# ---- design 1 ----
Design 1, cell sizes after repair:
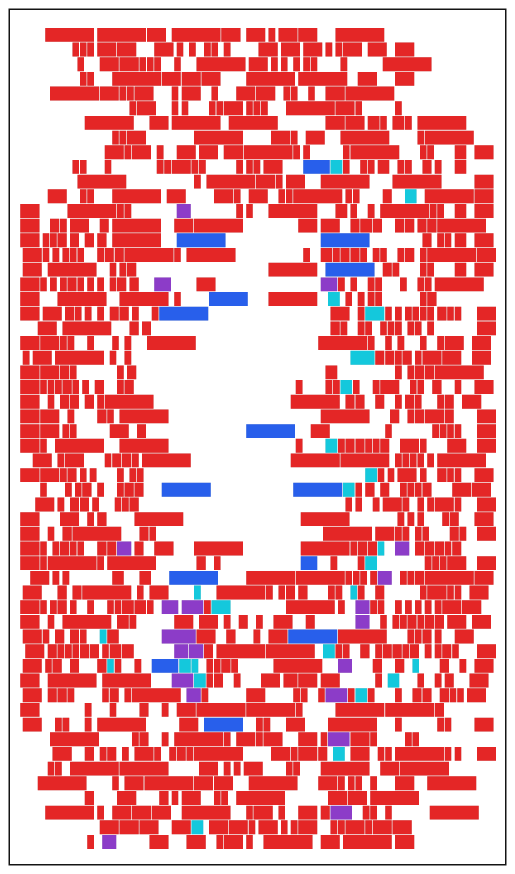

[config.mk]
export PLATFORM = sky130hd
export DESIGN_NAME = load_store_unit_flat
export DESIGN_NICKNAME = d
export VERILOG_FILES = /design/src/rtl/lsu_pkg.sv /design/src/rtl/lsu_if.sv /design/src/rtl/lsu_align.sv /design/src/rtl/load_store_unit.sv /design/src/flat_wrapper.sv
export SDC_FILE = /design/constraint.sdc
export NUM_CORES = 1
export LEC_CHECK = 0
export ABC_AREA = 1
export CAP_MARGIN = 30
export CORE_ASPECT_RATIO = 1.75
export CORE_MARGIN = 1.5
export CORE_UTILIZATION = 40
export CTS_BUF_LIST = sky130_fd_sc_hd__clkbuf_4 sky130_fd_sc_hd__clkbuf_8 sky130_fd_sc_hd__clkbuf_16
export DETAILED_ROUTE_END_ITERATION = 8
export PLACE_DENSITY = 0.78
export SLEW_MARGIN = 0
export SYNTH_ARGS = -nofsm -noshare
export SYNTH_HDL_FRONTEND = slang
export SYNTH_SLANG_ARGS = --single-unit
[constraint.sdc]
create_clock -name clk -period 2.8 [get_ports clk]
set_input_delay 0.56 -clock clk [delete_from_list [all_inputs] [get_ports clk]]
set_output_delay 0.56 -clock clk [all_outputs]
set_load 0.02 [all_outputs]
[src/rtl/lsu_pkg.sv]
// Load/store unit shared types: FSM states, access sizes, mask constants,
// and the helpers that classify and align an access.
package lsu_pkg;

  typedef enum logic [1:0] {
    IDLE = 2'd0,
    REQ  = 2'd1,
    DONE = 2'd2
  } lsu_state_e;

  typedef enum logic [1:0] {
    SZ_B = 2'd0,
    SZ_H = 2'd1,
    SZ_W = 2'd2
  } lsu_size_e;

  localparam logic [3:0] MASK_B = 4'b0001;
  localparam logic [3:0] MASK_H = 4'b0011;
  localparam logic [3:0] MASK_W = 4'b1111;

  // Any mask other than byte/half is treated as a word access
  function automatic lsu_size_e size_of(input logic [3:0] mask);
    case (mask)
      MASK_B:  return SZ_B;
      MASK_H:  return SZ_H;
      default: return SZ_W;
    endcase
  endfunction

  function automatic logic [3:0] size_mask(input lsu_size_e sz);
    case (sz)
      SZ_B:    return MASK_B;
      SZ_H:    return MASK_H;
      default: return MASK_W;
    endcase
  endfunction

  function automatic logic is_misaligned(input lsu_size_e sz, input logic [1:0] off);
    return ((sz == SZ_H) && off[0]) || ((sz == SZ_W) && (off != 2'b00));
  endfunction

  // Drop the offset bits that would make the access cross its natural boundary
  function automatic logic [1:0] force_align(input lsu_size_e sz, input logic [1:0] off);
    case (sz)
      SZ_H:    return {off[1], 1'b0};
      SZ_W:    return 2'b00;
      default: return off;
    endcase
  endfunction

endpackage

[src/rtl/lsu_if.sv]
// Data-memory req/ack bus between the load/store unit (master) and memory (slave).
interface lsu_if #(
  parameter int unsigned ADDR_WIDTH = 32
) ();

  logic                  mem_req_o;
  logic                  mem_we_o;
  logic [ADDR_WIDTH-1:0] mem_addr_o;
  logic [3:0]            mem_wmask_o;
  logic [31:0]           mem_wdata_o;
  logic                  mem_ack_i;
  logic [31:0]           mem_rdata_i;

  modport master (
    output mem_req_o, mem_we_o, mem_addr_o, mem_wmask_o, mem_wdata_o,
    input  mem_ack_i, mem_rdata_i
  );

  modport slave (
    input  mem_req_o, mem_we_o, mem_addr_o, mem_wmask_o, mem_wdata_o,
    output mem_ack_i, mem_rdata_i
  );

endinterface

[src/rtl/lsu_align.sv]
// Byte-lane alignment: store-side lane shift and write mask, load-side
// shift down and sign/zero extension. Purely combinational.
module lsu_align
  import lsu_pkg::*;
(
  input  logic        i_st_we,
  input  lsu_size_e   i_st_size,
  input  logic [1:0]  i_st_off,
  input  logic [31:0] i_st_wdata,
  output logic [3:0]  o_st_wmask,
  output logic [31:0] o_st_wdata,
  input  lsu_size_e   i_ld_size,
  input  logic [1:0]  i_ld_off,
  input  logic        i_ld_sext,
  input  logic [31:0] i_ld_rdata,
  output logic [31:0] o_ld_data
);

  logic [3:0]  w_mask;
  logic [31:0] w_r;

  // Store lanes: move LSB-justified data and size mask up to the byte offset
  always_comb begin
    w_mask     = size_mask(i_st_size);
    o_st_wmask = i_st_we ? (w_mask << i_st_off) : 4'b0000;
    o_st_wdata = i_st_wdata << {i_st_off, 3'b000};
  end

  // Load lanes: bring the addressed bytes down to bit 0 and extend
  always_comb begin
    w_r = i_ld_rdata >> {i_ld_off, 3'b000};
    case (i_ld_size)
      SZ_B:    o_ld_data = {{24{i_ld_sext & w_r[7]}}, w_r[7:0]};
      SZ_H:    o_ld_data = {{16{i_ld_sext & w_r[15]}}, w_r[15:0]};
      default: o_ld_data = w_r;
    endcase
  end

endmodule

[src/rtl/load_store_unit.sv]
// Load/store unit: one data-memory access per decoder request over a req/ack
// bus, stalling the core until the access completes.
// Optional feature macro MISALIGN_TRAP_EN: misaligned accesses skip the bus
// and raise misalign_o; otherwise the offending offset bits are forced to 0.
module load_store_unit
  import lsu_pkg::*;
#(
  parameter int unsigned ADDR_WIDTH = 32
) (
  input  logic        clk,
  input  logic        reset_n_i,
  input  logic        addr_valid_i,
  input  logic        we_i,
  input  logic [31:0] addr_i,
  input  logic [3:0]  mask_i,
  input  logic        sext_i,
  input  logic [31:0] wdata_i,
  lsu_if.master       mem,
  output logic        stall_o,
  output logic [31:0] load_data_o,
  output logic        load_valid_o,
  output logic        misalign_o
);

  lsu_state_e r_state, w_next;

  logic                  r_we;
  logic                  r_sext;
  logic                  r_mis;
  lsu_size_e             r_size;
  logic [1:0]            r_off;
  logic                  r_mem_we;
  logic [ADDR_WIDTH-1:0] r_addr;
  logic [3:0]            r_wmask;
  logic [31:0]           r_wdata;
  logic [31:0]           r_ld_data;

  lsu_size_e   w_size;
  logic [1:0]  w_off;
  logic        w_trap;
  logic        w_start;
  logic        w_stall;
  logic [3:0]  w_st_wmask;
  logic [31:0] w_st_wdata;
  logic [31:0] w_ld_data;

  assign w_size  = size_of(mask_i);
  assign w_start = (r_state == IDLE) && addr_valid_i;

`ifdef MISALIGN_TRAP_EN
  assign w_off  = addr_i[1:0];
  assign w_trap = is_misaligned(w_size, addr_i[1:0]);
`else
  assign w_off  = force_align(w_size, addr_i[1:0]);
  assign w_trap = 1'b0;
`endif

  lsu_align u_align (
    .i_st_we    (we_i),
    .i_st_size  (w_size),
    .i_st_off   (w_off),
    .i_st_wdata (wdata_i),
    .o_st_wmask (w_st_wmask),
    .o_st_wdata (w_st_wdata),
    .i_ld_size  (r_size),
    .i_ld_off   (r_off),
    .i_ld_sext  (r_sext),
    .i_ld_rdata (mem.mem_rdata_i),
    .o_ld_data  (w_ld_data)
  );

  // State register
  always_ff @(posedge clk or negedge reset_n_i) begin
    if (!reset_n_i) r_state <= IDLE;
    else            r_state <= w_next;
  end

  // Next state and stall; DONE always returns to IDLE so a still-high
  // addr_valid_i for the same instruction cannot launch a second access
  always_comb begin
    w_next  = r_state;
    w_stall = 1'b0;
    case (r_state)
      IDLE: begin
        if (addr_valid_i) begin
          w_stall = 1'b1;
          w_next  = w_trap ? DONE : REQ;
        end
      end
      REQ: begin
        w_stall = 1'b1;
        if (mem.mem_ack_i) w_next = DONE;
      end
      DONE:    w_next = IDLE;
      default: w_next = IDLE;
    endcase
  end

  // Request latch, registered bus outputs and captured load result
  always_ff @(posedge clk or negedge reset_n_i) begin
    if (!reset_n_i) begin
      r_we      <= 1'b0;
      r_sext    <= 1'b0;
      r_mis     <= 1'b0;
      r_size    <= SZ_B;
      r_off     <= 2'b00;
      r_mem_we  <= 1'b0;
      r_addr    <= '0;
      r_wmask   <= '0;
      r_wdata   <= '0;
      r_ld_data <= '0;
    end else begin
      if (w_start) begin
        r_we   <= we_i;
        r_sext <= sext_i;
        r_mis  <= w_trap;
        r_size <= w_size;
        r_off  <= w_off;
        if (!w_trap) begin
          r_mem_we <= we_i;
          r_addr   <= {addr_i[ADDR_WIDTH-1:2], 2'b00};
          r_wmask  <= w_st_wmask;
          r_wdata  <= w_st_wdata;
        end
      end
      if ((r_state == REQ) && mem.mem_ack_i && !r_we) begin
        r_ld_data <= w_ld_data;
      end
    end
  end

  assign mem.mem_req_o   = (r_state == REQ);
  assign mem.mem_we_o    = r_mem_we;
  assign mem.mem_addr_o  = r_addr;
  assign mem.mem_wmask_o = r_wmask;
  assign mem.mem_wdata_o = r_wdata;

  assign stall_o      = w_stall;
  assign load_data_o  = r_ld_data;
  assign load_valid_o = (r_state == DONE) && !r_we && !r_mis;

`ifdef MISALIGN_TRAP_EN
  assign misalign_o = (r_state == DONE) && r_mis;
`else
  assign misalign_o = 1'b0;
`endif

endmodule

[src/flat_wrapper.sv]
// flat-port wrapper written by rule: the top's interface ports become plain ports
module load_store_unit_flat import lsu_pkg::*;
#(
  parameter int unsigned ADDR_WIDTH = 32
)
  (clk, reset_n_i, addr_valid_i, we_i, addr_i, mask_i, sext_i, wdata_i, stall_o, load_data_o, load_valid_o, misalign_o, mem_mem_req_o, mem_mem_we_o, mem_mem_addr_o, mem_mem_wmask_o, mem_mem_wdata_o, mem_mem_ack_i, mem_mem_rdata_i);
  lsu_if #(.ADDR_WIDTH(ADDR_WIDTH)) mem_i ();
  input  logic clk;
  input  logic reset_n_i;
  input  logic addr_valid_i;
  input  logic we_i;
  input  logic [31:0] addr_i;
  input  logic [3:0] mask_i;
  input  logic sext_i;
  input  logic [31:0] wdata_i;
  output logic stall_o;
  output logic [31:0] load_data_o;
  output logic load_valid_o;
  output logic misalign_o;
  output wire logic [$bits(mem_i.mem_req_o)-1:0] mem_mem_req_o;
  output wire logic [$bits(mem_i.mem_we_o)-1:0] mem_mem_we_o;
  output wire logic [$bits(mem_i.mem_addr_o)-1:0] mem_mem_addr_o;
  output wire logic [$bits(mem_i.mem_wmask_o)-1:0] mem_mem_wmask_o;
  output wire logic [$bits(mem_i.mem_wdata_o)-1:0] mem_mem_wdata_o;
  input wire logic [$bits(mem_i.mem_ack_i)-1:0] mem_mem_ack_i;
  input wire logic [$bits(mem_i.mem_rdata_i)-1:0] mem_mem_rdata_i;
  assign mem_mem_req_o = mem_i.mem_req_o;
  assign mem_mem_we_o = mem_i.mem_we_o;
  assign mem_mem_addr_o = mem_i.mem_addr_o;
  assign mem_mem_wmask_o = mem_i.mem_wmask_o;
  assign mem_mem_wdata_o = mem_i.mem_wdata_o;
  assign mem_i.mem_ack_i = mem_mem_ack_i;
  assign mem_i.mem_rdata_i = mem_mem_rdata_i;
  load_store_unit #(.ADDR_WIDTH(ADDR_WIDTH)) u_core (.clk(clk), .reset_n_i(reset_n_i), .addr_valid_i(addr_valid_i), .we_i(we_i), .addr_i(addr_i), .mask_i(mask_i), .sext_i(sext_i), .wdata_i(wdata_i), .mem(mem_i), .stall_o(stall_o), .load_data_o(load_data_o), .load_valid_o(load_valid_o), .misalign_o(misalign_o));
endmodule
# ---- design 2 ----
===== src/rtl/rom_select_ctrl.sv =====
// -----------------------------------------------------------------------------
// rom_select_ctrl
//
// Front end between the board buttons and main_mem. It synchronises and
// debounces the raw buttons, keeps track of which ROM slot the user has
// selected, and requests a reload of main_mem once all buttons are released.
// If main_mem is still busy loading, the request waits until main_mem is idle.
//
// Selection modes:
//   MODE 0 (DIRECT) - the lowest pressed button number becomes the selection.
//   MODE 1 (STEP)   - button 0 steps forward, button 1 steps backward, both
//                     wrapping within 0..NUM_ROMS-1.
//
// Ports:
//   clock      in   1        system clock
//   reset      in   1        asynchronous, active-high; clears all state
//   buttons    in   NUM_BTN  raw button pins (0 = pressed when ACTIVE_LOW=1)
//   load_done  in   1        from main_mem; 1 = ROM load complete, NES running
//   pressed    out  NUM_BTN  debounced button state, 1 = pressed
//   index      out  IDX_W    ROM index to main_mem; updates only with reload
//   reload     out  1        one-cycle reload request pulse
//   pending    out  1        reload request waiting for main_mem to go idle
// -----------------------------------------------------------------------------
module rom_select_ctrl #(
    parameter int NUM_BTN         = 3,
    parameter int IDX_W           = 4,
    parameter int NUM_ROMS        = 4,
    parameter int MODE            = 0,
    parameter int ACTIVE_LOW      = 1,
    parameter int DEBOUNCE_CYCLES = 65536,
    parameter int INIT_INDEX      = 0
) (
    input  logic               clock,
    input  logic               reset,
    input  logic [NUM_BTN-1:0] buttons,
    input  logic               load_done,
    output logic [NUM_BTN-1:0] pressed,
    output logic [IDX_W-1:0]   index,
    output logic               reload,
    output logic               pending
);

    localparam int CNT_W = $clog2(DEBOUNCE_CYCLES + 1);
    // Pin level of a button that is not pressed.
    localparam logic RELEASED_LEVEL = (ACTIVE_LOW != 0) ? 1'b1 : 1'b0;

    // ------------------------------------------------------------------
    // Configuration checks
    // ------------------------------------------------------------------
    generate
        if (NUM_ROMS > (1 << IDX_W)) begin : g_bad_num_roms
            $error("rom_select_ctrl: NUM_ROMS does not fit in IDX_W bits");
        end
        if ((MODE == 0) && (NUM_BTN > (1 << IDX_W))) begin : g_bad_direct_width
            $error("rom_select_ctrl: DIRECT mode needs NUM_BTN <= 2**IDX_W");
        end
        if ((NUM_BTN < 1) || (NUM_BTN > 8)) begin : g_bad_num_btn
            $error("rom_select_ctrl: NUM_BTN must be 1..8");
        end
        if (DEBOUNCE_CYCLES < 1) begin : g_bad_debounce
            $error("rom_select_ctrl: DEBOUNCE_CYCLES must be >= 1");
        end
        if ((INIT_INDEX < 0) || (INIT_INDEX >= NUM_ROMS)) begin : g_bad_init
            $error("rom_select_ctrl: INIT_INDEX must be below NUM_ROMS");
        end
    endgenerate

    // ------------------------------------------------------------------
    // Per-button synchroniser and debouncer
    // ------------------------------------------------------------------
    logic [NUM_BTN-1:0] pressed_reg;

    genvar gi;
    generate
        for (gi = 0; gi < NUM_BTN; gi++) begin : g_btn
            logic             sync_a_reg;
            logic             sync_b_reg;
            logic             synced;
            logic [CNT_W-1:0] stable_cnt_reg;
            logic             state_reg;

            always_ff @(posedge clock or posedge reset) begin
                if (reset) begin
                    sync_a_reg <= RELEASED_LEVEL;
                    sync_b_reg <= RELEASED_LEVEL;
                end else begin
                    sync_a_reg <= buttons[gi];
                    sync_b_reg <= sync_a_reg;
                end
            end

            // Normalise to 1 = pressed after the synchroniser.
            assign synced = (ACTIVE_LOW != 0) ? ~sync_b_reg : sync_b_reg;

            // The counter measures how long the synced level has disagreed
            // with the debounced state. Toggling on the edge where it would
            // reach DEBOUNCE_CYCLES gives a total raw-edge latency of
            // 2 + DEBOUNCE_CYCLES clocks.
            always_ff @(posedge clock or posedge reset) begin
                if (reset) begin
                    stable_cnt_reg <= '0;
                    state_reg      <= 1'b0;
                end else if (synced == state_reg) begin
                    stable_cnt_reg <= '0;
                end else if (stable_cnt_reg == CNT_W'(DEBOUNCE_CYCLES - 1)) begin
                    state_reg      <= ~state_reg;
                    stable_cnt_reg <= '0;
                end else begin
                    stable_cnt_reg <= stable_cnt_reg + CNT_W'(1);
                end
            end

            assign pressed_reg[gi] = state_reg;
        end
    endgenerate

    assign pressed = pressed_reg;

    // Previous debounced state, for edge and release detection.
    logic [NUM_BTN-1:0] pressed_prev_reg;

    always_ff @(posedge clock or posedge reset) begin
        if (reset) begin
            pressed_prev_reg <= '0;
        end else begin
            pressed_prev_reg <= pressed_reg;
        end
    end

    // All buttons just went from "some pressed" to "none pressed".
    logic release_evt;
    assign release_evt = (|pressed_prev_reg) && !(|pressed_reg);

    // ------------------------------------------------------------------
    // ROM selection
    // ------------------------------------------------------------------
    logic [IDX_W-1:0] sel_reg;
    logic [IDX_W-1:0] sel_next;

    generate
        if (MODE == 0) begin : g_direct
            // Scan from the top so the lowest pressed button wins.
            always_comb begin
                sel_next = sel_reg;
                for (int i = NUM_BTN - 1; i >= 0; i--) begin
                    if (pressed_reg[i]) begin
                        sel_next = IDX_W'(i);
                    end
                end
            end
        end else begin : g_step
            // Only buttons 0 and 1 steer; padding keeps NUM_BTN=1 legal.
            logic [1:0] step_now;
            logic [1:0] step_prev;
            logic [1:0] step_rise;

            assign step_now  = 2'(pressed_reg);
            assign step_prev = 2'(pressed_prev_reg);
            assign step_rise = step_now & ~step_prev;

            always_comb begin
                sel_next = sel_reg;
                if (step_rise[0]) begin
                    sel_next = (sel_reg == IDX_W'(NUM_ROMS - 1)) ? '0
                                                                 : sel_reg + IDX_W'(1);
                end else if (step_rise[1]) begin
                    sel_next = (sel_reg == '0) ? IDX_W'(NUM_ROMS - 1)
                                               : sel_reg - IDX_W'(1);
                end
            end
        end
    endgenerate

    always_ff @(posedge clock or posedge reset) begin
        if (reset) begin
            sel_reg <= IDX_W'(INIT_INDEX);
        end else begin
            sel_reg <= sel_next;
        end
    end

    // ------------------------------------------------------------------
    // Reload handshake with main_mem
    // ------------------------------------------------------------------
    typedef enum logic [1:0] {
        IDLE    = 2'd0,
        PULSE   = 2'd1,
        WAIT_LO = 2'd2,
        WAIT_HI = 2'd3
    } state_t;

    state_t     state_reg;
    logic       req_reg;
    logic [3:0] timer_reg;

    logic go_pulse;
    logic req_next;

    assign go_pulse = (state_reg == IDLE) && req_reg && load_done;
    // The request is sticky; the PULSE cycle consumes it, but a release
    // arriving in that same cycle re-arms it.
    assign req_next = release_evt || (req_reg && (state_reg != PULSE));

    always_ff @(posedge clock or posedge reset) begin
        if (reset) begin
            state_reg <= IDLE;
            req_reg   <= 1'b0;
            timer_reg <= '0;
            reload    <= 1'b0;
            pending   <= 1'b0;
            index     <= IDX_W'(INIT_INDEX);
        end else begin
            reload  <= 1'b0;
            req_reg <= req_next;
            pending <= req_next && !go_pulse;
            case (state_reg)
                IDLE: begin
                    if (go_pulse) begin
                        state_reg <= PULSE;
                        reload    <= 1'b1;
                        index     <= sel_reg;
                    end
                end
                PULSE: begin
                    state_reg <= WAIT_LO;
                    timer_reg <= '0;
                end
                WAIT_LO: begin
                    // If main_mem never drops load_done, assume it ignored
                    // the pulse and give up after 16 cycles.
                    if (!load_done) begin
                        state_reg <= WAIT_HI;
                    end else if (timer_reg == 4'd15) begin
                        state_reg <= IDLE;
                    end else begin
                        timer_reg <= timer_reg + 4'd1;
                    end
                end
                WAIT_HI: begin
                    if (load_done) begin
                        state_reg <= IDLE;
                    end
                end
                default: begin
                    state_reg <= IDLE;
                end
            endcase
        end
    end

endmodule

===== config.mk =====
export PLATFORM = sky130hd
export DESIGN_NAME = rom_select_ctrl
export DESIGN_NICKNAME = d
export VERILOG_FILES = /design/src/rtl/rom_select_ctrl.sv
export SDC_FILE = /design/constraint.sdc
export NUM_CORES = 1
export LEC_CHECK = 0
export CORE_ASPECT_RATIO = 1.5
export CORE_MARGIN = 8
export CORE_UTILIZATION = 67
export CTS_BUF_LIST = sky130_fd_sc_hd__clkbuf_8
export DETAILED_ROUTE_END_ITERATION = 16
export GPL_TIMING_DRIVEN = 1
export PLACE_DENSITY = 0.87
export SYNTH_ARGS = -nofsm -noshare
export SYNTH_HDL_FRONTEND = slang
export SYNTH_SLANG_ARGS = --single-unit

===== constraint.sdc =====
create_clock -name clock -period 4.3 [get_ports clock]
set_input_delay 0.86 -clock clock [delete_from_list [all_inputs] [get_ports clock]]
set_output_delay 0.86 -clock clock [all_outputs]
set_load 0.005 [all_outputs]

# ---- design 3 ----
**config.mk**
```make
export PLATFORM = sky130hd
export DESIGN_NAME = apb3_fsm_controller
export DESIGN_NICKNAME = d
export VERILOG_FILES = /design/src/rtl/apb_bridge_pkg.sv /design/src/rtl/apb_wait_timer.sv /design/src/rtl/apb3_fsm_controller.sv
export SDC_FILE = /design/constraint.sdc
export NUM_CORES = 1
export LEC_CHECK = 0
export ABC_AREA = 1
export CORE_ASPECT_RATIO = 1.25
export CORE_MARGIN = 2
export CORE_UTILIZATION = 35
export CTS_BUF_LIST = sky130_fd_sc_hd__clkbuf_8
export CTS_CLUSTER_DIAMETER = 30
export CTS_CLUSTER_SIZE = 24
export DETAILED_ROUTE_END_ITERATION = 8
export PLACE_DENSITY = 0.72
export SLEW_MARGIN = 20
export SYNTH_ARGS = -nofsm -noshare
export SYNTH_HDL_FRONTEND = slang
export SYNTH_SLANG_ARGS = --single-unit
```
**constraint.sdc**
```tcl
create_clock -name Hclk -period 2.5 [get_ports Hclk]
set_input_delay 0.375 -clock Hclk [delete_from_list [all_inputs] [get_ports Hclk]]
set_output_delay 0.375 -clock Hclk [all_outputs]
set_load 0.02 [all_outputs]
```
**src/rtl/apb_bridge_pkg.sv**
```systemverilog
// Shared types and constants for the AHB-to-APB bridge.
package apb_bridge_pkg;

  typedef enum logic [2:0] {
    ST_IDLE,
    ST_WWAIT,
    ST_SETUP,
    ST_ACCESS,
    ST_ERR1,
    ST_ERR2
  } apb_state_t;

  localparam logic HRESP_OKAY  = 1'b0;
  localparam logic HRESP_ERROR = 1'b1;

endpackage

```
**src/rtl/apb_wait_timer.sv**
```systemverilog
// Counts APB wait states; expired flags the last allowed ACCESS cycle.
module apb_wait_timer #(
  parameter int TIMEOUT = 16
) (
  input  logic Hclk,
  input  logic Hresetn,
  input  logic clr,
  input  logic inc,
  output logic expired
);

  generate
    if (TIMEOUT == 0) begin : g_off
      logic unused_ok;
      assign unused_ok = ^{Hclk, Hresetn, clr, inc};
      assign expired   = 1'b0;
    end else begin : g_on
      localparam int CW = $clog2(TIMEOUT + 1);
      localparam logic [CW-1:0] LAST = CW'(TIMEOUT - 1);

      logic [CW-1:0] cnt;

      // NOTE: sequential state uses non-blocking assignments only, so every
      // flop samples the pre-edge value of its neighbours.
      always_ff @(posedge Hclk) begin
        if (!Hresetn)  cnt <= '0;
        else if (clr)  cnt <= '0;
        else if (inc)  cnt <= cnt + 1'b1;
      end

      assign expired = (cnt == LAST);
    end
  endgenerate

endmodule

```
**src/rtl/apb3_fsm_controller.sv**
```systemverilog
// APB3 master FSM: one AHB transfer at a time, SETUP/ACCESS with wait-state
// timeout and a two-cycle AHB ERROR response.
module apb3_fsm_controller
  import apb_bridge_pkg::*;
#(
  parameter int ADDR_W  = 32,
  parameter int DATA_W  = 32,
  parameter int NSLV    = 3,
  parameter int TIMEOUT = 16
) (
  input  logic              Hclk,
  input  logic              Hresetn,
  input  logic              valid,
  input  logic              Hwrite,
  input  logic [ADDR_W-1:0] Haddr,
  input  logic [NSLV-1:0]   tempselx,
  input  logic [DATA_W-1:0] Hwdata,
  input  logic [DATA_W-1:0] Prdata,
  input  logic              Pready,
  input  logic              Pslverr,
  output logic [ADDR_W-1:0] Paddr,
  output logic [DATA_W-1:0] Pwdata,
  output logic              Pwrite,
  output logic [NSLV-1:0]   Pselx,
  output logic              Penable,
  output logic              Hreadyout,
  output logic              Hresp,
  output logic [DATA_W-1:0] Hrdata
);

  apb_state_t      state, state_d;
  logic [NSLV-1:0] sel_q, sel_d;
  logic            accept;
  logic            timer_expired;

  assign accept = (state == ST_IDLE) && valid && Hreadyout;

  apb_wait_timer #(.TIMEOUT(TIMEOUT)) u_timer (
    .Hclk    (Hclk),
    .Hresetn (Hresetn),
    .clr     (state == ST_SETUP),
    .inc     ((state == ST_ACCESS) && !Pready),
    .expired (timer_expired)
  );

  // NOTE: defaults first so no path through the case leaves a latch.
  always_comb begin
    state_d = state;
    sel_d   = sel_q;
    unique case (state)
      ST_IDLE: begin
        if (accept) begin
          sel_d = tempselx;
          if (tempselx == '0) state_d = ST_ERR1;
          else if (Hwrite)    state_d = ST_WWAIT;
          else                state_d = ST_SETUP;
        end
      end
      ST_WWAIT:  state_d = ST_SETUP;
      ST_SETUP:  state_d = ST_ACCESS;
      ST_ACCESS: begin
        if (Pready)             state_d = Pslverr ? ST_ERR1 : ST_IDLE;
        else if (timer_expired) state_d = ST_ERR1;
      end
      ST_ERR1:   state_d = ST_ERR2;
      ST_ERR2:   state_d = ST_IDLE;
      default:   state_d = ST_IDLE;
    endcase
  end

  // Outputs are registered from the next state, so each one is the Moore
  // decode of the state register without a combinational output path.
  always_ff @(posedge Hclk) begin
    if (!Hresetn) begin
      state     <= ST_IDLE;
      sel_q     <= '0;
      Paddr     <= '0;
      Pwdata    <= '0;
      Pwrite    <= 1'b0;
      Hrdata    <= '0;
      Pselx     <= '0;
      Penable   <= 1'b0;
      Hreadyout <= 1'b1;
      Hresp     <= HRESP_OKAY;
    end else begin
      state <= state_d;
      sel_q <= sel_d;
      if (accept) begin
        Paddr  <= Haddr;
        Pwrite <= Hwrite;
      end
      if (state == ST_WWAIT) Pwdata <= Hwdata;
      if (state == ST_ACCESS && Pready && !Pslverr && !Pwrite) Hrdata <= Prdata;

      Pselx     <= (state_d == ST_SETUP || state_d == ST_ACCESS) ? sel_d : '0;
      Penable   <= (state_d == ST_ACCESS);
      Hreadyout <= (state_d == ST_IDLE) || (state_d == ST_ERR2);
      Hresp     <= (state_d == ST_ERR1 || state_d == ST_ERR2) ? HRESP_ERROR : HRESP_OKAY;
    end
  end

endmodule

```

==> layout pictures side by side <==
M1 wires.
Supply wires on this layer in grey.
picture 1
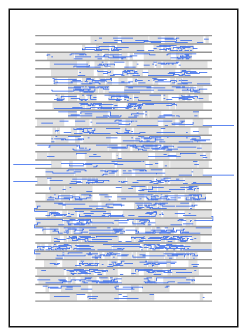
picture 2
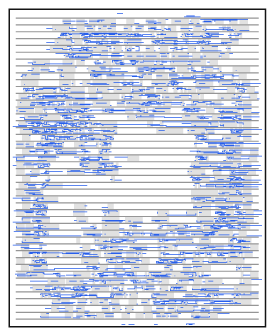
picture 3
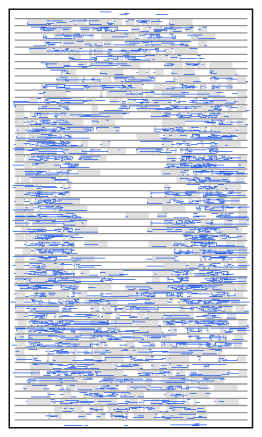
picture 2: design 3
picture 1: design 2
picture 3: design 1

Key to picture 2:
main direction: horizontal
share of all routed wire: 39%
wire length on this layer: 4650 µm

Design 2, cell sizes after repair:
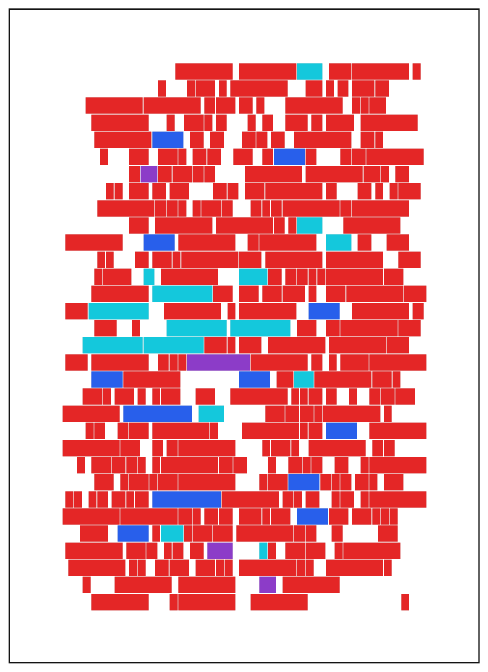
[purple] drive 3 to 4 | cells: 4 | share: 1.2%
[blue] drive 6 and up | cells: 12 | share: 3.5%
[cyan] drive 2 | cells: 15 | share: 4.3%
[red] drive 1 or less | cells: 314 | share: 91%
number of signal-net buffers in the layout: 13
final design area excluding fillers: 0.00379 mm²
Worst Slack Setup Final: 2.03 ns

==> reports/metrics.sh, design 2 <==
RUN_STATUS='completed'
RELSLEWSLACK_PCT=38.0
PATH_MAX_FANOUT=8
FF_LATCH_AREA_MM2=0.00191
IR_DROP_uV=290
POST_SYNTH.CELL_AREA_AVG_UM2=10.5
SYNTHTOPCELLSBYAREA='dfrtp_1, xnor2_1, nor2_1, dfstp_2, xor2_1'
DRT-INITIAL-DRC-COUNT=165
SYNTH.YOSYS.SEQ_AREA_SHARE_PCT=55.7
MULTI_INPUT_COMB_CELLS=224
PATH_CLK_SLEW_NS=0.07
NUMPORTBUFFERS=12
SIMPLE_GATE_AREA_SHARE_PCT=20.4
DIODES=0
BUF_SHARE_PCT=3.37
TIMING.SETUP.CRITICAL_PATH_CLASS='flop to primary output'
LAYOUT_MIN_CYCLE_TIME_NS=2.27
GR-USAGE-MET2_PCT=27.6
RR_WORST_DEPTH=4
HOLD_END='g_btn[2].sync_b_reg'
CTS_POST_SETUP_BUFFERS_INSERTED=0
WELL_TAP_CELLS=68
POST_SYNTH_MUX_AREA_SHARE_PCT=1.86
CP_DEPTH=1
MIN_DELAY_PATH_DEPTH=0
YOSYS.AREA_SHARE.ADDER_PCT=1.46
CAP_VIOLATIONS=0
CRITPATHCAPTURETYPE='primary output'
VIA_PER_INST=5.76
PLACE_INST=397
RR_STARTPOINT='g_btn[1].stable_cnt_reg[0]'
SYNTHESIS.YOSYS.WARNINGS=0
PLACEMENT.CELL_AREA_MM2=0.00357
DPL.HPWL_UM=3920
FP_UTIL_PCT=67.9
MOST_COMMON_CELL_AFTER_LAYOUT_FILL_AND_TAPS_ASIDE='dfrtp_1'
CTS_RESIZED=0
NUMBER_OF_CELL_ROWS=32
SEQ_CELLS=76
WORST_SETUP_PATH_STARTPOINT='g_btn[0].state_reg'
HIGHEST_METAL_USED='met4'
CTS.HTREE.LEVELS=3
DETAILROUTE.VIA_COUNT=2377
START_KIND='flop'
RSZ_0062_RAISED_AFTER_GLOBAL_ROUTING='false'
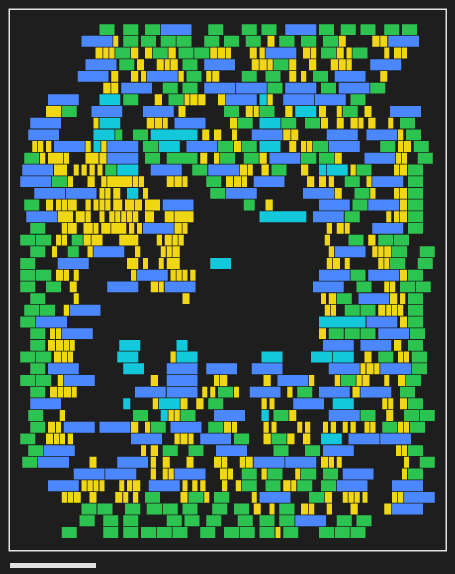
Design 3: placed cells, one colour a class
The bar under the picture is 20 µm long.
[blue] flops | cells: 114 | share of their area: 35%
[yellow] all other logic | cells: 377 | share of their area: 26%
[green] other buffers and delay cells | cells: 212 | share of their area: 33%
[cyan] clock drivers and dummy loads | cells: 31 | share of their area: 6.3%
fraction of standard cell area that is sequential: 34.2%
number of cell rows: 44

==> reports/metrics.sh, design 3 <==
RUN_STATUS='completed'
SYNTH.YOSYS.CHIP_AREA_MM2=0.00414
WL_PER_CELL_UM=13.7
FIN_UTIL_PCT=57.8
MOST_COMMON_CELL_AFTER_LAYOUT_FILL_AND_TAPS_ASIDE='clkdlybuf4s50_1'
LOGIC_AREA_MM2=0.00150
GRT_MOST_USED_LAYER='met2'
ANT_NETS=0
CTS_HOLD_BUFFERS=0
DIODES=0
POST_SYNTH.CELL_AREA_AVG_UM2=7.93
CRIT_SLOWEST_CELL='clkdlybuf4s50_1'
STDCELL_COUNT=872
HOLD_END='Pwdata[11]'
YOSYSMOSTFREQUENTCELL='nor2_1'
SETUP-TNS-FINAL_NS=0
POST_SYNTH_TALLY_OF_FLIP_FLOPS_WITH_INTEGRATED_ENABLE=0
RR_STARTPOINT='state[2]'
CTS.HTREE.LEVELS=4
CLKCELLAREAFRAC_PCT=6.14
SWITCHING_SHARE_PCT=33.4
DRT_FIRST_PASS_ITERS=4
POWER.STATIC_LEAKAGE_nW=2.60
WL_MET1_UM=4650
DPL.HPWL_UM=8690
TIMING.SETUP.CRITICAL_PATH_CLASS='flop to primary output'
LAYOUT_MIN_CYCLE_TIME_NS=1.79
MAX-CLOCK-PATH-BUFFERS=2
Design 1, clock wires, drivers and flops:
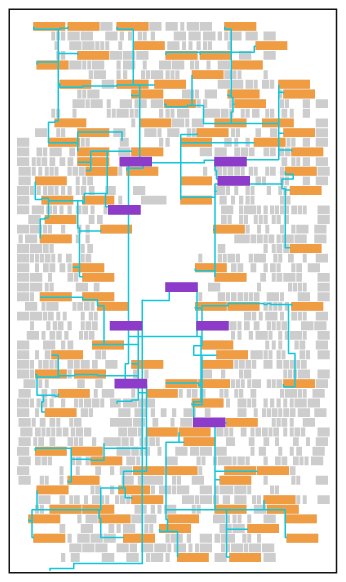
[purple] cells driving clock nets | count: 9
[cyan] clock wires | length: 1400 µm
[orange] flip-flops | count: 106
flops lie: all over the die
routed clock nets: 10

Notes on 'cell sizes after repair' of design 1 above:
[cyan] drive 2 | cells: 25 | share: 2.6%
[red] drive 1 or less | cells: 886 | share: 94%
[purple] drive 3 to 4 | cells: 20 | share: 2.1%
[blue] drive 6 and up | cells: 14 | share: 1.5%

==> reports/metrics.sh, design 1 <==
CORE_MM2=0.0135
SYNTH_COMPOUND_GATE_AREA_SHARE_PCT=2.22
MAX_CLOCK_FREQ_GHz=0.426
RUN_STATUS='completed'
GRT_MOST_USED_LAYER='met2'
POWER.NET_SWITCHING_mW=3.04
DPL.HPWL_UM=12600
CRIT_PATH_MAX_DELAY_FAMILY='buffers and inverters'
HOLDCRITPATHCLASS='input port to async pin'
WORSTPATHCELLLIST='clkdlybuf4s50_1, nand2_1, nand2_1, clkdlybuf4s50_1'
CTS_RESIZED=0
REMAINING_GLOBAL_ROUTE_OVERFLOW=0
PG_COMB_mW=3.80
POWER.SEQUENTIAL.FRACTION_PCT=33.6
SYN_TO_FINAL_GROWTH_PCT=44.3
BUF_SHARE_PCT=27.4
SYNTH-MAIN-FF-CELL='dfrtp_1'
RR_STARTPOINT='u_core.r_state[1]'
PLACE_WS_NS=0.447
DETAILROUTE.WIRELENGTH.MET3_UM=683
FINALNETCOUNT=1046
NONCLOCKBUFFERCOUNT=218
CTS_HOLD_BUFFERS=0
PATH_MAX_FANOUT=2
POST-SYNTH-TOP-AREA-FRACTION_PCT=48.1
CP_DEPTH=4
FINCLKSKEW_NS=0.00807
WORSTMARGINPINSLEW_NS=0.623
CRITPATHCAPTURETYPE='primary output'
FINALHOLDVIOLATIONS=0

# ---- design 4 ----
Design 4, placed cells, one colour a class:
The bar under the picture is 50 µm long.
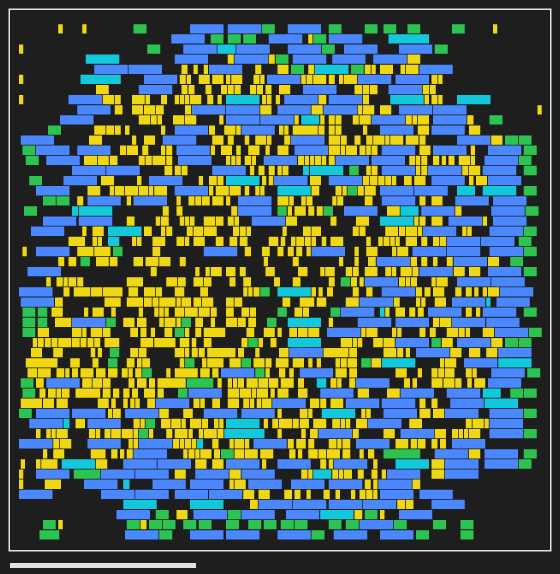

[src/rtl/peg_l2_rs_rmii_rx.sv]
// RMII receive RS: dibit sampling, preamble/SFD strip, LSB-first packing into packet words.
// Optional PEG_RMII_RX_STATS_EN adds saturating frame/error counters.
module peg_l2_rs_rmii_rx #(
    parameter int PKT_DATA_W = 64,
    parameter int PKT_SIZE_W = 16
) (
    input  logic                  rmii_ref_clk,
    input  logic                  rst_n,
    input  logic                  config_rs_mii_speed_100_n_10,
    input  logic [1:0]            rmii_rxd,
    input  logic                  rmii_crs_dv,
    input  logic                  rmii_rx_er,
    output logic                  pkt_valid,
    output logic                  pkt_sop,
    output logic                  pkt_eop,
    output logic [PKT_DATA_W-1:0] pkt_data,
    output logic [PKT_SIZE_W-1:0] pkt_size,
    output logic                  pkt_error
`ifdef PEG_RMII_RX_STATS_EN
    ,
    output logic [15:0]           stat_frame_cnt,
    output logic [15:0]           stat_err_cnt
`endif
);

    localparam int DW = $clog2(PKT_DATA_W / 2);
    localparam int BW = DW - 2;
    localparam int NB = PKT_DATA_W / 8;
    localparam logic [PKT_SIZE_W-1:0] FULL_SZ = PKT_SIZE_W'(PKT_DATA_W);

    typedef enum logic [2:0] {
        IDLE_S,
        PREAMBLE_S,
        RCV_S,
        DROP_S,
        FLUSH_S
    } state_t;

    state_t                state_q, state_d;
    logic [3:0]            div_q, div_d;
    logic                  speed_q, speed_d;
    logic [DW-1:0]         dcnt_q, dcnt_d;
    logic [PKT_DATA_W-1:0] word_q, word_d;
    logic [PKT_DATA_W-1:0] hold_q, hold_d;
    logic                  hold_vld_q, hold_vld_d;
    logic                  sop_pend_q, sop_pend_d;
    logic                  err_q, err_d;
    logic                  low_q, low_d;
    logic [PKT_SIZE_W-1:0] fin_size_q, fin_size_d;

    logic                  valid_q, valid_d;
    logic                  sop_q, sop_d;
    logic                  eop_q, eop_d;
    logic [PKT_DATA_W-1:0] data_q, data_d;
    logic [PKT_SIZE_W-1:0] size_q, size_d;
    logic                  perr_q, perr_d;

    logic                  speed100;
    logic                  stb;
    logic [PKT_DATA_W-1:0] word_wr;
    logic [PKT_DATA_W-1:0] cur;
    logic [PKT_DATA_W-1:0] masked;
    logic [BW-1:0]         keep;
    logic                  cur_hv;
    logic                  err_now;
    logic                  fin_err;
    logic                  empty;

    always_comb begin
        speed100 = (state_q == IDLE_S) ? config_rs_mii_speed_100_n_10 : speed_q;
        stb      = speed100 | (div_q == 4'd9);

        if (speed100 || (state_q == IDLE_S && !rmii_crs_dv) || div_q == 4'd9) begin
            div_d = 4'd0;
        end else begin
            div_d = div_q + 4'd1;
        end

        state_d    = state_q;
        speed_d    = speed_q;
        dcnt_d     = dcnt_q;
        word_d     = word_q;
        hold_d     = hold_q;
        hold_vld_d = hold_vld_q;
        sop_pend_d = sop_pend_q;
        err_d      = err_q;
        low_d      = low_q;
        fin_size_d = fin_size_q;

        valid_d = 1'b0;
        sop_d   = 1'b0;
        eop_d   = 1'b0;
        data_d  = '0;
        size_d  = '0;
        perr_d  = 1'b0;

        word_wr = (dcnt_q == '0) ? '0 : word_q;
        word_wr[{dcnt_q, 1'b0} +: 2] = rmii_rxd;
        err_now = err_q | rmii_rx_er;

        // A toggle end drops the byte that holds the toggle dibit.
        if (low_q) begin
            keep   = BW'((dcnt_q - DW'(1)) >> 2);
            cur    = (dcnt_q == '0) ? hold_q : word_q;
            cur_hv = hold_vld_q && (dcnt_q != '0);
        end else begin
            keep   = dcnt_q[DW-1:2];
            cur    = word_q;
            cur_hv = hold_vld_q;
        end
        masked = '0;
        for (int b = 0; b < NB; b++) begin
            if (b < int'(keep)) begin
                masked[8*b +: 8] = cur[8*b +: 8];
            end
        end
        empty   = (keep == '0) && !cur_hv;
        fin_err = err_now | low_q | empty;

        unique case (state_q)
            IDLE_S: begin
                if (stb && rmii_crs_dv && rmii_rxd == 2'b01) begin
                    state_d = PREAMBLE_S;
                    speed_d = config_rs_mii_speed_100_n_10;
                end
            end
            PREAMBLE_S: begin
                if (stb) begin
                    if (!rmii_crs_dv) begin
                        state_d = IDLE_S;
                    end else if (rmii_rxd == 2'b11) begin
                        state_d    = RCV_S;
                        dcnt_d     = '0;
                        word_d     = '0;
                        hold_vld_d = 1'b0;
                        sop_pend_d = 1'b1;
                        err_d      = 1'b0;
                        low_d      = 1'b0;
                    end else if (rmii_rxd == 2'b10) begin
                        state_d = DROP_S;
                        low_d   = 1'b0;
                    end
                end
            end
            DROP_S: begin
                if (stb) begin
                    if (rmii_crs_dv) begin
                        low_d = 1'b0;
                    end else if (low_q) begin
                        state_d = IDLE_S;
                        low_d   = 1'b0;
                    end else begin
                        low_d = 1'b1;
                    end
                end
            end
            RCV_S: begin
                if (stb) begin
                    if (!rmii_crs_dv && (low_q || dcnt_q[1:0] == 2'b00)) begin
                        state_d    = IDLE_S;
                        dcnt_d     = '0;
                        low_d      = 1'b0;
                        hold_vld_d = 1'b0;
                        sop_pend_d = 1'b0;
                        err_d      = fin_err;
                        valid_d    = 1'b1;
                        sop_d      = sop_pend_q;
                        perr_d     = fin_err;
                        if (keep != '0 && cur_hv) begin
                            state_d    = FLUSH_S;
                            data_d     = hold_q;
                            size_d     = FULL_SZ;
                            perr_d     = 1'b0;
                            hold_d     = masked;
                            fin_size_d = PKT_SIZE_W'({keep, 3'b000});
                        end else if (keep != '0) begin
                            eop_d  = 1'b1;
                            data_d = masked;
                            size_d = PKT_SIZE_W'({keep, 3'b000});
                        end else if (cur_hv) begin
                            eop_d  = 1'b1;
                            data_d = hold_q;
                            size_d = FULL_SZ;
                        end else begin
                            eop_d = 1'b1;
                        end
                    end else begin
                        low_d  = !rmii_crs_dv;
                        err_d  = err_now;
                        dcnt_d = dcnt_q + DW'(1);
                        word_d = word_wr;
                        if (hold_vld_q) begin
                            valid_d    = 1'b1;
                            sop_d      = sop_pend_q;
                            data_d     = hold_q;
                            size_d     = FULL_SZ;
                            sop_pend_d = 1'b0;
                            hold_vld_d = 1'b0;
                        end
                        if (dcnt_q == {DW{1'b1}}) begin
                            hold_d     = word_wr;
                            hold_vld_d = 1'b1;
                        end
                    end
                end
            end
            FLUSH_S: begin
                state_d = IDLE_S;
                valid_d = 1'b1;
                eop_d   = 1'b1;
                data_d  = hold_q;
                size_d  = fin_size_q;
                perr_d  = err_q;
            end
            default: begin
                state_d = IDLE_S;
            end
        endcase
    end

    always_ff @(posedge rmii_ref_clk or negedge rst_n) begin
        if (!rst_n) begin
            state_q    <= IDLE_S;
            div_q      <= '0;
            speed_q    <= 1'b0;
            dcnt_q     <= '0;
            word_q     <= '0;
            hold_q     <= '0;
            hold_vld_q <= 1'b0;
            sop_pend_q <= 1'b0;
            err_q      <= 1'b0;
            low_q      <= 1'b0;
            fin_size_q <= '0;
            valid_q    <= 1'b0;
            sop_q      <= 1'b0;
            eop_q      <= 1'b0;
            data_q     <= '0;
            size_q     <= '0;
            perr_q     <= 1'b0;
        end else begin
            state_q    <= state_d;
            div_q      <= div_d;
            speed_q    <= speed_d;
            dcnt_q     <= dcnt_d;
            word_q     <= word_d;
            hold_q     <= hold_d;
            hold_vld_q <= hold_vld_d;
            sop_pend_q <= sop_pend_d;
            err_q      <= err_d;
            low_q      <= low_d;
            fin_size_q <= fin_size_d;
            valid_q    <= valid_d;
            sop_q      <= sop_d;
            eop_q      <= eop_d;
            data_q     <= data_d;
            size_q     <= size_d;
            perr_q     <= perr_d;
        end
    end

    assign pkt_valid = valid_q;
    assign pkt_sop   = sop_q;
    assign pkt_eop   = eop_q;
    assign pkt_data  = data_q;
    assign pkt_size  = size_q;
    assign pkt_error = perr_q;

`ifdef PEG_RMII_RX_STATS_EN
    logic [15:0] sfc_q, sfc_d;
    logic [15:0] sec_q, sec_d;

    always_comb begin
        sfc_d = sfc_q;
        sec_d = sec_q;
        if (valid_d && eop_d) begin
            if (sfc_q != 16'hFFFF) begin
                sfc_d = sfc_q + 16'd1;
            end
            if (perr_d && sec_q != 16'hFFFF) begin
                sec_d = sec_q + 16'd1;
            end
        end
    end

    always_ff @(posedge rmii_ref_clk or negedge rst_n) begin
        if (!rst_n) begin
            sfc_q <= '0;
            sec_q <= '0;
        end else begin
            sfc_q <= sfc_d;
            sec_q <= sec_d;
        end
    end

    assign stat_frame_cnt = sfc_q;
    assign stat_err_cnt   = sec_q;
`endif

endmodule
[config.mk]
export PLATFORM = sky130hd
export DESIGN_NAME = peg_l2_rs_rmii_rx
export DESIGN_NICKNAME = d
export VERILOG_FILES = /design/src/rtl/peg_l2_rs_rmii_rx.sv
export SDC_FILE = /design/constraint.sdc
export NUM_CORES = 1
export LEC_CHECK = 0
export CORE_MARGIN = 2
export CORE_UTILIZATION = 55
export DETAILED_ROUTE_END_ITERATION = 6
export PLACE_DENSITY = 0.87
export SLEW_MARGIN = 30
export SYNTH_ARGS = -nofsm -noshare
export SYNTH_HDL_FRONTEND = slang
export SYNTH_SLANG_ARGS = --single-unit
[constraint.sdc]
create_clock -name rmii_ref_clk -period 4.7 [get_ports rmii_ref_clk]
set_input_delay 0.47 -clock rmii_ref_clk [delete_from_list [all_inputs] [get_ports rmii_ref_clk]]
set_output_delay 0.47 -clock rmii_ref_clk [all_outputs]
set_load 0.05 [all_outputs]
# ---- design 5 ----
[src/rtl/pulse_pkg.sv]
// Shared definitions for the multi-channel pulse generator.
// Optional feature macro: PULSE_DELAY_EN (enables the trigger-to-pulse DELAY state).
package pulse_pkg;

  // Per-channel FSM states; encoding is stable whether or not DELAY is built in.
  typedef enum logic [1:0] {
    ST_IDLE  = 2'd0,
    ST_DELAY = 2'd1,
    ST_PULSE = 2'd2,
    ST_DONE  = 2'd3
  } pulse_state_e;

  localparam int DEF_CNT_W = 36;
  localparam int DEF_N_CH  = 4;

endpackage

[src/rtl/pulse_ch.sv]
// One independent pulse channel: trigger select, optional delay, timed pulse,
// then an end-of-pulse launch flag held until the trigger is released.
// Optional feature macro: PULSE_DELAY_EN (without it, the delay input is ignored).
module pulse_ch
  import pulse_pkg::*;
#(
  parameter int CNT_W = DEF_CNT_W
) (
  input  logic             clk_Pulse,
  input  logic             rst,
  input  logic             CHTS,
  input  logic             PL_start,
  input  logic             PL_launch,
  input  logic [CNT_W-1:0] delay,
  input  logic [CNT_W-1:0] duration,
  output logic             PL_out,
  output logic             launch_DL,
  output logic             busy,
  output pulse_state_e     state
);

  localparam logic [CNT_W-1:0] CNT_ONE = {{(CNT_W-1){1'b0}}, 1'b1};

  // Selected trigger level; re-evaluated every edge so a CHTS change mid-run
  // simply swaps which level the FSM watches.
  logic trg;
  assign trg = CHTS ? PL_start : PL_launch;

  // Remaining cycles in the current timed state (DELAY or PULSE) minus one.
  // Counting down and stopping at zero means it can never wrap.
  logic [CNT_W-1:0] cnt;

`ifdef PULSE_DELAY_EN
  // Duration captured at trigger time, consumed when DELAY expires.
  logic [CNT_W-1:0] dur_q;
`else
  logic unused_delay;
  assign unused_delay = ^delay;
`endif

  // Channel FSM with registered outputs; any trg=0 in DELAY/PULSE aborts to IDLE.
  always_ff @(posedge clk_Pulse) begin
    if (rst) begin
      state     <= ST_IDLE;
      cnt       <= '0;
`ifdef PULSE_DELAY_EN
      dur_q     <= '0;
`endif
      PL_out    <= 1'b0;
      launch_DL <= 1'b0;
      busy      <= 1'b0;
    end else begin
      case (state)
        ST_IDLE: begin
          if (trg) begin
`ifdef PULSE_DELAY_EN
            dur_q <= duration;
            if (delay != '0) begin
              state <= ST_DELAY;
              cnt   <= delay - CNT_ONE;
              busy  <= 1'b1;
            end else if (duration != '0) begin
              state  <= ST_PULSE;
              cnt    <= duration - CNT_ONE;
              PL_out <= 1'b1;
              busy   <= 1'b1;
            end else begin
              state     <= ST_DONE;
              launch_DL <= 1'b1;
            end
`else
            if (duration != '0) begin
              state  <= ST_PULSE;
              cnt    <= duration - CNT_ONE;
              PL_out <= 1'b1;
              busy   <= 1'b1;
            end else begin
              state     <= ST_DONE;
              launch_DL <= 1'b1;
            end
`endif
          end
        end
`ifdef PULSE_DELAY_EN
        ST_DELAY: begin
          if (!trg) begin
            state <= ST_IDLE;
            cnt   <= '0;
            busy  <= 1'b0;
          end else if (cnt == '0) begin
            if (dur_q != '0) begin
              state  <= ST_PULSE;
              cnt    <= dur_q - CNT_ONE;
              PL_out <= 1'b1;
            end else begin
              state     <= ST_DONE;
              launch_DL <= 1'b1;
              busy      <= 1'b0;
            end
          end else begin
            cnt <= cnt - CNT_ONE;
          end
        end
`endif
        ST_PULSE: begin
          if (!trg) begin
            state  <= ST_IDLE;
            cnt    <= '0;
            PL_out <= 1'b0;
            busy   <= 1'b0;
          end else if (cnt == '0) begin
            state     <= ST_DONE;
            PL_out    <= 1'b0;
            launch_DL <= 1'b1;
            busy      <= 1'b0;
          end else begin
            cnt <= cnt - CNT_ONE;
          end
        end
        ST_DONE: begin
          if (!trg) begin
            state     <= ST_IDLE;
            launch_DL <= 1'b0;
          end
        end
        default: begin
          state     <= ST_IDLE;
          cnt       <= '0;
          PL_out    <= 1'b0;
          launch_DL <= 1'b0;
          busy      <= 1'b0;
        end
      endcase
    end
  end

endmodule

[src/rtl/pulse_multi_ch.sv]
// N_CH independent pulse channels; this level only slices the packed buses.
// Optional feature macro: PULSE_DELAY_EN (per-channel trigger-to-pulse delay).
module pulse_multi_ch
  import pulse_pkg::*;
#(
  parameter int N_CH  = DEF_N_CH,
  parameter int CNT_W = DEF_CNT_W
) (
  input  logic                  clk_Pulse,
  input  logic                  rst,
  input  logic [N_CH-1:0]       CHTS,
  input  logic [N_CH-1:0]       PL_start,
  input  logic [N_CH-1:0]       PL_launch,
  input  logic [N_CH*CNT_W-1:0] delay,
  input  logic [N_CH*CNT_W-1:0] duration,
  output logic [N_CH-1:0]       PL_out,
  output logic [N_CH-1:0]       launch_DL,
  output logic [N_CH-1:0]       busy
);

  // Per-channel FSM state, kept as named nets for hierarchical probes.
  pulse_state_e unused_dbg_state [N_CH];

  // One channel instance per bit lane; channels share nothing but the clock and reset.
  for (genvar i = 0; i < N_CH; i++) begin : g_ch
    pulse_ch #(
      .CNT_W(CNT_W)
    ) u_ch (
      .clk_Pulse (clk_Pulse),
      .rst       (rst),
      .CHTS      (CHTS[i]),
      .PL_start  (PL_start[i]),
      .PL_launch (PL_launch[i]),
      .delay     (delay[i*CNT_W +: CNT_W]),
      .duration  (duration[i*CNT_W +: CNT_W]),
      .PL_out    (PL_out[i]),
      .launch_DL (launch_DL[i]),
      .busy      (busy[i]),
      .state     (unused_dbg_state[i])
    );
  end

endmodule

[config.mk]
export PLATFORM = sky130hd
export DESIGN_NAME = pulse_multi_ch
export DESIGN_NICKNAME = d
export VERILOG_FILES = /design/src/rtl/pulse_pkg.sv /design/src/rtl/pulse_ch.sv /design/src/rtl/pulse_multi_ch.sv
export SDC_FILE = /design/constraint.sdc
export NUM_CORES = 1
export LEC_CHECK = 0
export ABC_AREA = 1
export CAP_MARGIN = 20
export CORE_ASPECT_RATIO = 1.1
export CORE_MARGIN = 2
export CORE_UTILIZATION = 54
export DETAILED_ROUTE_END_ITERATION = 8
export PLACE_DENSITY = 0.88
export SLEW_MARGIN = 20
export SYNTH_ARGS = -nofsm -noshare
export SYNTH_HDL_FRONTEND = slang
export SYNTH_SLANG_ARGS = --single-unit
[constraint.sdc]
create_clock -name clk_Pulse -period 2.1 [get_ports clk_Pulse]
set_input_delay 0.42 -clock clk_Pulse [delete_from_list [all_inputs] [get_ports clk_Pulse]]
set_output_delay 0.42 -clock clk_Pulse [all_outputs]
set_load 0.005 [all_outputs]
Design 5, cell sizes after repair:
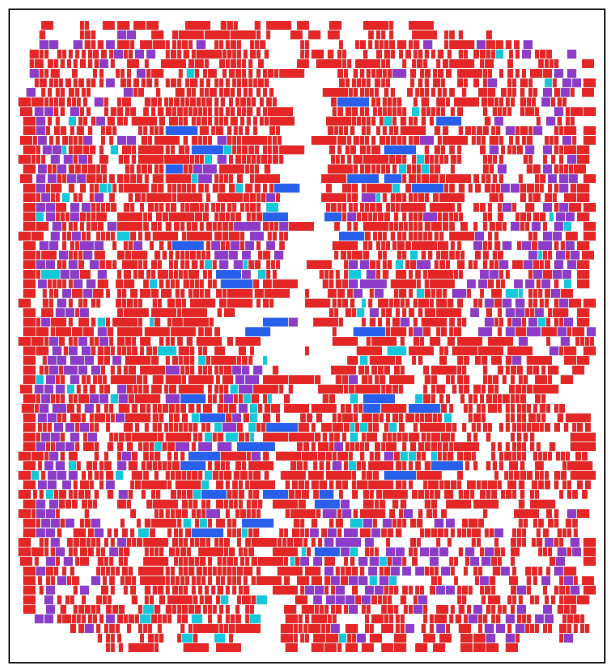
[cyan] drive 2 | cells: 101 | share: 2.9%
[purple] drive 3 to 4 | cells: 390 | share: 11%
[blue] drive 6 and up | cells: 37 | share: 1.1%
[red] drive 1 or less | cells: 2941 | share: 85%
number of signal-net buffers in the layout: 533
Worst Slack Setup Final: -0.0812 ns
layout-stage area growth over the synthesis result: 32.4%
final design area excluding fillers: 0.0213 mm²

==> reports/metrics.sh, design 5 <==
POST_SYNTH_MUX_AREA_SHARE_PCT=0
RELSLEWSLACK_PCT=63.7
PLACE_INST=3799
CLOCK_BUFFER_COUNT=22
IOPINCOUNT=314
CTS.HTREE.LEVELS=4
CRIT_END='g_ch[0].u_ch.cnt[12]'
OPENROAD.WARNINGS=179
WELL_TAP_CELLS=374
RUN_STATUS='finished with violations'
P_COMB_SHARE_PCT=42.5
FP_UTIL_PCT=54.7
WL_PER_CELL_UM=15.1
SYNTHTOPCELLSBYAREA='nand2_1, dfxtp_1, nor2_1, nand3_1, inv_1'
POWER.SEQUENTIAL.FRACTION_PCT=31.5
YOSYSMOSTFREQUENTCELL='nand2_1'
CLKSINKCOUNT=160
GRT_MOST_USED_LAYER='met2'
REG_TOP3='g_ch.u_ch.cnt: 144 flops, g_ch.u_ch.state: 8 flops, g_ch.u_ch.launch_DL: 4 flops'
POST-ROUTE-DRC-COUNT=0
SYNTH-SEQ-CELLS=160
POWER_DENSITY_OVER_CELL_AREA_mW_PER_MM2=537
GRT_ANTENNA_BEFORE_REPAIR=0
CTS_RESIZED=3
CTS-ROOT-BUF='clkbuf_16'
HOLD_END='g_ch[3].u_ch.cnt[20]'
POWER.SHARE.CLOCK_PCT=26.0
CORE_MM2=0.0295
VIOLATIONS='negative setup slack'
PG_COMB_mW=4.87
MOST_COMMON_CELL_AFTER_LAYOUT_FILL_AND_TAPS_ASIDE='nand2_1'
POST-ROUTE-WORST-SETUP-SLACK_NS=-0.0812
MAX-CLOCK-PATH-BUFFERS=2
SETUP-VIOLATIONS-FINAL=1
LOGIC_AREA_MM2=0.0115
SYNTHESIS.INSTANCES=2980
CRITICAL_PATH_ARRIVAL_NS=2.53
SEQAREAFRACTION_PCT=15.0
TIMING.CRITICAL_PATH.SLOWEST_CELL_DELAY_NS=0.36
RSZ_0062_RAISED_AFTER_GLOBAL_ROUTING='true'
SYNTH_CELL_TYPES=41
PATH_MAX_FANOUT=9
Design 4, clock wiring as the flow saved it:
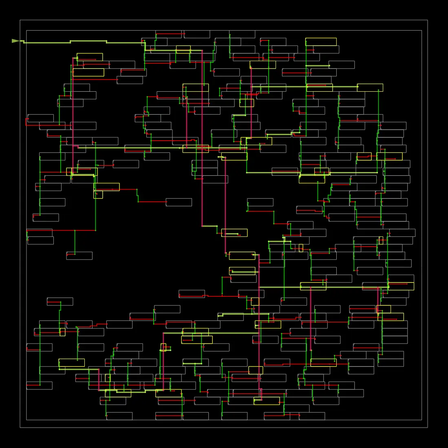
cts bufs inserted: 24
number of sinks handled by clock tree synthesis: 220
clock insertion delay at the later pin of the skew report: 0.51 ns

## Picture notes: 'placed cells, one colour a class' of design 4
[green] other buffers and delay cells | cells: 110 | share of their area: 8.6%
[cyan] clock drivers and dummy loads | cells: 43 | share of their area: 6.8%
[blue] flops | cells: 220 | share of their area: 44%
[yellow] all other logic | cells: 828 | share of their area: 41%
final design area excluding fillers: 0.0128 mm²
core region area: 0.0195 mm²
number of cell rows: 51
final core area utilization: 65.7%
fraction of standard cell area that is sequential: 42.9%

==> reports/metrics.sh, design 4 <==
RUN_STATUS='completed'
TIMING.CRITICAL_PATH.REQUIRED_NS=5.14
P_SEQ_mW=2.10
POST-ROUTE-WORST-SETUP-SLACK_NS=0.875
CLOCK_BUFFER_COUNT=33
SYNTHTOPCELLSBYAREA='dfrtp_1, nand2_1, a22o_1, o21ai_1, a21oi_1'
DIODES=0
SWITCHING_SHARE_PCT=40.0
LOGIC_AREA_MM2=0.00502
CELLINTERNALPOWER_mW=3.76
POWER.CLOCK.TOTAL_mW=1.99
SYN_TO_FINAL_GROWTH_PCT=17.0
CTS_RESIZED=0
MAX_CLOCK_FREQ_GHz=0.261
DIE_H_UM=145
CRIT_PATH_MAX_DELAY_FAMILY='simple AND/OR/NAND/NOR gates'
BUF_SHARE_PCT=8.37
MOST_COMMON_CELL_AFTER_LAYOUT_FILL_AND_TAPS_ASIDE='dfrtp_1'
TIMING.SETUP.CRITICAL_PATH_CLASS='flop to flop'

# ---- design 6 ----
Design 6, placed cells, one colour a class:
The bar under the picture is 20 µm long.
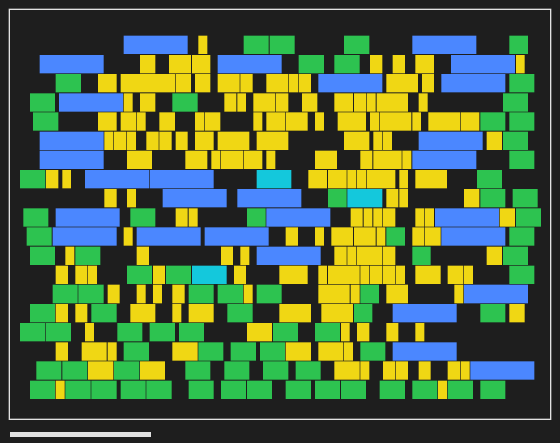

File: src/rtl/ballot_terminal_scheduler_pkg.sv
// Shared election types: phase encoding, mode codes, field widths
// and the packed core transaction bundle.
package election_pkg;

  typedef enum logic [1:0] {
    PH_IDLE     = 2'd0,
    PH_REGISTER = 2'd1,
    PH_VOTING   = 2'd2,
    PH_RESULTS  = 2'd3
  } phase_t;

  localparam int N_TERM_MAX = 4;
  localparam int MODE_W     = 2;
  localparam int USERID_W   = 6;
  localparam int CAND_W     = 2;
  localparam int TIMER_W    = 8;

  localparam logic [MODE_W-1:0] MODE_REG  = 2'd0;
  localparam logic [MODE_W-1:0] MODE_VOTE = 2'd1;

  typedef struct packed {
    logic [MODE_W-1:0]   mode;
    logic [USERID_W-1:0] user_id;
    logic [CAND_W-1:0]   cand;
  } txn_t;

  function automatic logic [1:0] ptr_after(
    input logic [1:0] w
  );
    return w + 2'd1;
  endfunction

endpackage

File: src/rtl/ballot_terminal_scheduler_if.sv
// Terminal request bus and core transaction port of the scheduler.
// slave: scheduler side; master: terminals + core side.
interface ballot_terminal_scheduler_if;
  import election_pkg::*;

  logic                  start;
  logic [3:0]            req;
  logic [4*MODE_W-1:0]   mode_in;
  logic [4*USERID_W-1:0] userID_in;
  logic [4*CAND_W-1:0]   candidate_in;
  logic [3:0]            grant;
  logic                  core_valid;
  logic                  core_ready;
  logic [MODE_W-1:0]     core_mode;
  logic [USERID_W-1:0]   core_userID;
  logic [CAND_W-1:0]     core_candidate;
  logic [1:0]            phase;
  logic [TIMER_W-1:0]    cycles_left;
  logic                  results_valid;

  modport slave (
    input  start, req, mode_in,
    input  userID_in, candidate_in,
    input  core_ready,
    output grant, core_valid,
    output core_mode, core_userID,
    output core_candidate, phase,
    output cycles_left, results_valid
  );

  modport master (
    output start, req, mode_in,
    output userID_in, candidate_in,
    output core_ready,
    input  grant, core_valid,
    input  core_mode, core_userID,
    input  core_candidate, phase,
    input  cycles_left, results_valid
  );

endinterface

File: src/rtl/ballot_terminal_scheduler_rr_arbiter4.sv
// Four-way round-robin pick: first requester at or after ptr_i.
// Ports: req_i, ptr_i in; gnt_o one-hot, idx_o winner, any_o.
module rr_arbiter4 (
  input  logic [3:0] req_i,
  input  logic [1:0] ptr_i,
  output logic [3:0] gnt_o,
  output logic [1:0] idx_o,
  output logic       any_o
);

  logic       found;
  logic [1:0] cand;

  always_comb begin
    found = 1'b0;
    cand  = '0;
    idx_o = '0;
    for (int k = 0; k < 4; k++) begin
      cand = ptr_i + 2'(k);
      if (!found && req_i[cand]) begin
        found = 1'b1;
        idx_o = cand;
      end
    end
    gnt_o = found ? (4'b0001 << idx_o) : 4'b0000;
    any_o = |req_i;
  end

endmodule

File: src/rtl/ballot_terminal_scheduler.sv
// Election phase sequencer plus round-robin sharing of the core port.
// Ports: CLK, RST (async, high), bus (slave side of the scheduler if).
module ballot_terminal_scheduler
  import election_pkg::*;
#(
  parameter int N_TERM      = 4,
  parameter int REG_CYCLES  = 100,
  parameter int VOTE_CYCLES = 100
) (
  input  logic CLK,
  input  logic RST,
  ballot_terminal_scheduler_if.slave bus
);

  phase_t             phase_q;
  logic [TIMER_W-1:0] cyc_q;
  logic [3:0]         grant_q;
  logic               valid_q;
  txn_t               txn_q;
  logic               rv_q;
  logic [1:0]         ptr_q;

  logic [N_TERM-1:0]  elig;
  logic [3:0]         win_gnt;
  logic [1:0]         win_idx;
  logic               win_any;
  logic               slot_free;
  logic               open_ph;
  logic               capture;
  txn_t               txn_d;

  // a terminal still showing req while its grant is up is masked,
  // so a late req drop cannot be captured twice
  assign elig      = bus.req & ~grant_q;
  assign slot_free = !valid_q || bus.core_ready;
  assign open_ph   = (phase_q == PH_REGISTER) ||
                     (phase_q == PH_VOTING);
  assign capture   = open_ph && slot_free && win_any;

  rr_arbiter4 u_arb (
    .req_i (elig),
    .ptr_i (ptr_q),
    .gnt_o (win_gnt),
    .idx_o (win_idx),
    .any_o (win_any)
  );

  always_comb begin
    txn_d = '0;
    unique case (win_idx)
      2'd0: txn_d = '{
        mode:    bus.mode_in[1:0],
        user_id: bus.userID_in[5:0],
        cand:    bus.candidate_in[1:0]
      };
      2'd1: txn_d = '{
        mode:    bus.mode_in[3:2],
        user_id: bus.userID_in[11:6],
        cand:    bus.candidate_in[3:2]
      };
      2'd2: txn_d = '{
        mode:    bus.mode_in[5:4],
        user_id: bus.userID_in[17:12],
        cand:    bus.candidate_in[5:4]
      };
      2'd3: txn_d = '{
        mode:    bus.mode_in[7:6],
        user_id: bus.userID_in[23:18],
        cand:    bus.candidate_in[7:6]
      };
      default: txn_d = '0;
    endcase
  end

  always_ff @(posedge CLK or posedge RST) begin
    if (RST) begin
      phase_q <= PH_IDLE;
      cyc_q   <= '0;
      grant_q <= '0;
      valid_q <= 1'b0;
      txn_q   <= '0;
      rv_q    <= 1'b0;
      ptr_q   <= '0;
    end else begin
      unique case (phase_q)
        PH_IDLE: begin
          if (bus.start) begin
            phase_q <= PH_REGISTER;
            cyc_q   <= TIMER_W'(REG_CYCLES - 1);
          end
        end
        PH_REGISTER: begin
          if (cyc_q == '0) begin
            phase_q <= PH_VOTING;
            cyc_q   <= TIMER_W'(VOTE_CYCLES - 1);
          end else begin
            cyc_q <= cyc_q - 8'd1;
          end
        end
        PH_VOTING: begin
          if (cyc_q == '0) begin
            phase_q <= PH_RESULTS;
            cyc_q   <= '0;
          end else begin
            cyc_q <= cyc_q - 8'd1;
          end
        end
        PH_RESULTS: begin
          // results are final once nothing is left in the slot
          if (slot_free) rv_q <= 1'b1;
        end
        default: phase_q <= PH_IDLE;
      endcase

      if (capture) begin
        valid_q <= 1'b1;
        txn_q   <= txn_d;
        grant_q <= win_gnt;
        ptr_q   <= ptr_after(win_idx);
      end else begin
        grant_q <= '0;
        if (slot_free) valid_q <= 1'b0;
      end
    end
  end

  assign bus.grant          = grant_q;
  assign bus.core_valid     = valid_q;
  assign bus.core_mode      = txn_q.mode;
  assign bus.core_userID    = txn_q.user_id;
  assign bus.core_candidate = txn_q.cand;
  assign bus.phase          = phase_q;
  assign bus.cycles_left    = cyc_q;
  assign bus.results_valid  = rv_q;

endmodule

File: src/flat_wrapper.sv
// flat-port wrapper written by rule: the top's interface ports become plain ports
module ballot_terminal_scheduler_flat import election_pkg::*;
#(
  parameter int N_TERM      = 4,
  parameter int REG_CYCLES  = 100,
  parameter int VOTE_CYCLES = 100
)
  (CLK, RST, bus_start, bus_req, bus_mode_in, bus_userID_in, bus_candidate_in, bus_core_ready, bus_grant, bus_core_valid, bus_core_mode, bus_core_userID, bus_core_candidate, bus_phase, bus_cycles_left, bus_results_valid);
  ballot_terminal_scheduler_if bus_i ();
  input  logic CLK;
  input  logic RST;
  input wire logic [$bits(bus_i.start)-1:0] bus_start;
  input wire logic [$bits(bus_i.req)-1:0] bus_req;
  input wire logic [$bits(bus_i.mode_in)-1:0] bus_mode_in;
  input wire logic [$bits(bus_i.userID_in)-1:0] bus_userID_in;
  input wire logic [$bits(bus_i.candidate_in)-1:0] bus_candidate_in;
  input wire logic [$bits(bus_i.core_ready)-1:0] bus_core_ready;
  output wire logic [$bits(bus_i.grant)-1:0] bus_grant;
  output wire logic [$bits(bus_i.core_valid)-1:0] bus_core_valid;
  output wire logic [$bits(bus_i.core_mode)-1:0] bus_core_mode;
  output wire logic [$bits(bus_i.core_userID)-1:0] bus_core_userID;
  output wire logic [$bits(bus_i.core_candidate)-1:0] bus_core_candidate;
  output wire logic [$bits(bus_i.phase)-1:0] bus_phase;
  output wire logic [$bits(bus_i.cycles_left)-1:0] bus_cycles_left;
  output wire logic [$bits(bus_i.results_valid)-1:0] bus_results_valid;
  assign bus_i.start = bus_start;
  assign bus_i.req = bus_req;
  assign bus_i.mode_in = bus_mode_in;
  assign bus_i.userID_in = bus_userID_in;
  assign bus_i.candidate_in = bus_candidate_in;
  assign bus_i.core_ready = bus_core_ready;
  assign bus_grant = bus_i.grant;
  assign bus_core_valid = bus_i.core_valid;
  assign bus_core_mode = bus_i.core_mode;
  assign bus_core_userID = bus_i.core_userID;
  assign bus_core_candidate = bus_i.core_candidate;
  assign bus_phase = bus_i.phase;
  assign bus_cycles_left = bus_i.cycles_left;
  assign bus_results_valid = bus_i.results_valid;
  ballot_terminal_scheduler #(.N_TERM(N_TERM), .REG_CYCLES(REG_CYCLES), .VOTE_CYCLES(VOTE_CYCLES)) u_core (.CLK(CLK), .RST(RST), .bus(bus_i));
endmodule
File: config.mk
export PLATFORM = sky130hd
export DESIGN_NAME = ballot_terminal_scheduler_flat
export DESIGN_NICKNAME = d
export VERILOG_FILES = /design/src/rtl/ballot_terminal_scheduler_pkg.sv /design/src/rtl/ballot_terminal_scheduler_if.sv /design/src/rtl/ballot_terminal_scheduler_rr_arbiter4.sv /design/src/rtl/ballot_terminal_scheduler.sv /design/src/flat_wrapper.sv
export SDC_FILE = /design/constraint.sdc
export NUM_CORES = 1
export LEC_CHECK = 0
export CAP_MARGIN = 20
export CORE_ASPECT_RATIO = 0.75
export CORE_UTILIZATION = 43
export CTS_CLUSTER_SIZE = 20
export DETAILED_ROUTE_END_ITERATION = 16
export GPL_ROUTABILITY_DRIVEN = 0
export PLACE_DENSITY_LB_ADDON = 0.12
export SLEW_MARGIN = 5
export SYNTH_ARGS = -nofsm -noshare
export SYNTH_HDL_FRONTEND = slang
export SYNTH_HIERARCHICAL = 1
export SYNTH_SLANG_ARGS = --single-unit
File: constraint.sdc
create_clock -name CLK -period 3.45 [get_ports CLK]
set_clock_uncertainty 0.15 [all_clocks]
set_input_delay 0.69 -clock CLK [delete_from_list [all_inputs] [get_ports CLK]]
set_output_delay 0.69 -clock CLK [all_outputs]
set_load 0.005 [all_outputs]
# ---- design 7 ----
## src/rtl/rv32i_fetch_unit.sv

```systemverilog
// rtl/rv32i_fetch_unit.sv - RV32I instruction prefetch unit with credit-limited FIFO and redirect flush
// Optional FETCH_MISALIGN_CHECK_EN: misaligned redirect targets halt fetch and raise fetch_fault.
module rv32i_fetch_unit #(
  parameter int          DEPTH    = 4,
  parameter logic [31:0] RESET_PC = 32'h0000_0000
) (
  input  logic        clk,
  input  logic        rst_n,
  output logic [31:0] mem_addr,
  output logic        mem_re,
  input  logic [31:0] mem_rdata,
  input  logic        mem_rvalid,
  output logic        instr_valid,
  input  logic        instr_ready,
  output logic [31:0] instr_data,
  output logic [31:0] instr_pc,
  input  logic        redirect_valid,
  input  logic [31:0] redirect_pc,
  output logic        fetch_fault
);

  localparam int             AW      = $clog2(DEPTH);
  localparam logic [AW:0]    DEPTH_C = (AW+1)'(DEPTH);
  localparam logic [AW-1:0]  PTR_ONE = AW'(1);

  typedef enum logic [1:0] {
    S_IDLE  = 2'd0,
    S_WAIT  = 2'd1,
    S_DRAIN = 2'd2,
    S_HALT  = 2'd3
  } state_t;

  state_t        r_state;
  state_t        w_state_nxt;
  logic [31:0]   r_fetch_pc;
  logic [31:0]   w_fetch_pc_nxt;
  logic [31:0]   r_mem_addr;
  logic          r_mem_re;
  logic [31:0]   r_fifo_data [DEPTH];
  logic [31:0]   r_fifo_pc   [DEPTH];
  logic [AW-1:0] r_wr_ptr;
  logic [AW-1:0] r_rd_ptr;
  logic [AW:0]   r_count;
  logic [AW:0]   w_count_nxt;
  logic          w_push;
  logic          w_pop;
  logic          w_flush;
  logic          w_issue;
  logic          w_go_idle;
  logic          w_misalign;
  logic [31:0]   w_redir_pc;
  logic [31:0]   w_base_pc;

`ifdef FETCH_MISALIGN_CHECK_EN
  logic r_fault;

  assign w_redir_pc  = redirect_pc;
  assign w_misalign  = redirect_valid && (redirect_pc[1:0] != 2'b00);
  assign fetch_fault = r_fault;

  always_ff @(posedge clk or negedge rst_n) begin
    if (!rst_n) begin
      r_fault <= 1'b0;
    end else if (w_state_nxt == S_HALT) begin
      r_fault <= 1'b1;
    end
  end
`else
  logic w_unused_lsbs;

  assign w_redir_pc    = {redirect_pc[31:2], 2'b00};
  assign w_misalign    = 1'b0;
  assign w_unused_lsbs = ^redirect_pc[1:0];
  assign fetch_fault   = 1'b0;
`endif

  assign instr_valid = (r_count != '0);
  assign w_pop       = instr_valid && instr_ready;
  assign instr_data  = instr_valid ? r_fifo_data[r_rd_ptr] : 32'h0;
  assign instr_pc    = instr_valid ? r_fifo_pc[r_rd_ptr]   : 32'h0;
  assign mem_addr    = r_mem_addr;
  assign mem_re      = r_mem_re;

  // A redirect both supplies the next fetch address and kills any in-flight response.
  always_comb begin
    w_state_nxt    = r_state;
    w_fetch_pc_nxt = r_fetch_pc;
    w_push         = 1'b0;
    w_flush        = redirect_valid;
    w_go_idle      = 1'b0;
    w_issue        = 1'b0;
    w_base_pc      = redirect_valid ? w_redir_pc : r_fetch_pc;

    case (r_state)
      S_IDLE: begin
        w_go_idle = 1'b1;
      end
      S_WAIT: begin
        if (mem_rvalid) begin
          w_push    = !redirect_valid;
          w_go_idle = 1'b1;
        end else if (redirect_valid) begin
          w_state_nxt = S_DRAIN;
        end
      end
      S_DRAIN: begin
        if (mem_rvalid) begin
          w_go_idle = 1'b1;
        end
      end
      S_HALT: begin
        w_go_idle = 1'b0;
      end
      default: begin
        w_state_nxt = S_IDLE;
      end
    endcase

    if (w_misalign && (r_state != S_HALT)) begin
      w_state_nxt = S_HALT;
      w_go_idle   = 1'b0;
      w_push      = 1'b0;
    end else if (redirect_valid) begin
      w_fetch_pc_nxt = w_redir_pc;
    end

    if (w_flush) begin
      w_count_nxt = '0;
    end else begin
      w_count_nxt = r_count + {{AW{1'b0}}, w_push} - {{AW{1'b0}}, w_pop};
    end

    // Issue only when the entry this request will fill is already free.
    if (w_go_idle) begin
      if (w_count_nxt < DEPTH_C) begin
        w_issue        = 1'b1;
        w_state_nxt    = S_WAIT;
        w_fetch_pc_nxt = w_base_pc + 32'd4;
      end else begin
        w_state_nxt = S_IDLE;
      end
    end
  end

  always_ff @(posedge clk or negedge rst_n) begin
    if (!rst_n) begin
      r_state <= S_IDLE;
    end else begin
      r_state <= w_state_nxt;
    end
  end

  always_ff @(posedge clk or negedge rst_n) begin
    if (!rst_n) begin
      r_fetch_pc <= RESET_PC;
      r_mem_addr <= 32'h0;
      r_mem_re   <= 1'b0;
      r_count    <= '0;
      r_wr_ptr   <= '0;
      r_rd_ptr   <= '0;
    end else begin
      r_fetch_pc <= w_fetch_pc_nxt;
      r_mem_re   <= w_issue;
      r_count    <= w_count_nxt;
      if (w_issue) begin
        r_mem_addr <= w_base_pc;
      end
      if (w_flush) begin
        r_wr_ptr <= '0;
        r_rd_ptr <= '0;
      end else begin
        if (w_push) begin
          r_wr_ptr <= r_wr_ptr + PTR_ONE;
        end
        if (w_pop) begin
          r_rd_ptr <= r_rd_ptr + PTR_ONE;
        end
      end
    end
  end

  // mem_addr still holds the address of the single outstanding request when its data returns.
  always_ff @(posedge clk) begin
    if (w_push) begin
      r_fifo_data[r_wr_ptr] <= mem_rdata;
      r_fifo_pc[r_wr_ptr]   <= r_mem_addr;
    end
  end

endmodule
```

## config.mk

```make
export PLATFORM = sky130hd
export DESIGN_NAME = rv32i_fetch_unit
export DESIGN_NICKNAME = d
export VERILOG_FILES = /design/src/rtl/rv32i_fetch_unit.sv
export SDC_FILE = /design/constraint.sdc
export NUM_CORES = 1
export LEC_CHECK = 0
export CAP_MARGIN = 0
export CORE_ASPECT_RATIO = 0.8
export CORE_MARGIN = 8
export CORE_UTILIZATION = 55
export CTS_CLUSTER_DIAMETER = 200
export CTS_CLUSTER_SIZE = 12
export DETAILED_ROUTE_END_ITERATION = 10
export PLACE_DENSITY = 0.88
export REMOVE_ABC_BUFFERS = 1
export SETUP_SLACK_MARGIN = 0.2
export SLEW_MARGIN = 20
export SYNTH_ARGS = -nofsm -noshare
export SYNTH_HDL_FRONTEND = slang
export SYNTH_SLANG_ARGS = --single-unit
```

## constraint.sdc

```tcl
create_clock -name clk -period 4.9 [get_ports clk]
set_clock_uncertainty 0.1 [all_clocks]
set_input_delay 0.735 -clock clk [delete_from_list [all_inputs] [get_ports clk]]
set_output_delay 0.735 -clock clk [all_outputs]
set_load 0.02 [all_outputs]
```

# ---- design 8 ----
### src/rtl/axil_ctrl_bridge_if.sv
// ----------------------------------------------------------------------------
// axil_ctrl_bridge_if
// AXI4-Lite bundle between an SoC master and the Garnet control bridge.
//
// Signals (names follow the slave-side view, prefixed s_):
//   AW : s_awaddr, s_awvalid, s_awready
//   W  : s_wdata, s_wstrb, s_wvalid, s_wready
//   B  : s_bresp, s_bvalid, s_bready
//   AR : s_araddr, s_arvalid, s_arready
//   R  : s_rdata, s_rresp, s_rvalid, s_rready
// Modports:
//   slave  - the bridge (receives AW/W/AR, drives B/R)
//   master - the requester (drives AW/W/AR, receives B/R)
// ----------------------------------------------------------------------------
interface axil_ctrl_bridge_if #(
  parameter int ADDR_WIDTH = 12,
  parameter int DATA_WIDTH = 32,
  parameter int STRB_WIDTH = DATA_WIDTH / 8
);

  logic [ADDR_WIDTH-1:0] s_awaddr;
  logic                  s_awvalid;
  logic                  s_awready;

  logic [DATA_WIDTH-1:0] s_wdata;
  logic [STRB_WIDTH-1:0] s_wstrb;
  logic                  s_wvalid;
  logic                  s_wready;

  logic [1:0]            s_bresp;
  logic                  s_bvalid;
  logic                  s_bready;

  logic [ADDR_WIDTH-1:0] s_araddr;
  logic                  s_arvalid;
  logic                  s_arready;

  logic [DATA_WIDTH-1:0] s_rdata;
  logic [1:0]            s_rresp;
  logic                  s_rvalid;
  logic                  s_rready;

  modport slave (
    input  s_awaddr, s_awvalid,
    output s_awready,
    input  s_wdata, s_wstrb, s_wvalid,
    output s_wready,
    output s_bresp, s_bvalid,
    input  s_bready,
    input  s_araddr, s_arvalid,
    output s_arready,
    output s_rdata, s_rresp, s_rvalid,
    input  s_rready
  );

  modport master (
    output s_awaddr, s_awvalid,
    input  s_awready,
    output s_wdata, s_wstrb, s_wvalid,
    input  s_wready,
    input  s_bresp, s_bvalid,
    output s_bready,
    output s_araddr, s_arvalid,
    input  s_arready,
    input  s_rdata, s_rresp, s_rvalid,
    output s_rready
  );

endinterface

### src/rtl/axil_ctrl_bridge.sv
// ----------------------------------------------------------------------------
// axil_ctrl_bridge
// AXI4-Lite slave in front of the Garnet global controller. AW, W and AR are
// each captured into a one-entry holding register, reads and writes are
// arbitrated round-robin, and a single register-bus request is issued to the
// core at a time. Proper B/R responses are returned, with SLVERR for a
// misaligned address, a core error, or a core that never answers.
//
// Ports:
//   clk, reset_n   clock, asynchronous active-low reset
//   s_axil         AXI4-Lite slave bundle (axil_ctrl_bridge_if.slave)
//   req_valid/req_ready/req_write/req_addr/req_wdata/req_wstrb
//                  register-bus request to the core (held until accepted)
//   rsp_valid/rsp_rdata/rsp_err
//                  core completion pulse, read data, error flag
//   busy           high whenever a transaction is in progress
//
// DATA_WIDTH is expected to be 32 or 64. TIMEOUT = 0 waits forever.
// ----------------------------------------------------------------------------
module axil_ctrl_bridge #(
  parameter int ADDR_WIDTH = 12,
  parameter int DATA_WIDTH = 32,
  parameter int STRB_WIDTH = DATA_WIDTH / 8,
  parameter int TIMEOUT    = 255
) (
  input  logic                  clk,
  input  logic                  reset_n,
  axil_ctrl_bridge_if.slave     s_axil,
  output logic                  req_valid,
  input  logic                  req_ready,
  output logic                  req_write,
  output logic [ADDR_WIDTH-1:0] req_addr,
  output logic [DATA_WIDTH-1:0] req_wdata,
  output logic [STRB_WIDTH-1:0] req_wstrb,
  input  logic                  rsp_valid,
  input  logic [DATA_WIDTH-1:0] rsp_rdata,
  input  logic                  rsp_err,
  output logic                  busy
);

  localparam int LSB_W = (STRB_WIDTH > 1) ? $clog2(STRB_WIDTH) : 1;
  // The wait counter only has to reach TIMEOUT-1.
  localparam int CNT_W = (TIMEOUT > 2) ? $clog2(TIMEOUT) : 1;
  localparam logic [CNT_W-1:0] CNT_LAST = CNT_W'((TIMEOUT > 0) ? TIMEOUT - 1 : 0);
  localparam bit TO_EN = (TIMEOUT != 0);

  localparam logic [ADDR_WIDTH-1:0] ADDR_ZERO = {ADDR_WIDTH{1'b0}};
  localparam logic [DATA_WIDTH-1:0] DATA_ZERO = {DATA_WIDTH{1'b0}};
  localparam logic [STRB_WIDTH-1:0] STRB_ZERO = {STRB_WIDTH{1'b0}};
  localparam logic [1:0] RESP_OKAY   = 2'b00;
  localparam logic [1:0] RESP_SLVERR = 2'b10;

  // One-hot so each Moore output is a single flop bit.
  typedef enum logic [4:0] {
    ST_IDLE  = 5'b00001,
    ST_REQ   = 5'b00010,
    ST_WAIT  = 5'b00100,
    ST_BRESP = 5'b01000,
    ST_RRESP = 5'b10000
  } state_e;

  // An address is misaligned when any byte-offset bit inside a data word is set.
  function automatic logic is_misaligned(input logic [ADDR_WIDTH-1:0] addr);
    return |addr[LSB_W-1:0];
  endfunction

  state_e                state_r;
  state_e                state_s;

  logic                  aw_full_r;
  logic                  awready_r;
  logic [ADDR_WIDTH-1:0] aw_addr_r;
  logic                  w_full_r;
  logic                  wready_r;
  logic [DATA_WIDTH-1:0] w_data_r;
  logic [STRB_WIDTH-1:0] w_strb_r;
  logic                  ar_full_r;
  logic                  arready_r;
  logic [ADDR_WIDTH-1:0] ar_addr_r;

  logic                  ptr_write_r;
  logic                  cur_write_r;
  logic [ADDR_WIDTH-1:0] req_addr_r;
  logic [DATA_WIDTH-1:0] req_wdata_r;
  logic [STRB_WIDTH-1:0] req_wstrb_r;
  logic [1:0]            resp_r;
  logic [DATA_WIDTH-1:0] rdata_r;
  logic [CNT_W-1:0]      cnt_r;

  logic                  aw_load_s;
  logic                  w_load_s;
  logic                  ar_load_s;
  logic                  consume_b_s;
  logic                  consume_r_s;
  logic                  wr_pend_s;
  logic                  rd_pend_s;
  logic                  grant_wr_s;
  logic                  grant_rd_s;
  logic [ADDR_WIDTH-1:0] grant_addr_s;
  logic                  grant_misal_s;
  logic                  timeout_s;

  // Handshake strobes, pending flags and the round-robin grant decision
  always_comb begin
    aw_load_s   = s_axil.s_awvalid & awready_r;
    w_load_s    = s_axil.s_wvalid  & wready_r;
    ar_load_s   = s_axil.s_arvalid & arready_r;
    consume_b_s = (state_r == ST_BRESP) & s_axil.s_bready;
    consume_r_s = (state_r == ST_RRESP) & s_axil.s_rready;
    wr_pend_s   = aw_full_r & w_full_r;
    rd_pend_s   = ar_full_r;
    // The pointer only matters when both request types are waiting.
    grant_wr_s  = wr_pend_s & (~rd_pend_s | ptr_write_r);
    grant_rd_s  = rd_pend_s & ~grant_wr_s;
    if (grant_wr_s) begin
      grant_addr_s = aw_addr_r;
    end else begin
      grant_addr_s = ar_addr_r;
    end
    grant_misal_s = is_misaligned(grant_addr_s);
    timeout_s     = TO_EN & (cnt_r == CNT_LAST);
  end

  // AW holding register; frees only once the write response is accepted
  always_ff @(posedge clk or negedge reset_n) begin
    if (!reset_n) begin
      aw_full_r <= 1'b0;
      awready_r <= 1'b0;
      aw_addr_r <= ADDR_ZERO;
    end else if (consume_b_s) begin
      aw_full_r <= 1'b0;
      awready_r <= 1'b1;
    end else if (aw_load_s) begin
      aw_full_r <= 1'b1;
      awready_r <= 1'b0;
      aw_addr_r <= s_axil.s_awaddr;
    end else begin
      awready_r <= ~aw_full_r;
    end
  end

  // W holding register; frees together with AW on the write response
  always_ff @(posedge clk or negedge reset_n) begin
    if (!reset_n) begin
      w_full_r <= 1'b0;
      wready_r <= 1'b0;
      w_data_r <= DATA_ZERO;
      w_strb_r <= STRB_ZERO;
    end else if (consume_b_s) begin
      w_full_r <= 1'b0;
      wready_r <= 1'b1;
    end else if (w_load_s) begin
      w_full_r <= 1'b1;
      wready_r <= 1'b0;
      w_data_r <= s_axil.s_wdata;
      w_strb_r <= s_axil.s_wstrb;
    end else begin
      wready_r <= ~w_full_r;
    end
  end

  // AR holding register; frees once the read response is accepted
  always_ff @(posedge clk or negedge reset_n) begin
    if (!reset_n) begin
      ar_full_r <= 1'b0;
      arready_r <= 1'b0;
      ar_addr_r <= ADDR_ZERO;
    end else if (consume_r_s) begin
      ar_full_r <= 1'b0;
      arready_r <= 1'b1;
    end else if (ar_load_s) begin
      ar_full_r <= 1'b1;
      arready_r <= 1'b0;
      ar_addr_r <= s_axil.s_araddr;
    end else begin
      arready_r <= ~ar_full_r;
    end
  end

  // FSM state register
  always_ff @(posedge clk or negedge reset_n) begin
    if (!reset_n) begin
      state_r <= ST_IDLE;
    end else begin
      state_r <= state_s;
    end
  end

  // FSM next-state logic
  always_comb begin
    state_s = state_r;
    case (state_r)
      ST_IDLE: begin
        if (grant_wr_s | grant_rd_s) begin
          if (grant_misal_s) begin
            // Misaligned accesses never reach the core.
            state_s = grant_wr_s ? ST_BRESP : ST_RRESP;
          end else begin
            state_s = ST_REQ;
          end
        end else begin
          state_s = ST_IDLE;
        end
      end
      ST_REQ: begin
        if (req_ready) begin
          state_s = ST_WAIT;
        end else begin
          state_s = ST_REQ;
        end
      end
      ST_WAIT: begin
        if (rsp_valid | timeout_s) begin
          state_s = cur_write_r ? ST_BRESP : ST_RRESP;
        end else begin
          state_s = ST_WAIT;
        end
      end
      ST_BRESP: begin
        if (s_axil.s_bready) begin
          state_s = ST_IDLE;
        end else begin
          state_s = ST_BRESP;
        end
      end
      ST_RRESP: begin
        if (s_axil.s_rready) begin
          state_s = ST_IDLE;
        end else begin
          state_s = ST_RRESP;
        end
      end
      default: begin
        state_s = ST_IDLE;
      end
    endcase
  end

  // Transaction context: payload, response code, read data, pointer, wait counter
  always_ff @(posedge clk or negedge reset_n) begin
    if (!reset_n) begin
      ptr_write_r <= 1'b1;
      cur_write_r <= 1'b0;
      req_addr_r  <= ADDR_ZERO;
      req_wdata_r <= DATA_ZERO;
      req_wstrb_r <= STRB_ZERO;
      resp_r      <= RESP_OKAY;
      rdata_r     <= DATA_ZERO;
      cnt_r       <= {CNT_W{1'b0}};
    end else begin
      case (state_r)
        ST_IDLE: begin
          if (grant_wr_s | grant_rd_s) begin
            cur_write_r <= grant_wr_s;
            req_addr_r  <= grant_addr_s;
            req_wdata_r <= grant_wr_s ? w_data_r : DATA_ZERO;
            req_wstrb_r <= grant_wr_s ? w_strb_r : STRB_ZERO;
            resp_r      <= grant_misal_s ? RESP_SLVERR : RESP_OKAY;
            rdata_r     <= DATA_ZERO;
            if (wr_pend_s & rd_pend_s) begin
              ptr_write_r <= ~ptr_write_r;
            end
          end
        end
        ST_REQ: begin
          if (req_ready) begin
            cnt_r <= {CNT_W{1'b0}};
          end
        end
        ST_WAIT: begin
          cnt_r <= cnt_r + CNT_W'(1'b1);
          if (rsp_valid) begin
            resp_r  <= rsp_err ? RESP_SLVERR : RESP_OKAY;
            rdata_r <= cur_write_r ? DATA_ZERO : rsp_rdata;
          end else if (timeout_s) begin
            resp_r  <= RESP_SLVERR;
            rdata_r <= DATA_ZERO;
          end
        end
        default: begin
        end
      endcase
    end
  end

  // Moore outputs decoded from the state and context registers
  always_comb begin
    req_valid          = (state_r == ST_REQ);
    req_write          = cur_write_r;
    req_addr           = req_addr_r;
    req_wdata          = req_wdata_r;
    req_wstrb          = req_wstrb_r;
    busy               = (state_r != ST_IDLE);
    s_axil.s_awready   = awready_r;
    s_axil.s_wready    = wready_r;
    s_axil.s_arready   = arready_r;
    s_axil.s_rdata     = rdata_r;
    if (state_r == ST_BRESP) begin
      s_axil.s_bvalid = 1'b1;
      s_axil.s_bresp  = resp_r;
    end else begin
      s_axil.s_bvalid = 1'b0;
      s_axil.s_bresp  = RESP_OKAY;
    end
    if (state_r == ST_RRESP) begin
      s_axil.s_rvalid = 1'b1;
      s_axil.s_rresp  = resp_r;
    end else begin
      s_axil.s_rvalid = 1'b0;
      s_axil.s_rresp  = RESP_OKAY;
    end
  end

endmodule

### src/flat_wrapper.sv
// flat-port wrapper written by rule: the top's interface ports become plain ports
module axil_ctrl_bridge_flat 
#(
  parameter int ADDR_WIDTH = 12,
  parameter int DATA_WIDTH = 32,
  parameter int STRB_WIDTH = DATA_WIDTH / 8,
  parameter int TIMEOUT    = 255
)
  (clk, reset_n, req_valid, req_ready, req_write, req_addr, req_wdata, req_wstrb, rsp_valid, rsp_rdata, rsp_err, busy, s_axil_s_awaddr, s_axil_s_awvalid, s_axil_s_awready, s_axil_s_wdata, s_axil_s_wstrb, s_axil_s_wvalid, s_axil_s_wready, s_axil_s_bresp, s_axil_s_bvalid, s_axil_s_bready, s_axil_s_araddr, s_axil_s_arvalid, s_axil_s_arready, s_axil_s_rdata, s_axil_s_rresp, s_axil_s_rvalid, s_axil_s_rready);
  axil_ctrl_bridge_if #(.ADDR_WIDTH(ADDR_WIDTH), .DATA_WIDTH(DATA_WIDTH), .STRB_WIDTH(STRB_WIDTH)) s_axil_i ();
  input  logic clk;
  input  logic reset_n;
  output logic req_valid;
  input  logic req_ready;
  output logic req_write;
  output logic [ADDR_WIDTH-1:0] req_addr;
  output logic [DATA_WIDTH-1:0] req_wdata;
  output logic [STRB_WIDTH-1:0] req_wstrb;
  input  logic rsp_valid;
  input  logic [DATA_WIDTH-1:0] rsp_rdata;
  input  logic rsp_err;
  output logic busy;
  input wire logic [$bits(s_axil_i.s_awaddr)-1:0] s_axil_s_awaddr;
  input wire logic [$bits(s_axil_i.s_awvalid)-1:0] s_axil_s_awvalid;
  output wire logic [$bits(s_axil_i.s_awready)-1:0] s_axil_s_awready;
  input wire logic [$bits(s_axil_i.s_wdata)-1:0] s_axil_s_wdata;
  input wire logic [$bits(s_axil_i.s_wstrb)-1:0] s_axil_s_wstrb;
  input wire logic [$bits(s_axil_i.s_wvalid)-1:0] s_axil_s_wvalid;
  output wire logic [$bits(s_axil_i.s_wready)-1:0] s_axil_s_wready;
  output wire logic [$bits(s_axil_i.s_bresp)-1:0] s_axil_s_bresp;
  output wire logic [$bits(s_axil_i.s_bvalid)-1:0] s_axil_s_bvalid;
  input wire logic [$bits(s_axil_i.s_bready)-1:0] s_axil_s_bready;
  input wire logic [$bits(s_axil_i.s_araddr)-1:0] s_axil_s_araddr;
  input wire logic [$bits(s_axil_i.s_arvalid)-1:0] s_axil_s_arvalid;
  output wire logic [$bits(s_axil_i.s_arready)-1:0] s_axil_s_arready;
  output wire logic [$bits(s_axil_i.s_rdata)-1:0] s_axil_s_rdata;
  output wire logic [$bits(s_axil_i.s_rresp)-1:0] s_axil_s_rresp;
  output wire logic [$bits(s_axil_i.s_rvalid)-1:0] s_axil_s_rvalid;
  input wire logic [$bits(s_axil_i.s_rready)-1:0] s_axil_s_rready;
  assign s_axil_i.s_awaddr = s_axil_s_awaddr;
  assign s_axil_i.s_awvalid = s_axil_s_awvalid;
  assign s_axil_s_awready = s_axil_i.s_awready;
  assign s_axil_i.s_wdata = s_axil_s_wdata;
  assign s_axil_i.s_wstrb = s_axil_s_wstrb;
  assign s_axil_i.s_wvalid = s_axil_s_wvalid;
  assign s_axil_s_wready = s_axil_i.s_wready;
  assign s_axil_s_bresp = s_axil_i.s_bresp;
  assign s_axil_s_bvalid = s_axil_i.s_bvalid;
  assign s_axil_i.s_bready = s_axil_s_bready;
  assign s_axil_i.s_araddr = s_axil_s_araddr;
  assign s_axil_i.s_arvalid = s_axil_s_arvalid;
  assign s_axil_s_arready = s_axil_i.s_arready;
  assign s_axil_s_rdata = s_axil_i.s_rdata;
  assign s_axil_s_rresp = s_axil_i.s_rresp;
  assign s_axil_s_rvalid = s_axil_i.s_rvalid;
  assign s_axil_i.s_rready = s_axil_s_rready;
  axil_ctrl_bridge #(.ADDR_WIDTH(ADDR_WIDTH), .DATA_WIDTH(DATA_WIDTH), .STRB_WIDTH(STRB_WIDTH), .TIMEOUT(TIMEOUT)) u_core (.clk(clk), .reset_n(reset_n), .s_axil(s_axil_i), .req_valid(req_valid), .req_ready(req_ready), .req_write(req_write), .req_addr(req_addr), .req_wdata(req_wdata), .req_wstrb(req_wstrb), .rsp_valid(rsp_valid), .rsp_rdata(rsp_rdata), .rsp_err(rsp_err), .busy(busy));
endmodule
### config.mk
export PLATFORM = sky130hd
export DESIGN_NAME = axil_ctrl_bridge_flat
export DESIGN_NICKNAME = d
export VERILOG_FILES = /design/src/rtl/axil_ctrl_bridge_if.sv /design/src/rtl/axil_ctrl_bridge.sv /design/src/flat_wrapper.sv
export SDC_FILE = /design/constraint.sdc
export NUM_CORES = 1
export LEC_CHECK = 0
export CAP_MARGIN = 20
export CORE_MARGIN = 2
export CORE_UTILIZATION = 42
export DETAILED_ROUTE_END_ITERATION = 8
export PLACE_DENSITY = 0.76
export SLEW_MARGIN = 20
export SYNTH_ARGS = -nofsm -noshare
export SYNTH_HDL_FRONTEND = slang
export SYNTH_SLANG_ARGS = --single-unit
### constraint.sdc
create_clock -name clk -period 1.8 [get_ports clk]
set_input_delay 0.18 -clock clk [delete_from_list [all_inputs] [get_ports clk]]
set_output_delay 0.18 -clock clk [all_outputs]
set_load 0.03 [all_outputs]
Design 8, placed cells, one colour a class:
The bar under the picture is 50 µm long.
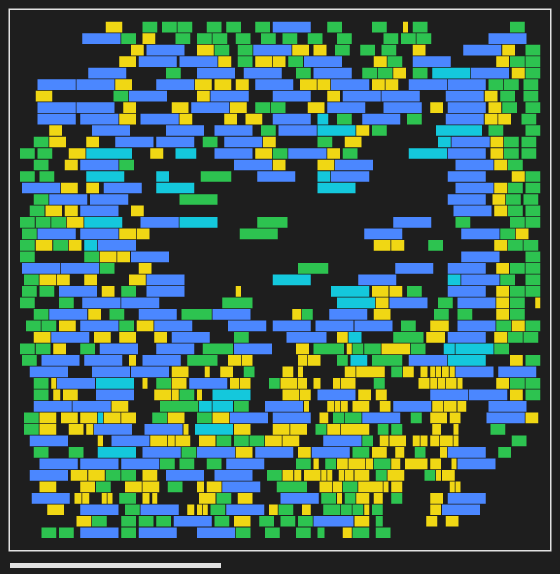
[yellow] all other logic | cells: 267 | share of their area: 24%
[blue] flops | cells: 162 | share of their area: 44%
[cyan] clock drivers and dummy loads | cells: 32 | share of their area: 6.5%
[green] other buffers and delay cells | cells: 230 | share of their area: 26%

Design 8, cell sizes after repair:
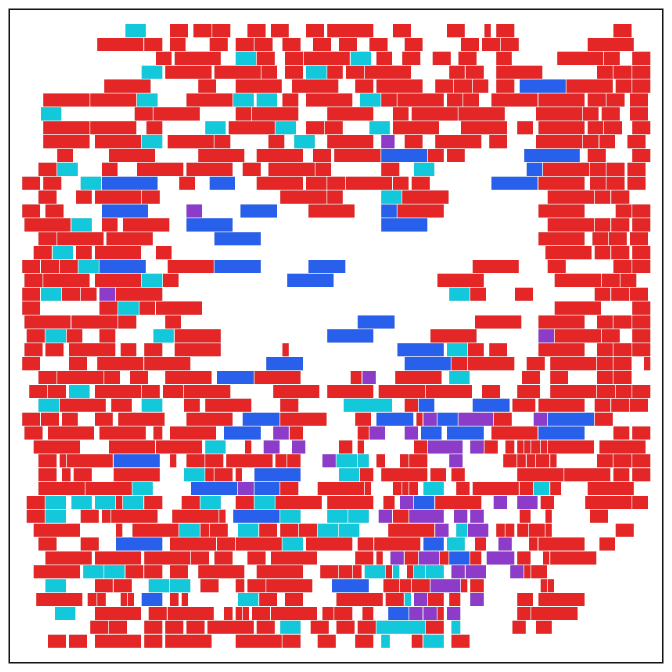
[cyan] drive 2 | cells: 76 | share: 11%
[blue] drive 6 and up | cells: 45 | share: 6.5%
[purple] drive 3 to 4 | cells: 40 | share: 5.8%
[red] drive 1 or less | cells: 530 | share: 77%

==> reports/metrics.sh, design 8 <==
POST-ROUTE-WORST-SETUP-SLACK_NS=-0.0458
GRT_MOST_USED_LAYER='met2'
PLACE_INST=838
FIN_UTIL_PCT=63.3
RR_WORST_DEPTH=7
DRT-INITIAL-DRC-COUNT=121
SWITCHING_SHARE_PCT=34.4
RR_STARTPOINT='u_core.state_r[1]'
POWER_DENSITY_OVER_CELL_AREA_mW_PER_MM2=1640
CRIT_END='busy'
WL_MET1_UM=6620
CTS_INSERTED_BUFFERS=17
POST-SYNTH-TOP-AREA-FRACTION_PCT=62.2
POWER.SHARE.CLOCK_PCT=23.1
CLKSINKCOUNT=162
POWER.GROUP.TOP='combinational cells'
IOPINCOUNT=194
CP_DEPTH=4
VIOLATIONS='negative setup slack'
PLACE_WS_NS=-0.0337
TRITONCTS='done'
MAPPEDNETLISTAREA_MM2=0.00644
REMAINING_GLOBAL_ROUTE_OVERFLOW=0
FIN_WORST_HOLD_SLACK_NS=0.265
NUMPORTBUFFERS=191
CRIT_PATH_MAX_DELAY_FAMILY='simple AND/OR/NAND/NOR gates'
GRT.TOTAL_USAGE_PCT=19.2
FP_UTIL_PCT=42.7
LOGIC_FAMILY='AND-OR/OR-AND gates'
SYNTH.YOSYS.CHIP_AREA_MM2=0.00644
SYNTHESIS.INSTANCES=457
LAY_TOP_CELLS='clkdlybuf4s50_1, dfrtp_1, a22o_1'
CRITICAL_PATH_ARRIVAL_NS=1.67
LARGEST_CLASS='sequential cells'
RUN_STATUS='finished with violations'
TIMING.CRITICAL_PATH.SLOWEST_CELL_DELAY_NS=0.41
BUF_SHARE_PCT=25.1
SETUP-VIOLATIONS-FINAL=19
YOSYS.AREA_SHARE.ADDER_PCT=0.389
WORST_SETUP_PATH_STARTPOINT='u_core.state_r[1]'
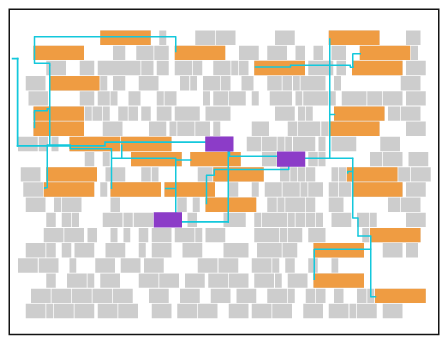
Design 6: clock wires, drivers and flops
[cyan] clock wires | length: 328 µm
[purple] cells driving clock nets | count: 3
[orange] flip-flops | count: 28
routed clock nets: 4
clock insertion delay at the later pin of the skew report: 0.27 ns
Clock group: 0.170 mW
Clock power frac: 7.4%

Design 6, M1 wires:
Supply wires on this layer in grey.
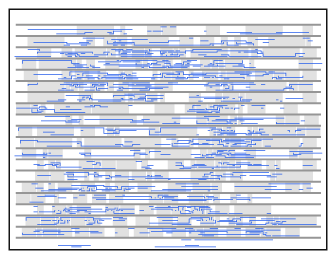
share of all routed wire: 52%
nets with wire on the layer: 283
number of vias after detailed routing: 1764
final wirelength: 4520 µm
met1 layer usage reported by global route: 32.9%

## Picture notes: 'placed cells, one colour a class' of design 6
[cyan] cells driving clock nets | cells: 3 | share of their area: 1.6%
[blue] flops | cells: 28 | share of their area: 27%
[green] other buffers and delay cells | cells: 80 | share of their area: 31%
[yellow] all other logic | cells: 166 | share of their area: 41%

==> reports/metrics.sh, design 6 <==
DRT_FIRST_PASS_ITERS=5
ANT_NETS=0
POST_SYNTH_TALLY_OF_FLIP_FLOPS_WITH_INTEGRATED_ENABLE=0
POWER.NET_SWITCHING_mW=1.01
RUN_STATUS='completed'
PLACE_INST=326
LAY_TOP_CELLS='clkdlybuf4s50_1, dfrtp_1, nor2_1'
PLACE_WS_NS=0.142
NUMPORTBUFFERS=73
SETUP-TNS-FINAL_NS=0
YOSYS.AREA_SHARE.ADDER_PCT=7.65
CELLINTERNALPOWER_mW=1.29
FINAL.PERIOD_UTILIZATION_PCT=88.6
MULTI_INPUT_COMB_CELLS=147
GRT_START_MAX_NET_PINS=29
LAYOUT.CELL_AREA.NON_FILLER_MM2=0.00263
POST-ROUTE-WORST-SETUP-SLACK_NS=0.395
DETAILROUTE.WIRELENGTH.MET3_UM=306
SIMPLE_GATE_AREA_SHARE_PCT=16.4
WORSTPATHCELLLIST='clkdlybuf4s50_1, nor2b_1, inv_1, a311oi_1, inv_1, ha_1, a222oi_1, nor2_1, a21oi_1, o21ai_0'
LARGEST_CLASS='multi-input combinational cells'
CRITICAL_PATH_ARRIVAL_NS=3.05
FILLERS=314
NUMBER_OF_CELL_ROWS=19
PATH_MAX_FANOUT=10
MIN_DELAY_PATH_DEPTH=1
SYNTH_CELL_TYPES=45
POWER_mW=2.30
GR-USAGE-MET2_PCT=32.8
RR_STARTPOINT='u_core/ptr_q[1]'
WORSTMARGINPINSLEW_NS=0.849
Design 7, placed cells, one colour a class:
The bar under the picture is 50 µm long.
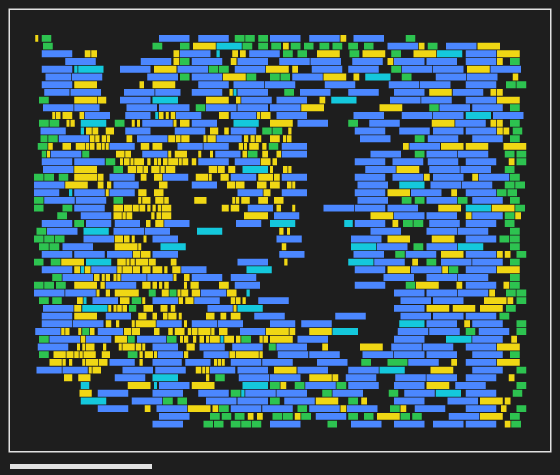
[cyan] clock drivers and dummy loads | cells: 45 | share of their area: 5.3%
[yellow] all other logic | cells: 411 | share of their area: 23%
[blue] flops | cells: 330 | share of their area: 61%
[green] other buffers and delay cells | cells: 172 | share of their area: 11%

==> reports/metrics.sh, design 7 <==
CTS-ROOT-BUF='clkbuf_16'
DIODES=0
DPL.HPWL_UM=17200
CELLINTERNALPOWER_mW=6.18
LAYOUT_MIN_CYCLE_TIME_NS=3.92
WORST_SETUP_PATH_STARTPOINT='mem_rvalid'
CTS_RESIZED=0
SYNTH-MAIN-FF-CELL='edfxtp_1'
TRITONCTS='done'
GRT_USE_MET3_PCT=3.60
YS_TOP_CELLS_BY_COUNT='edfxtp_1, dfrtp_1, and2_1, mux4_2, nor2_1'
RD_PLACE_CONGESTION=0.772
SWITCHING_SHARE_PCT=32.4
CTS_INSERTED_BUFFERS=31
REG_TOP3='r_fifo_data: 128 flops, r_fifo_pc: 128 flops'
SYNTHESIS.YOSYS.WARNINGS=0
RELSLEWSLACK_PCT=29.4
DIE_H_UM=156
POST-ROUTE-DRC-COUNT=0
RSZ_0062_RAISED_AFTER_GLOBAL_ROUTING='false'
SETUP-TNS-FINAL_NS=0
POWER_DENSITY_OVER_CELL_AREA_mW_PER_MM2=566
HIGHEST_METAL_USED='met4'
CTS.HTREE.LEVELS=1
POST-ROUTE-WORST-SETUP-SLACK_NS=0.977
FIN_UTIL_PCT=67.1
RUN_STATUS='completed'
TIMING.CRITICAL_PATH.SLOWEST_CELL_DELAY_NS=0.53
ANT_NETS=0
GLOBAL_ROUTE_WIRE_LENGTH_BEFORE_REPAIR_UM=44600
POWER.STATIC_LEAKAGE_nW=5.47
OPENROAD.WARNINGS=31

==> layout pictures side by side <==
Clock wiring as the flow saved it.
shot_01.png
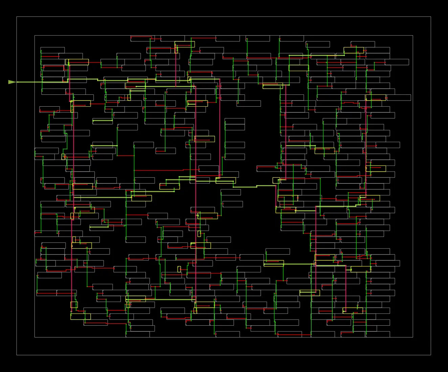
shot_02.png
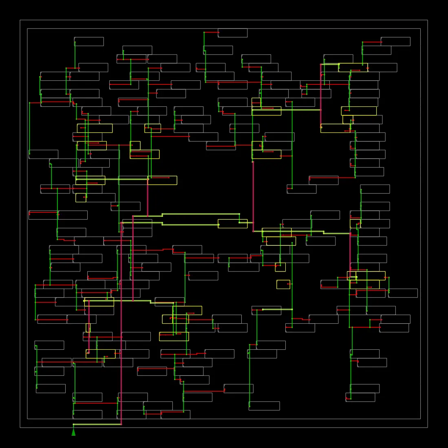
shot_03.png
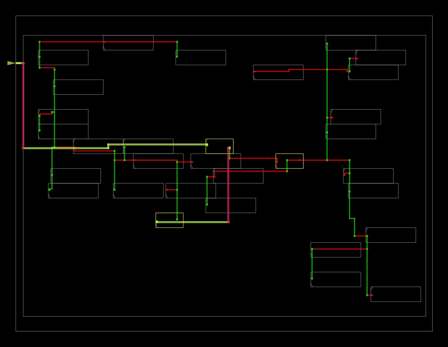
shot_01.png comes from design 7.
shot_02.png comes from design 8.
shot_03.png comes from design 6.
- most clock buffers: shot_01.png



==> screenshots <==
Clock wiring as the flow saved it.
(a)
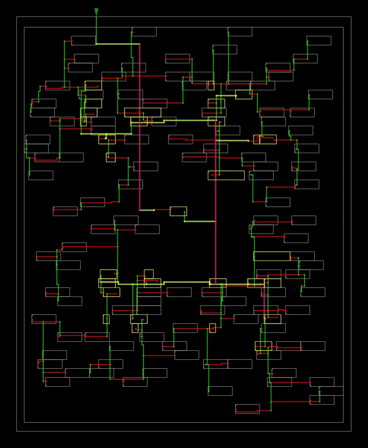
(b)
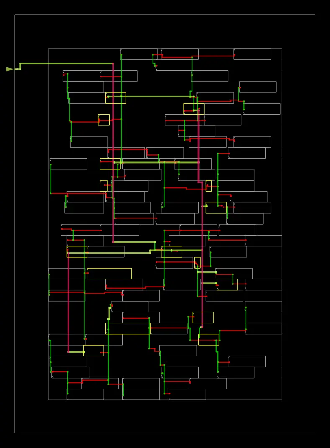
(c)
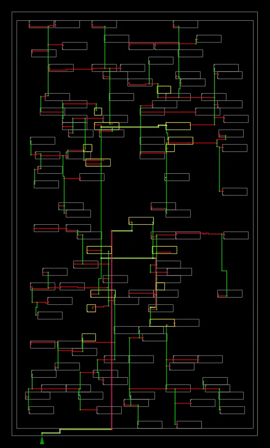
(d)
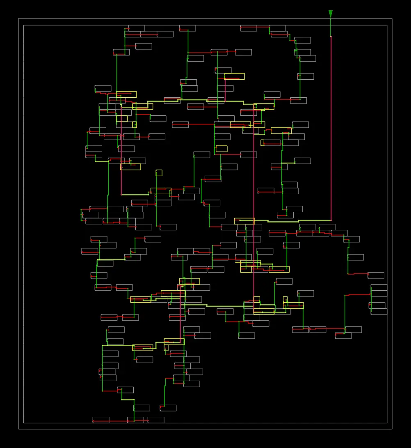
- design 5 = (d)
- design 2 = (b)
- design 3 = (a)
- design 1 = (c)
Of these, most sequential cells: (d)


==> screenshots <==
Cell sizes after repair.
Plate I
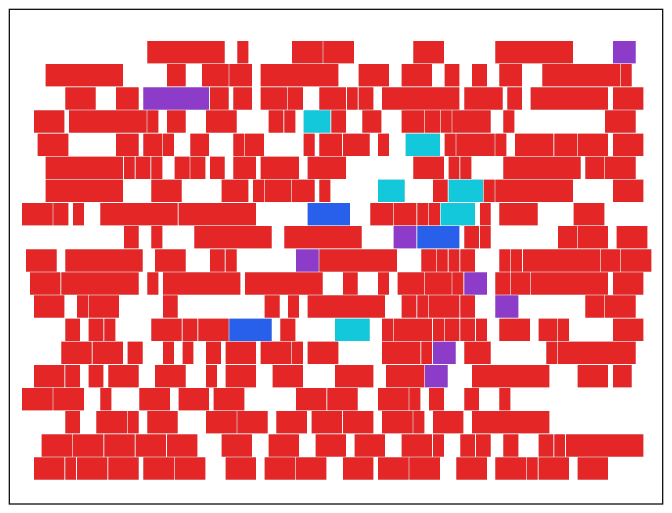
Plate II
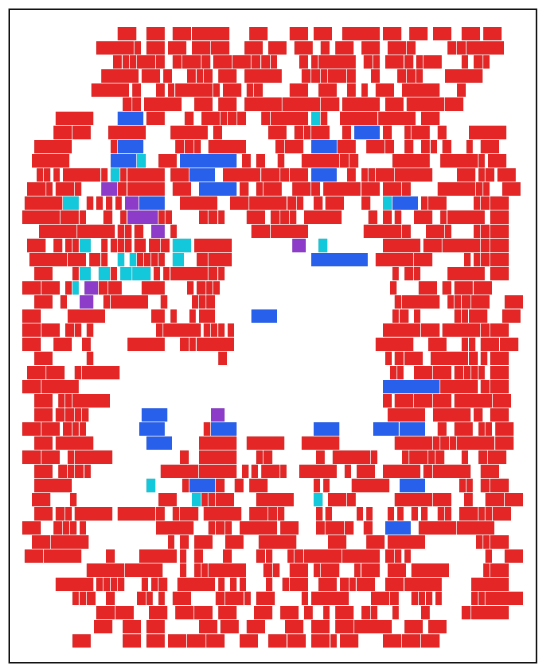
Plate III
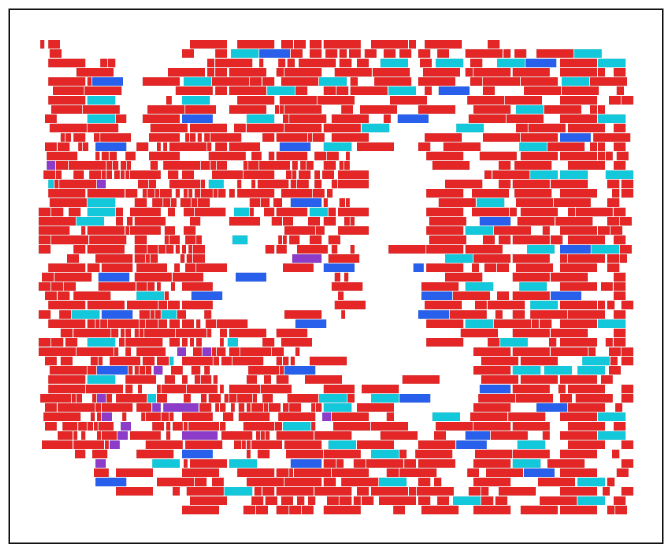
Plate IV
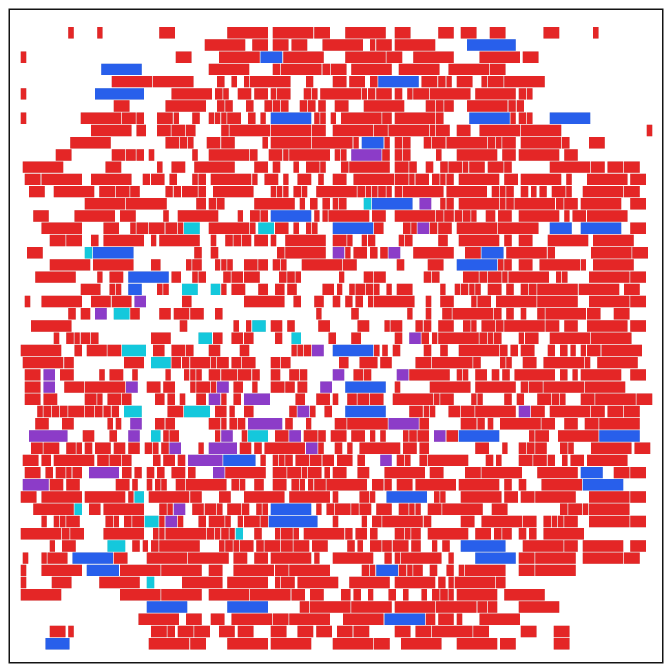
The one with the fewest cells is Plate I.
Plate II comes from design 3.
Plate I comes from design 6.
Plate III comes from design 7.
Plate IV comes from design 4.

Key to Plate I:
[purple] drive 3 to 4 | cells: 8 | share: 2.9%
[red] drive 1 or less | cells: 260 | share: 94%
[blue] drive 6 and up | cells: 3 | share: 1.1%
[cyan] drive 2 | cells: 6 | share: 2.2%

Power and IR drop assume default switching activity.
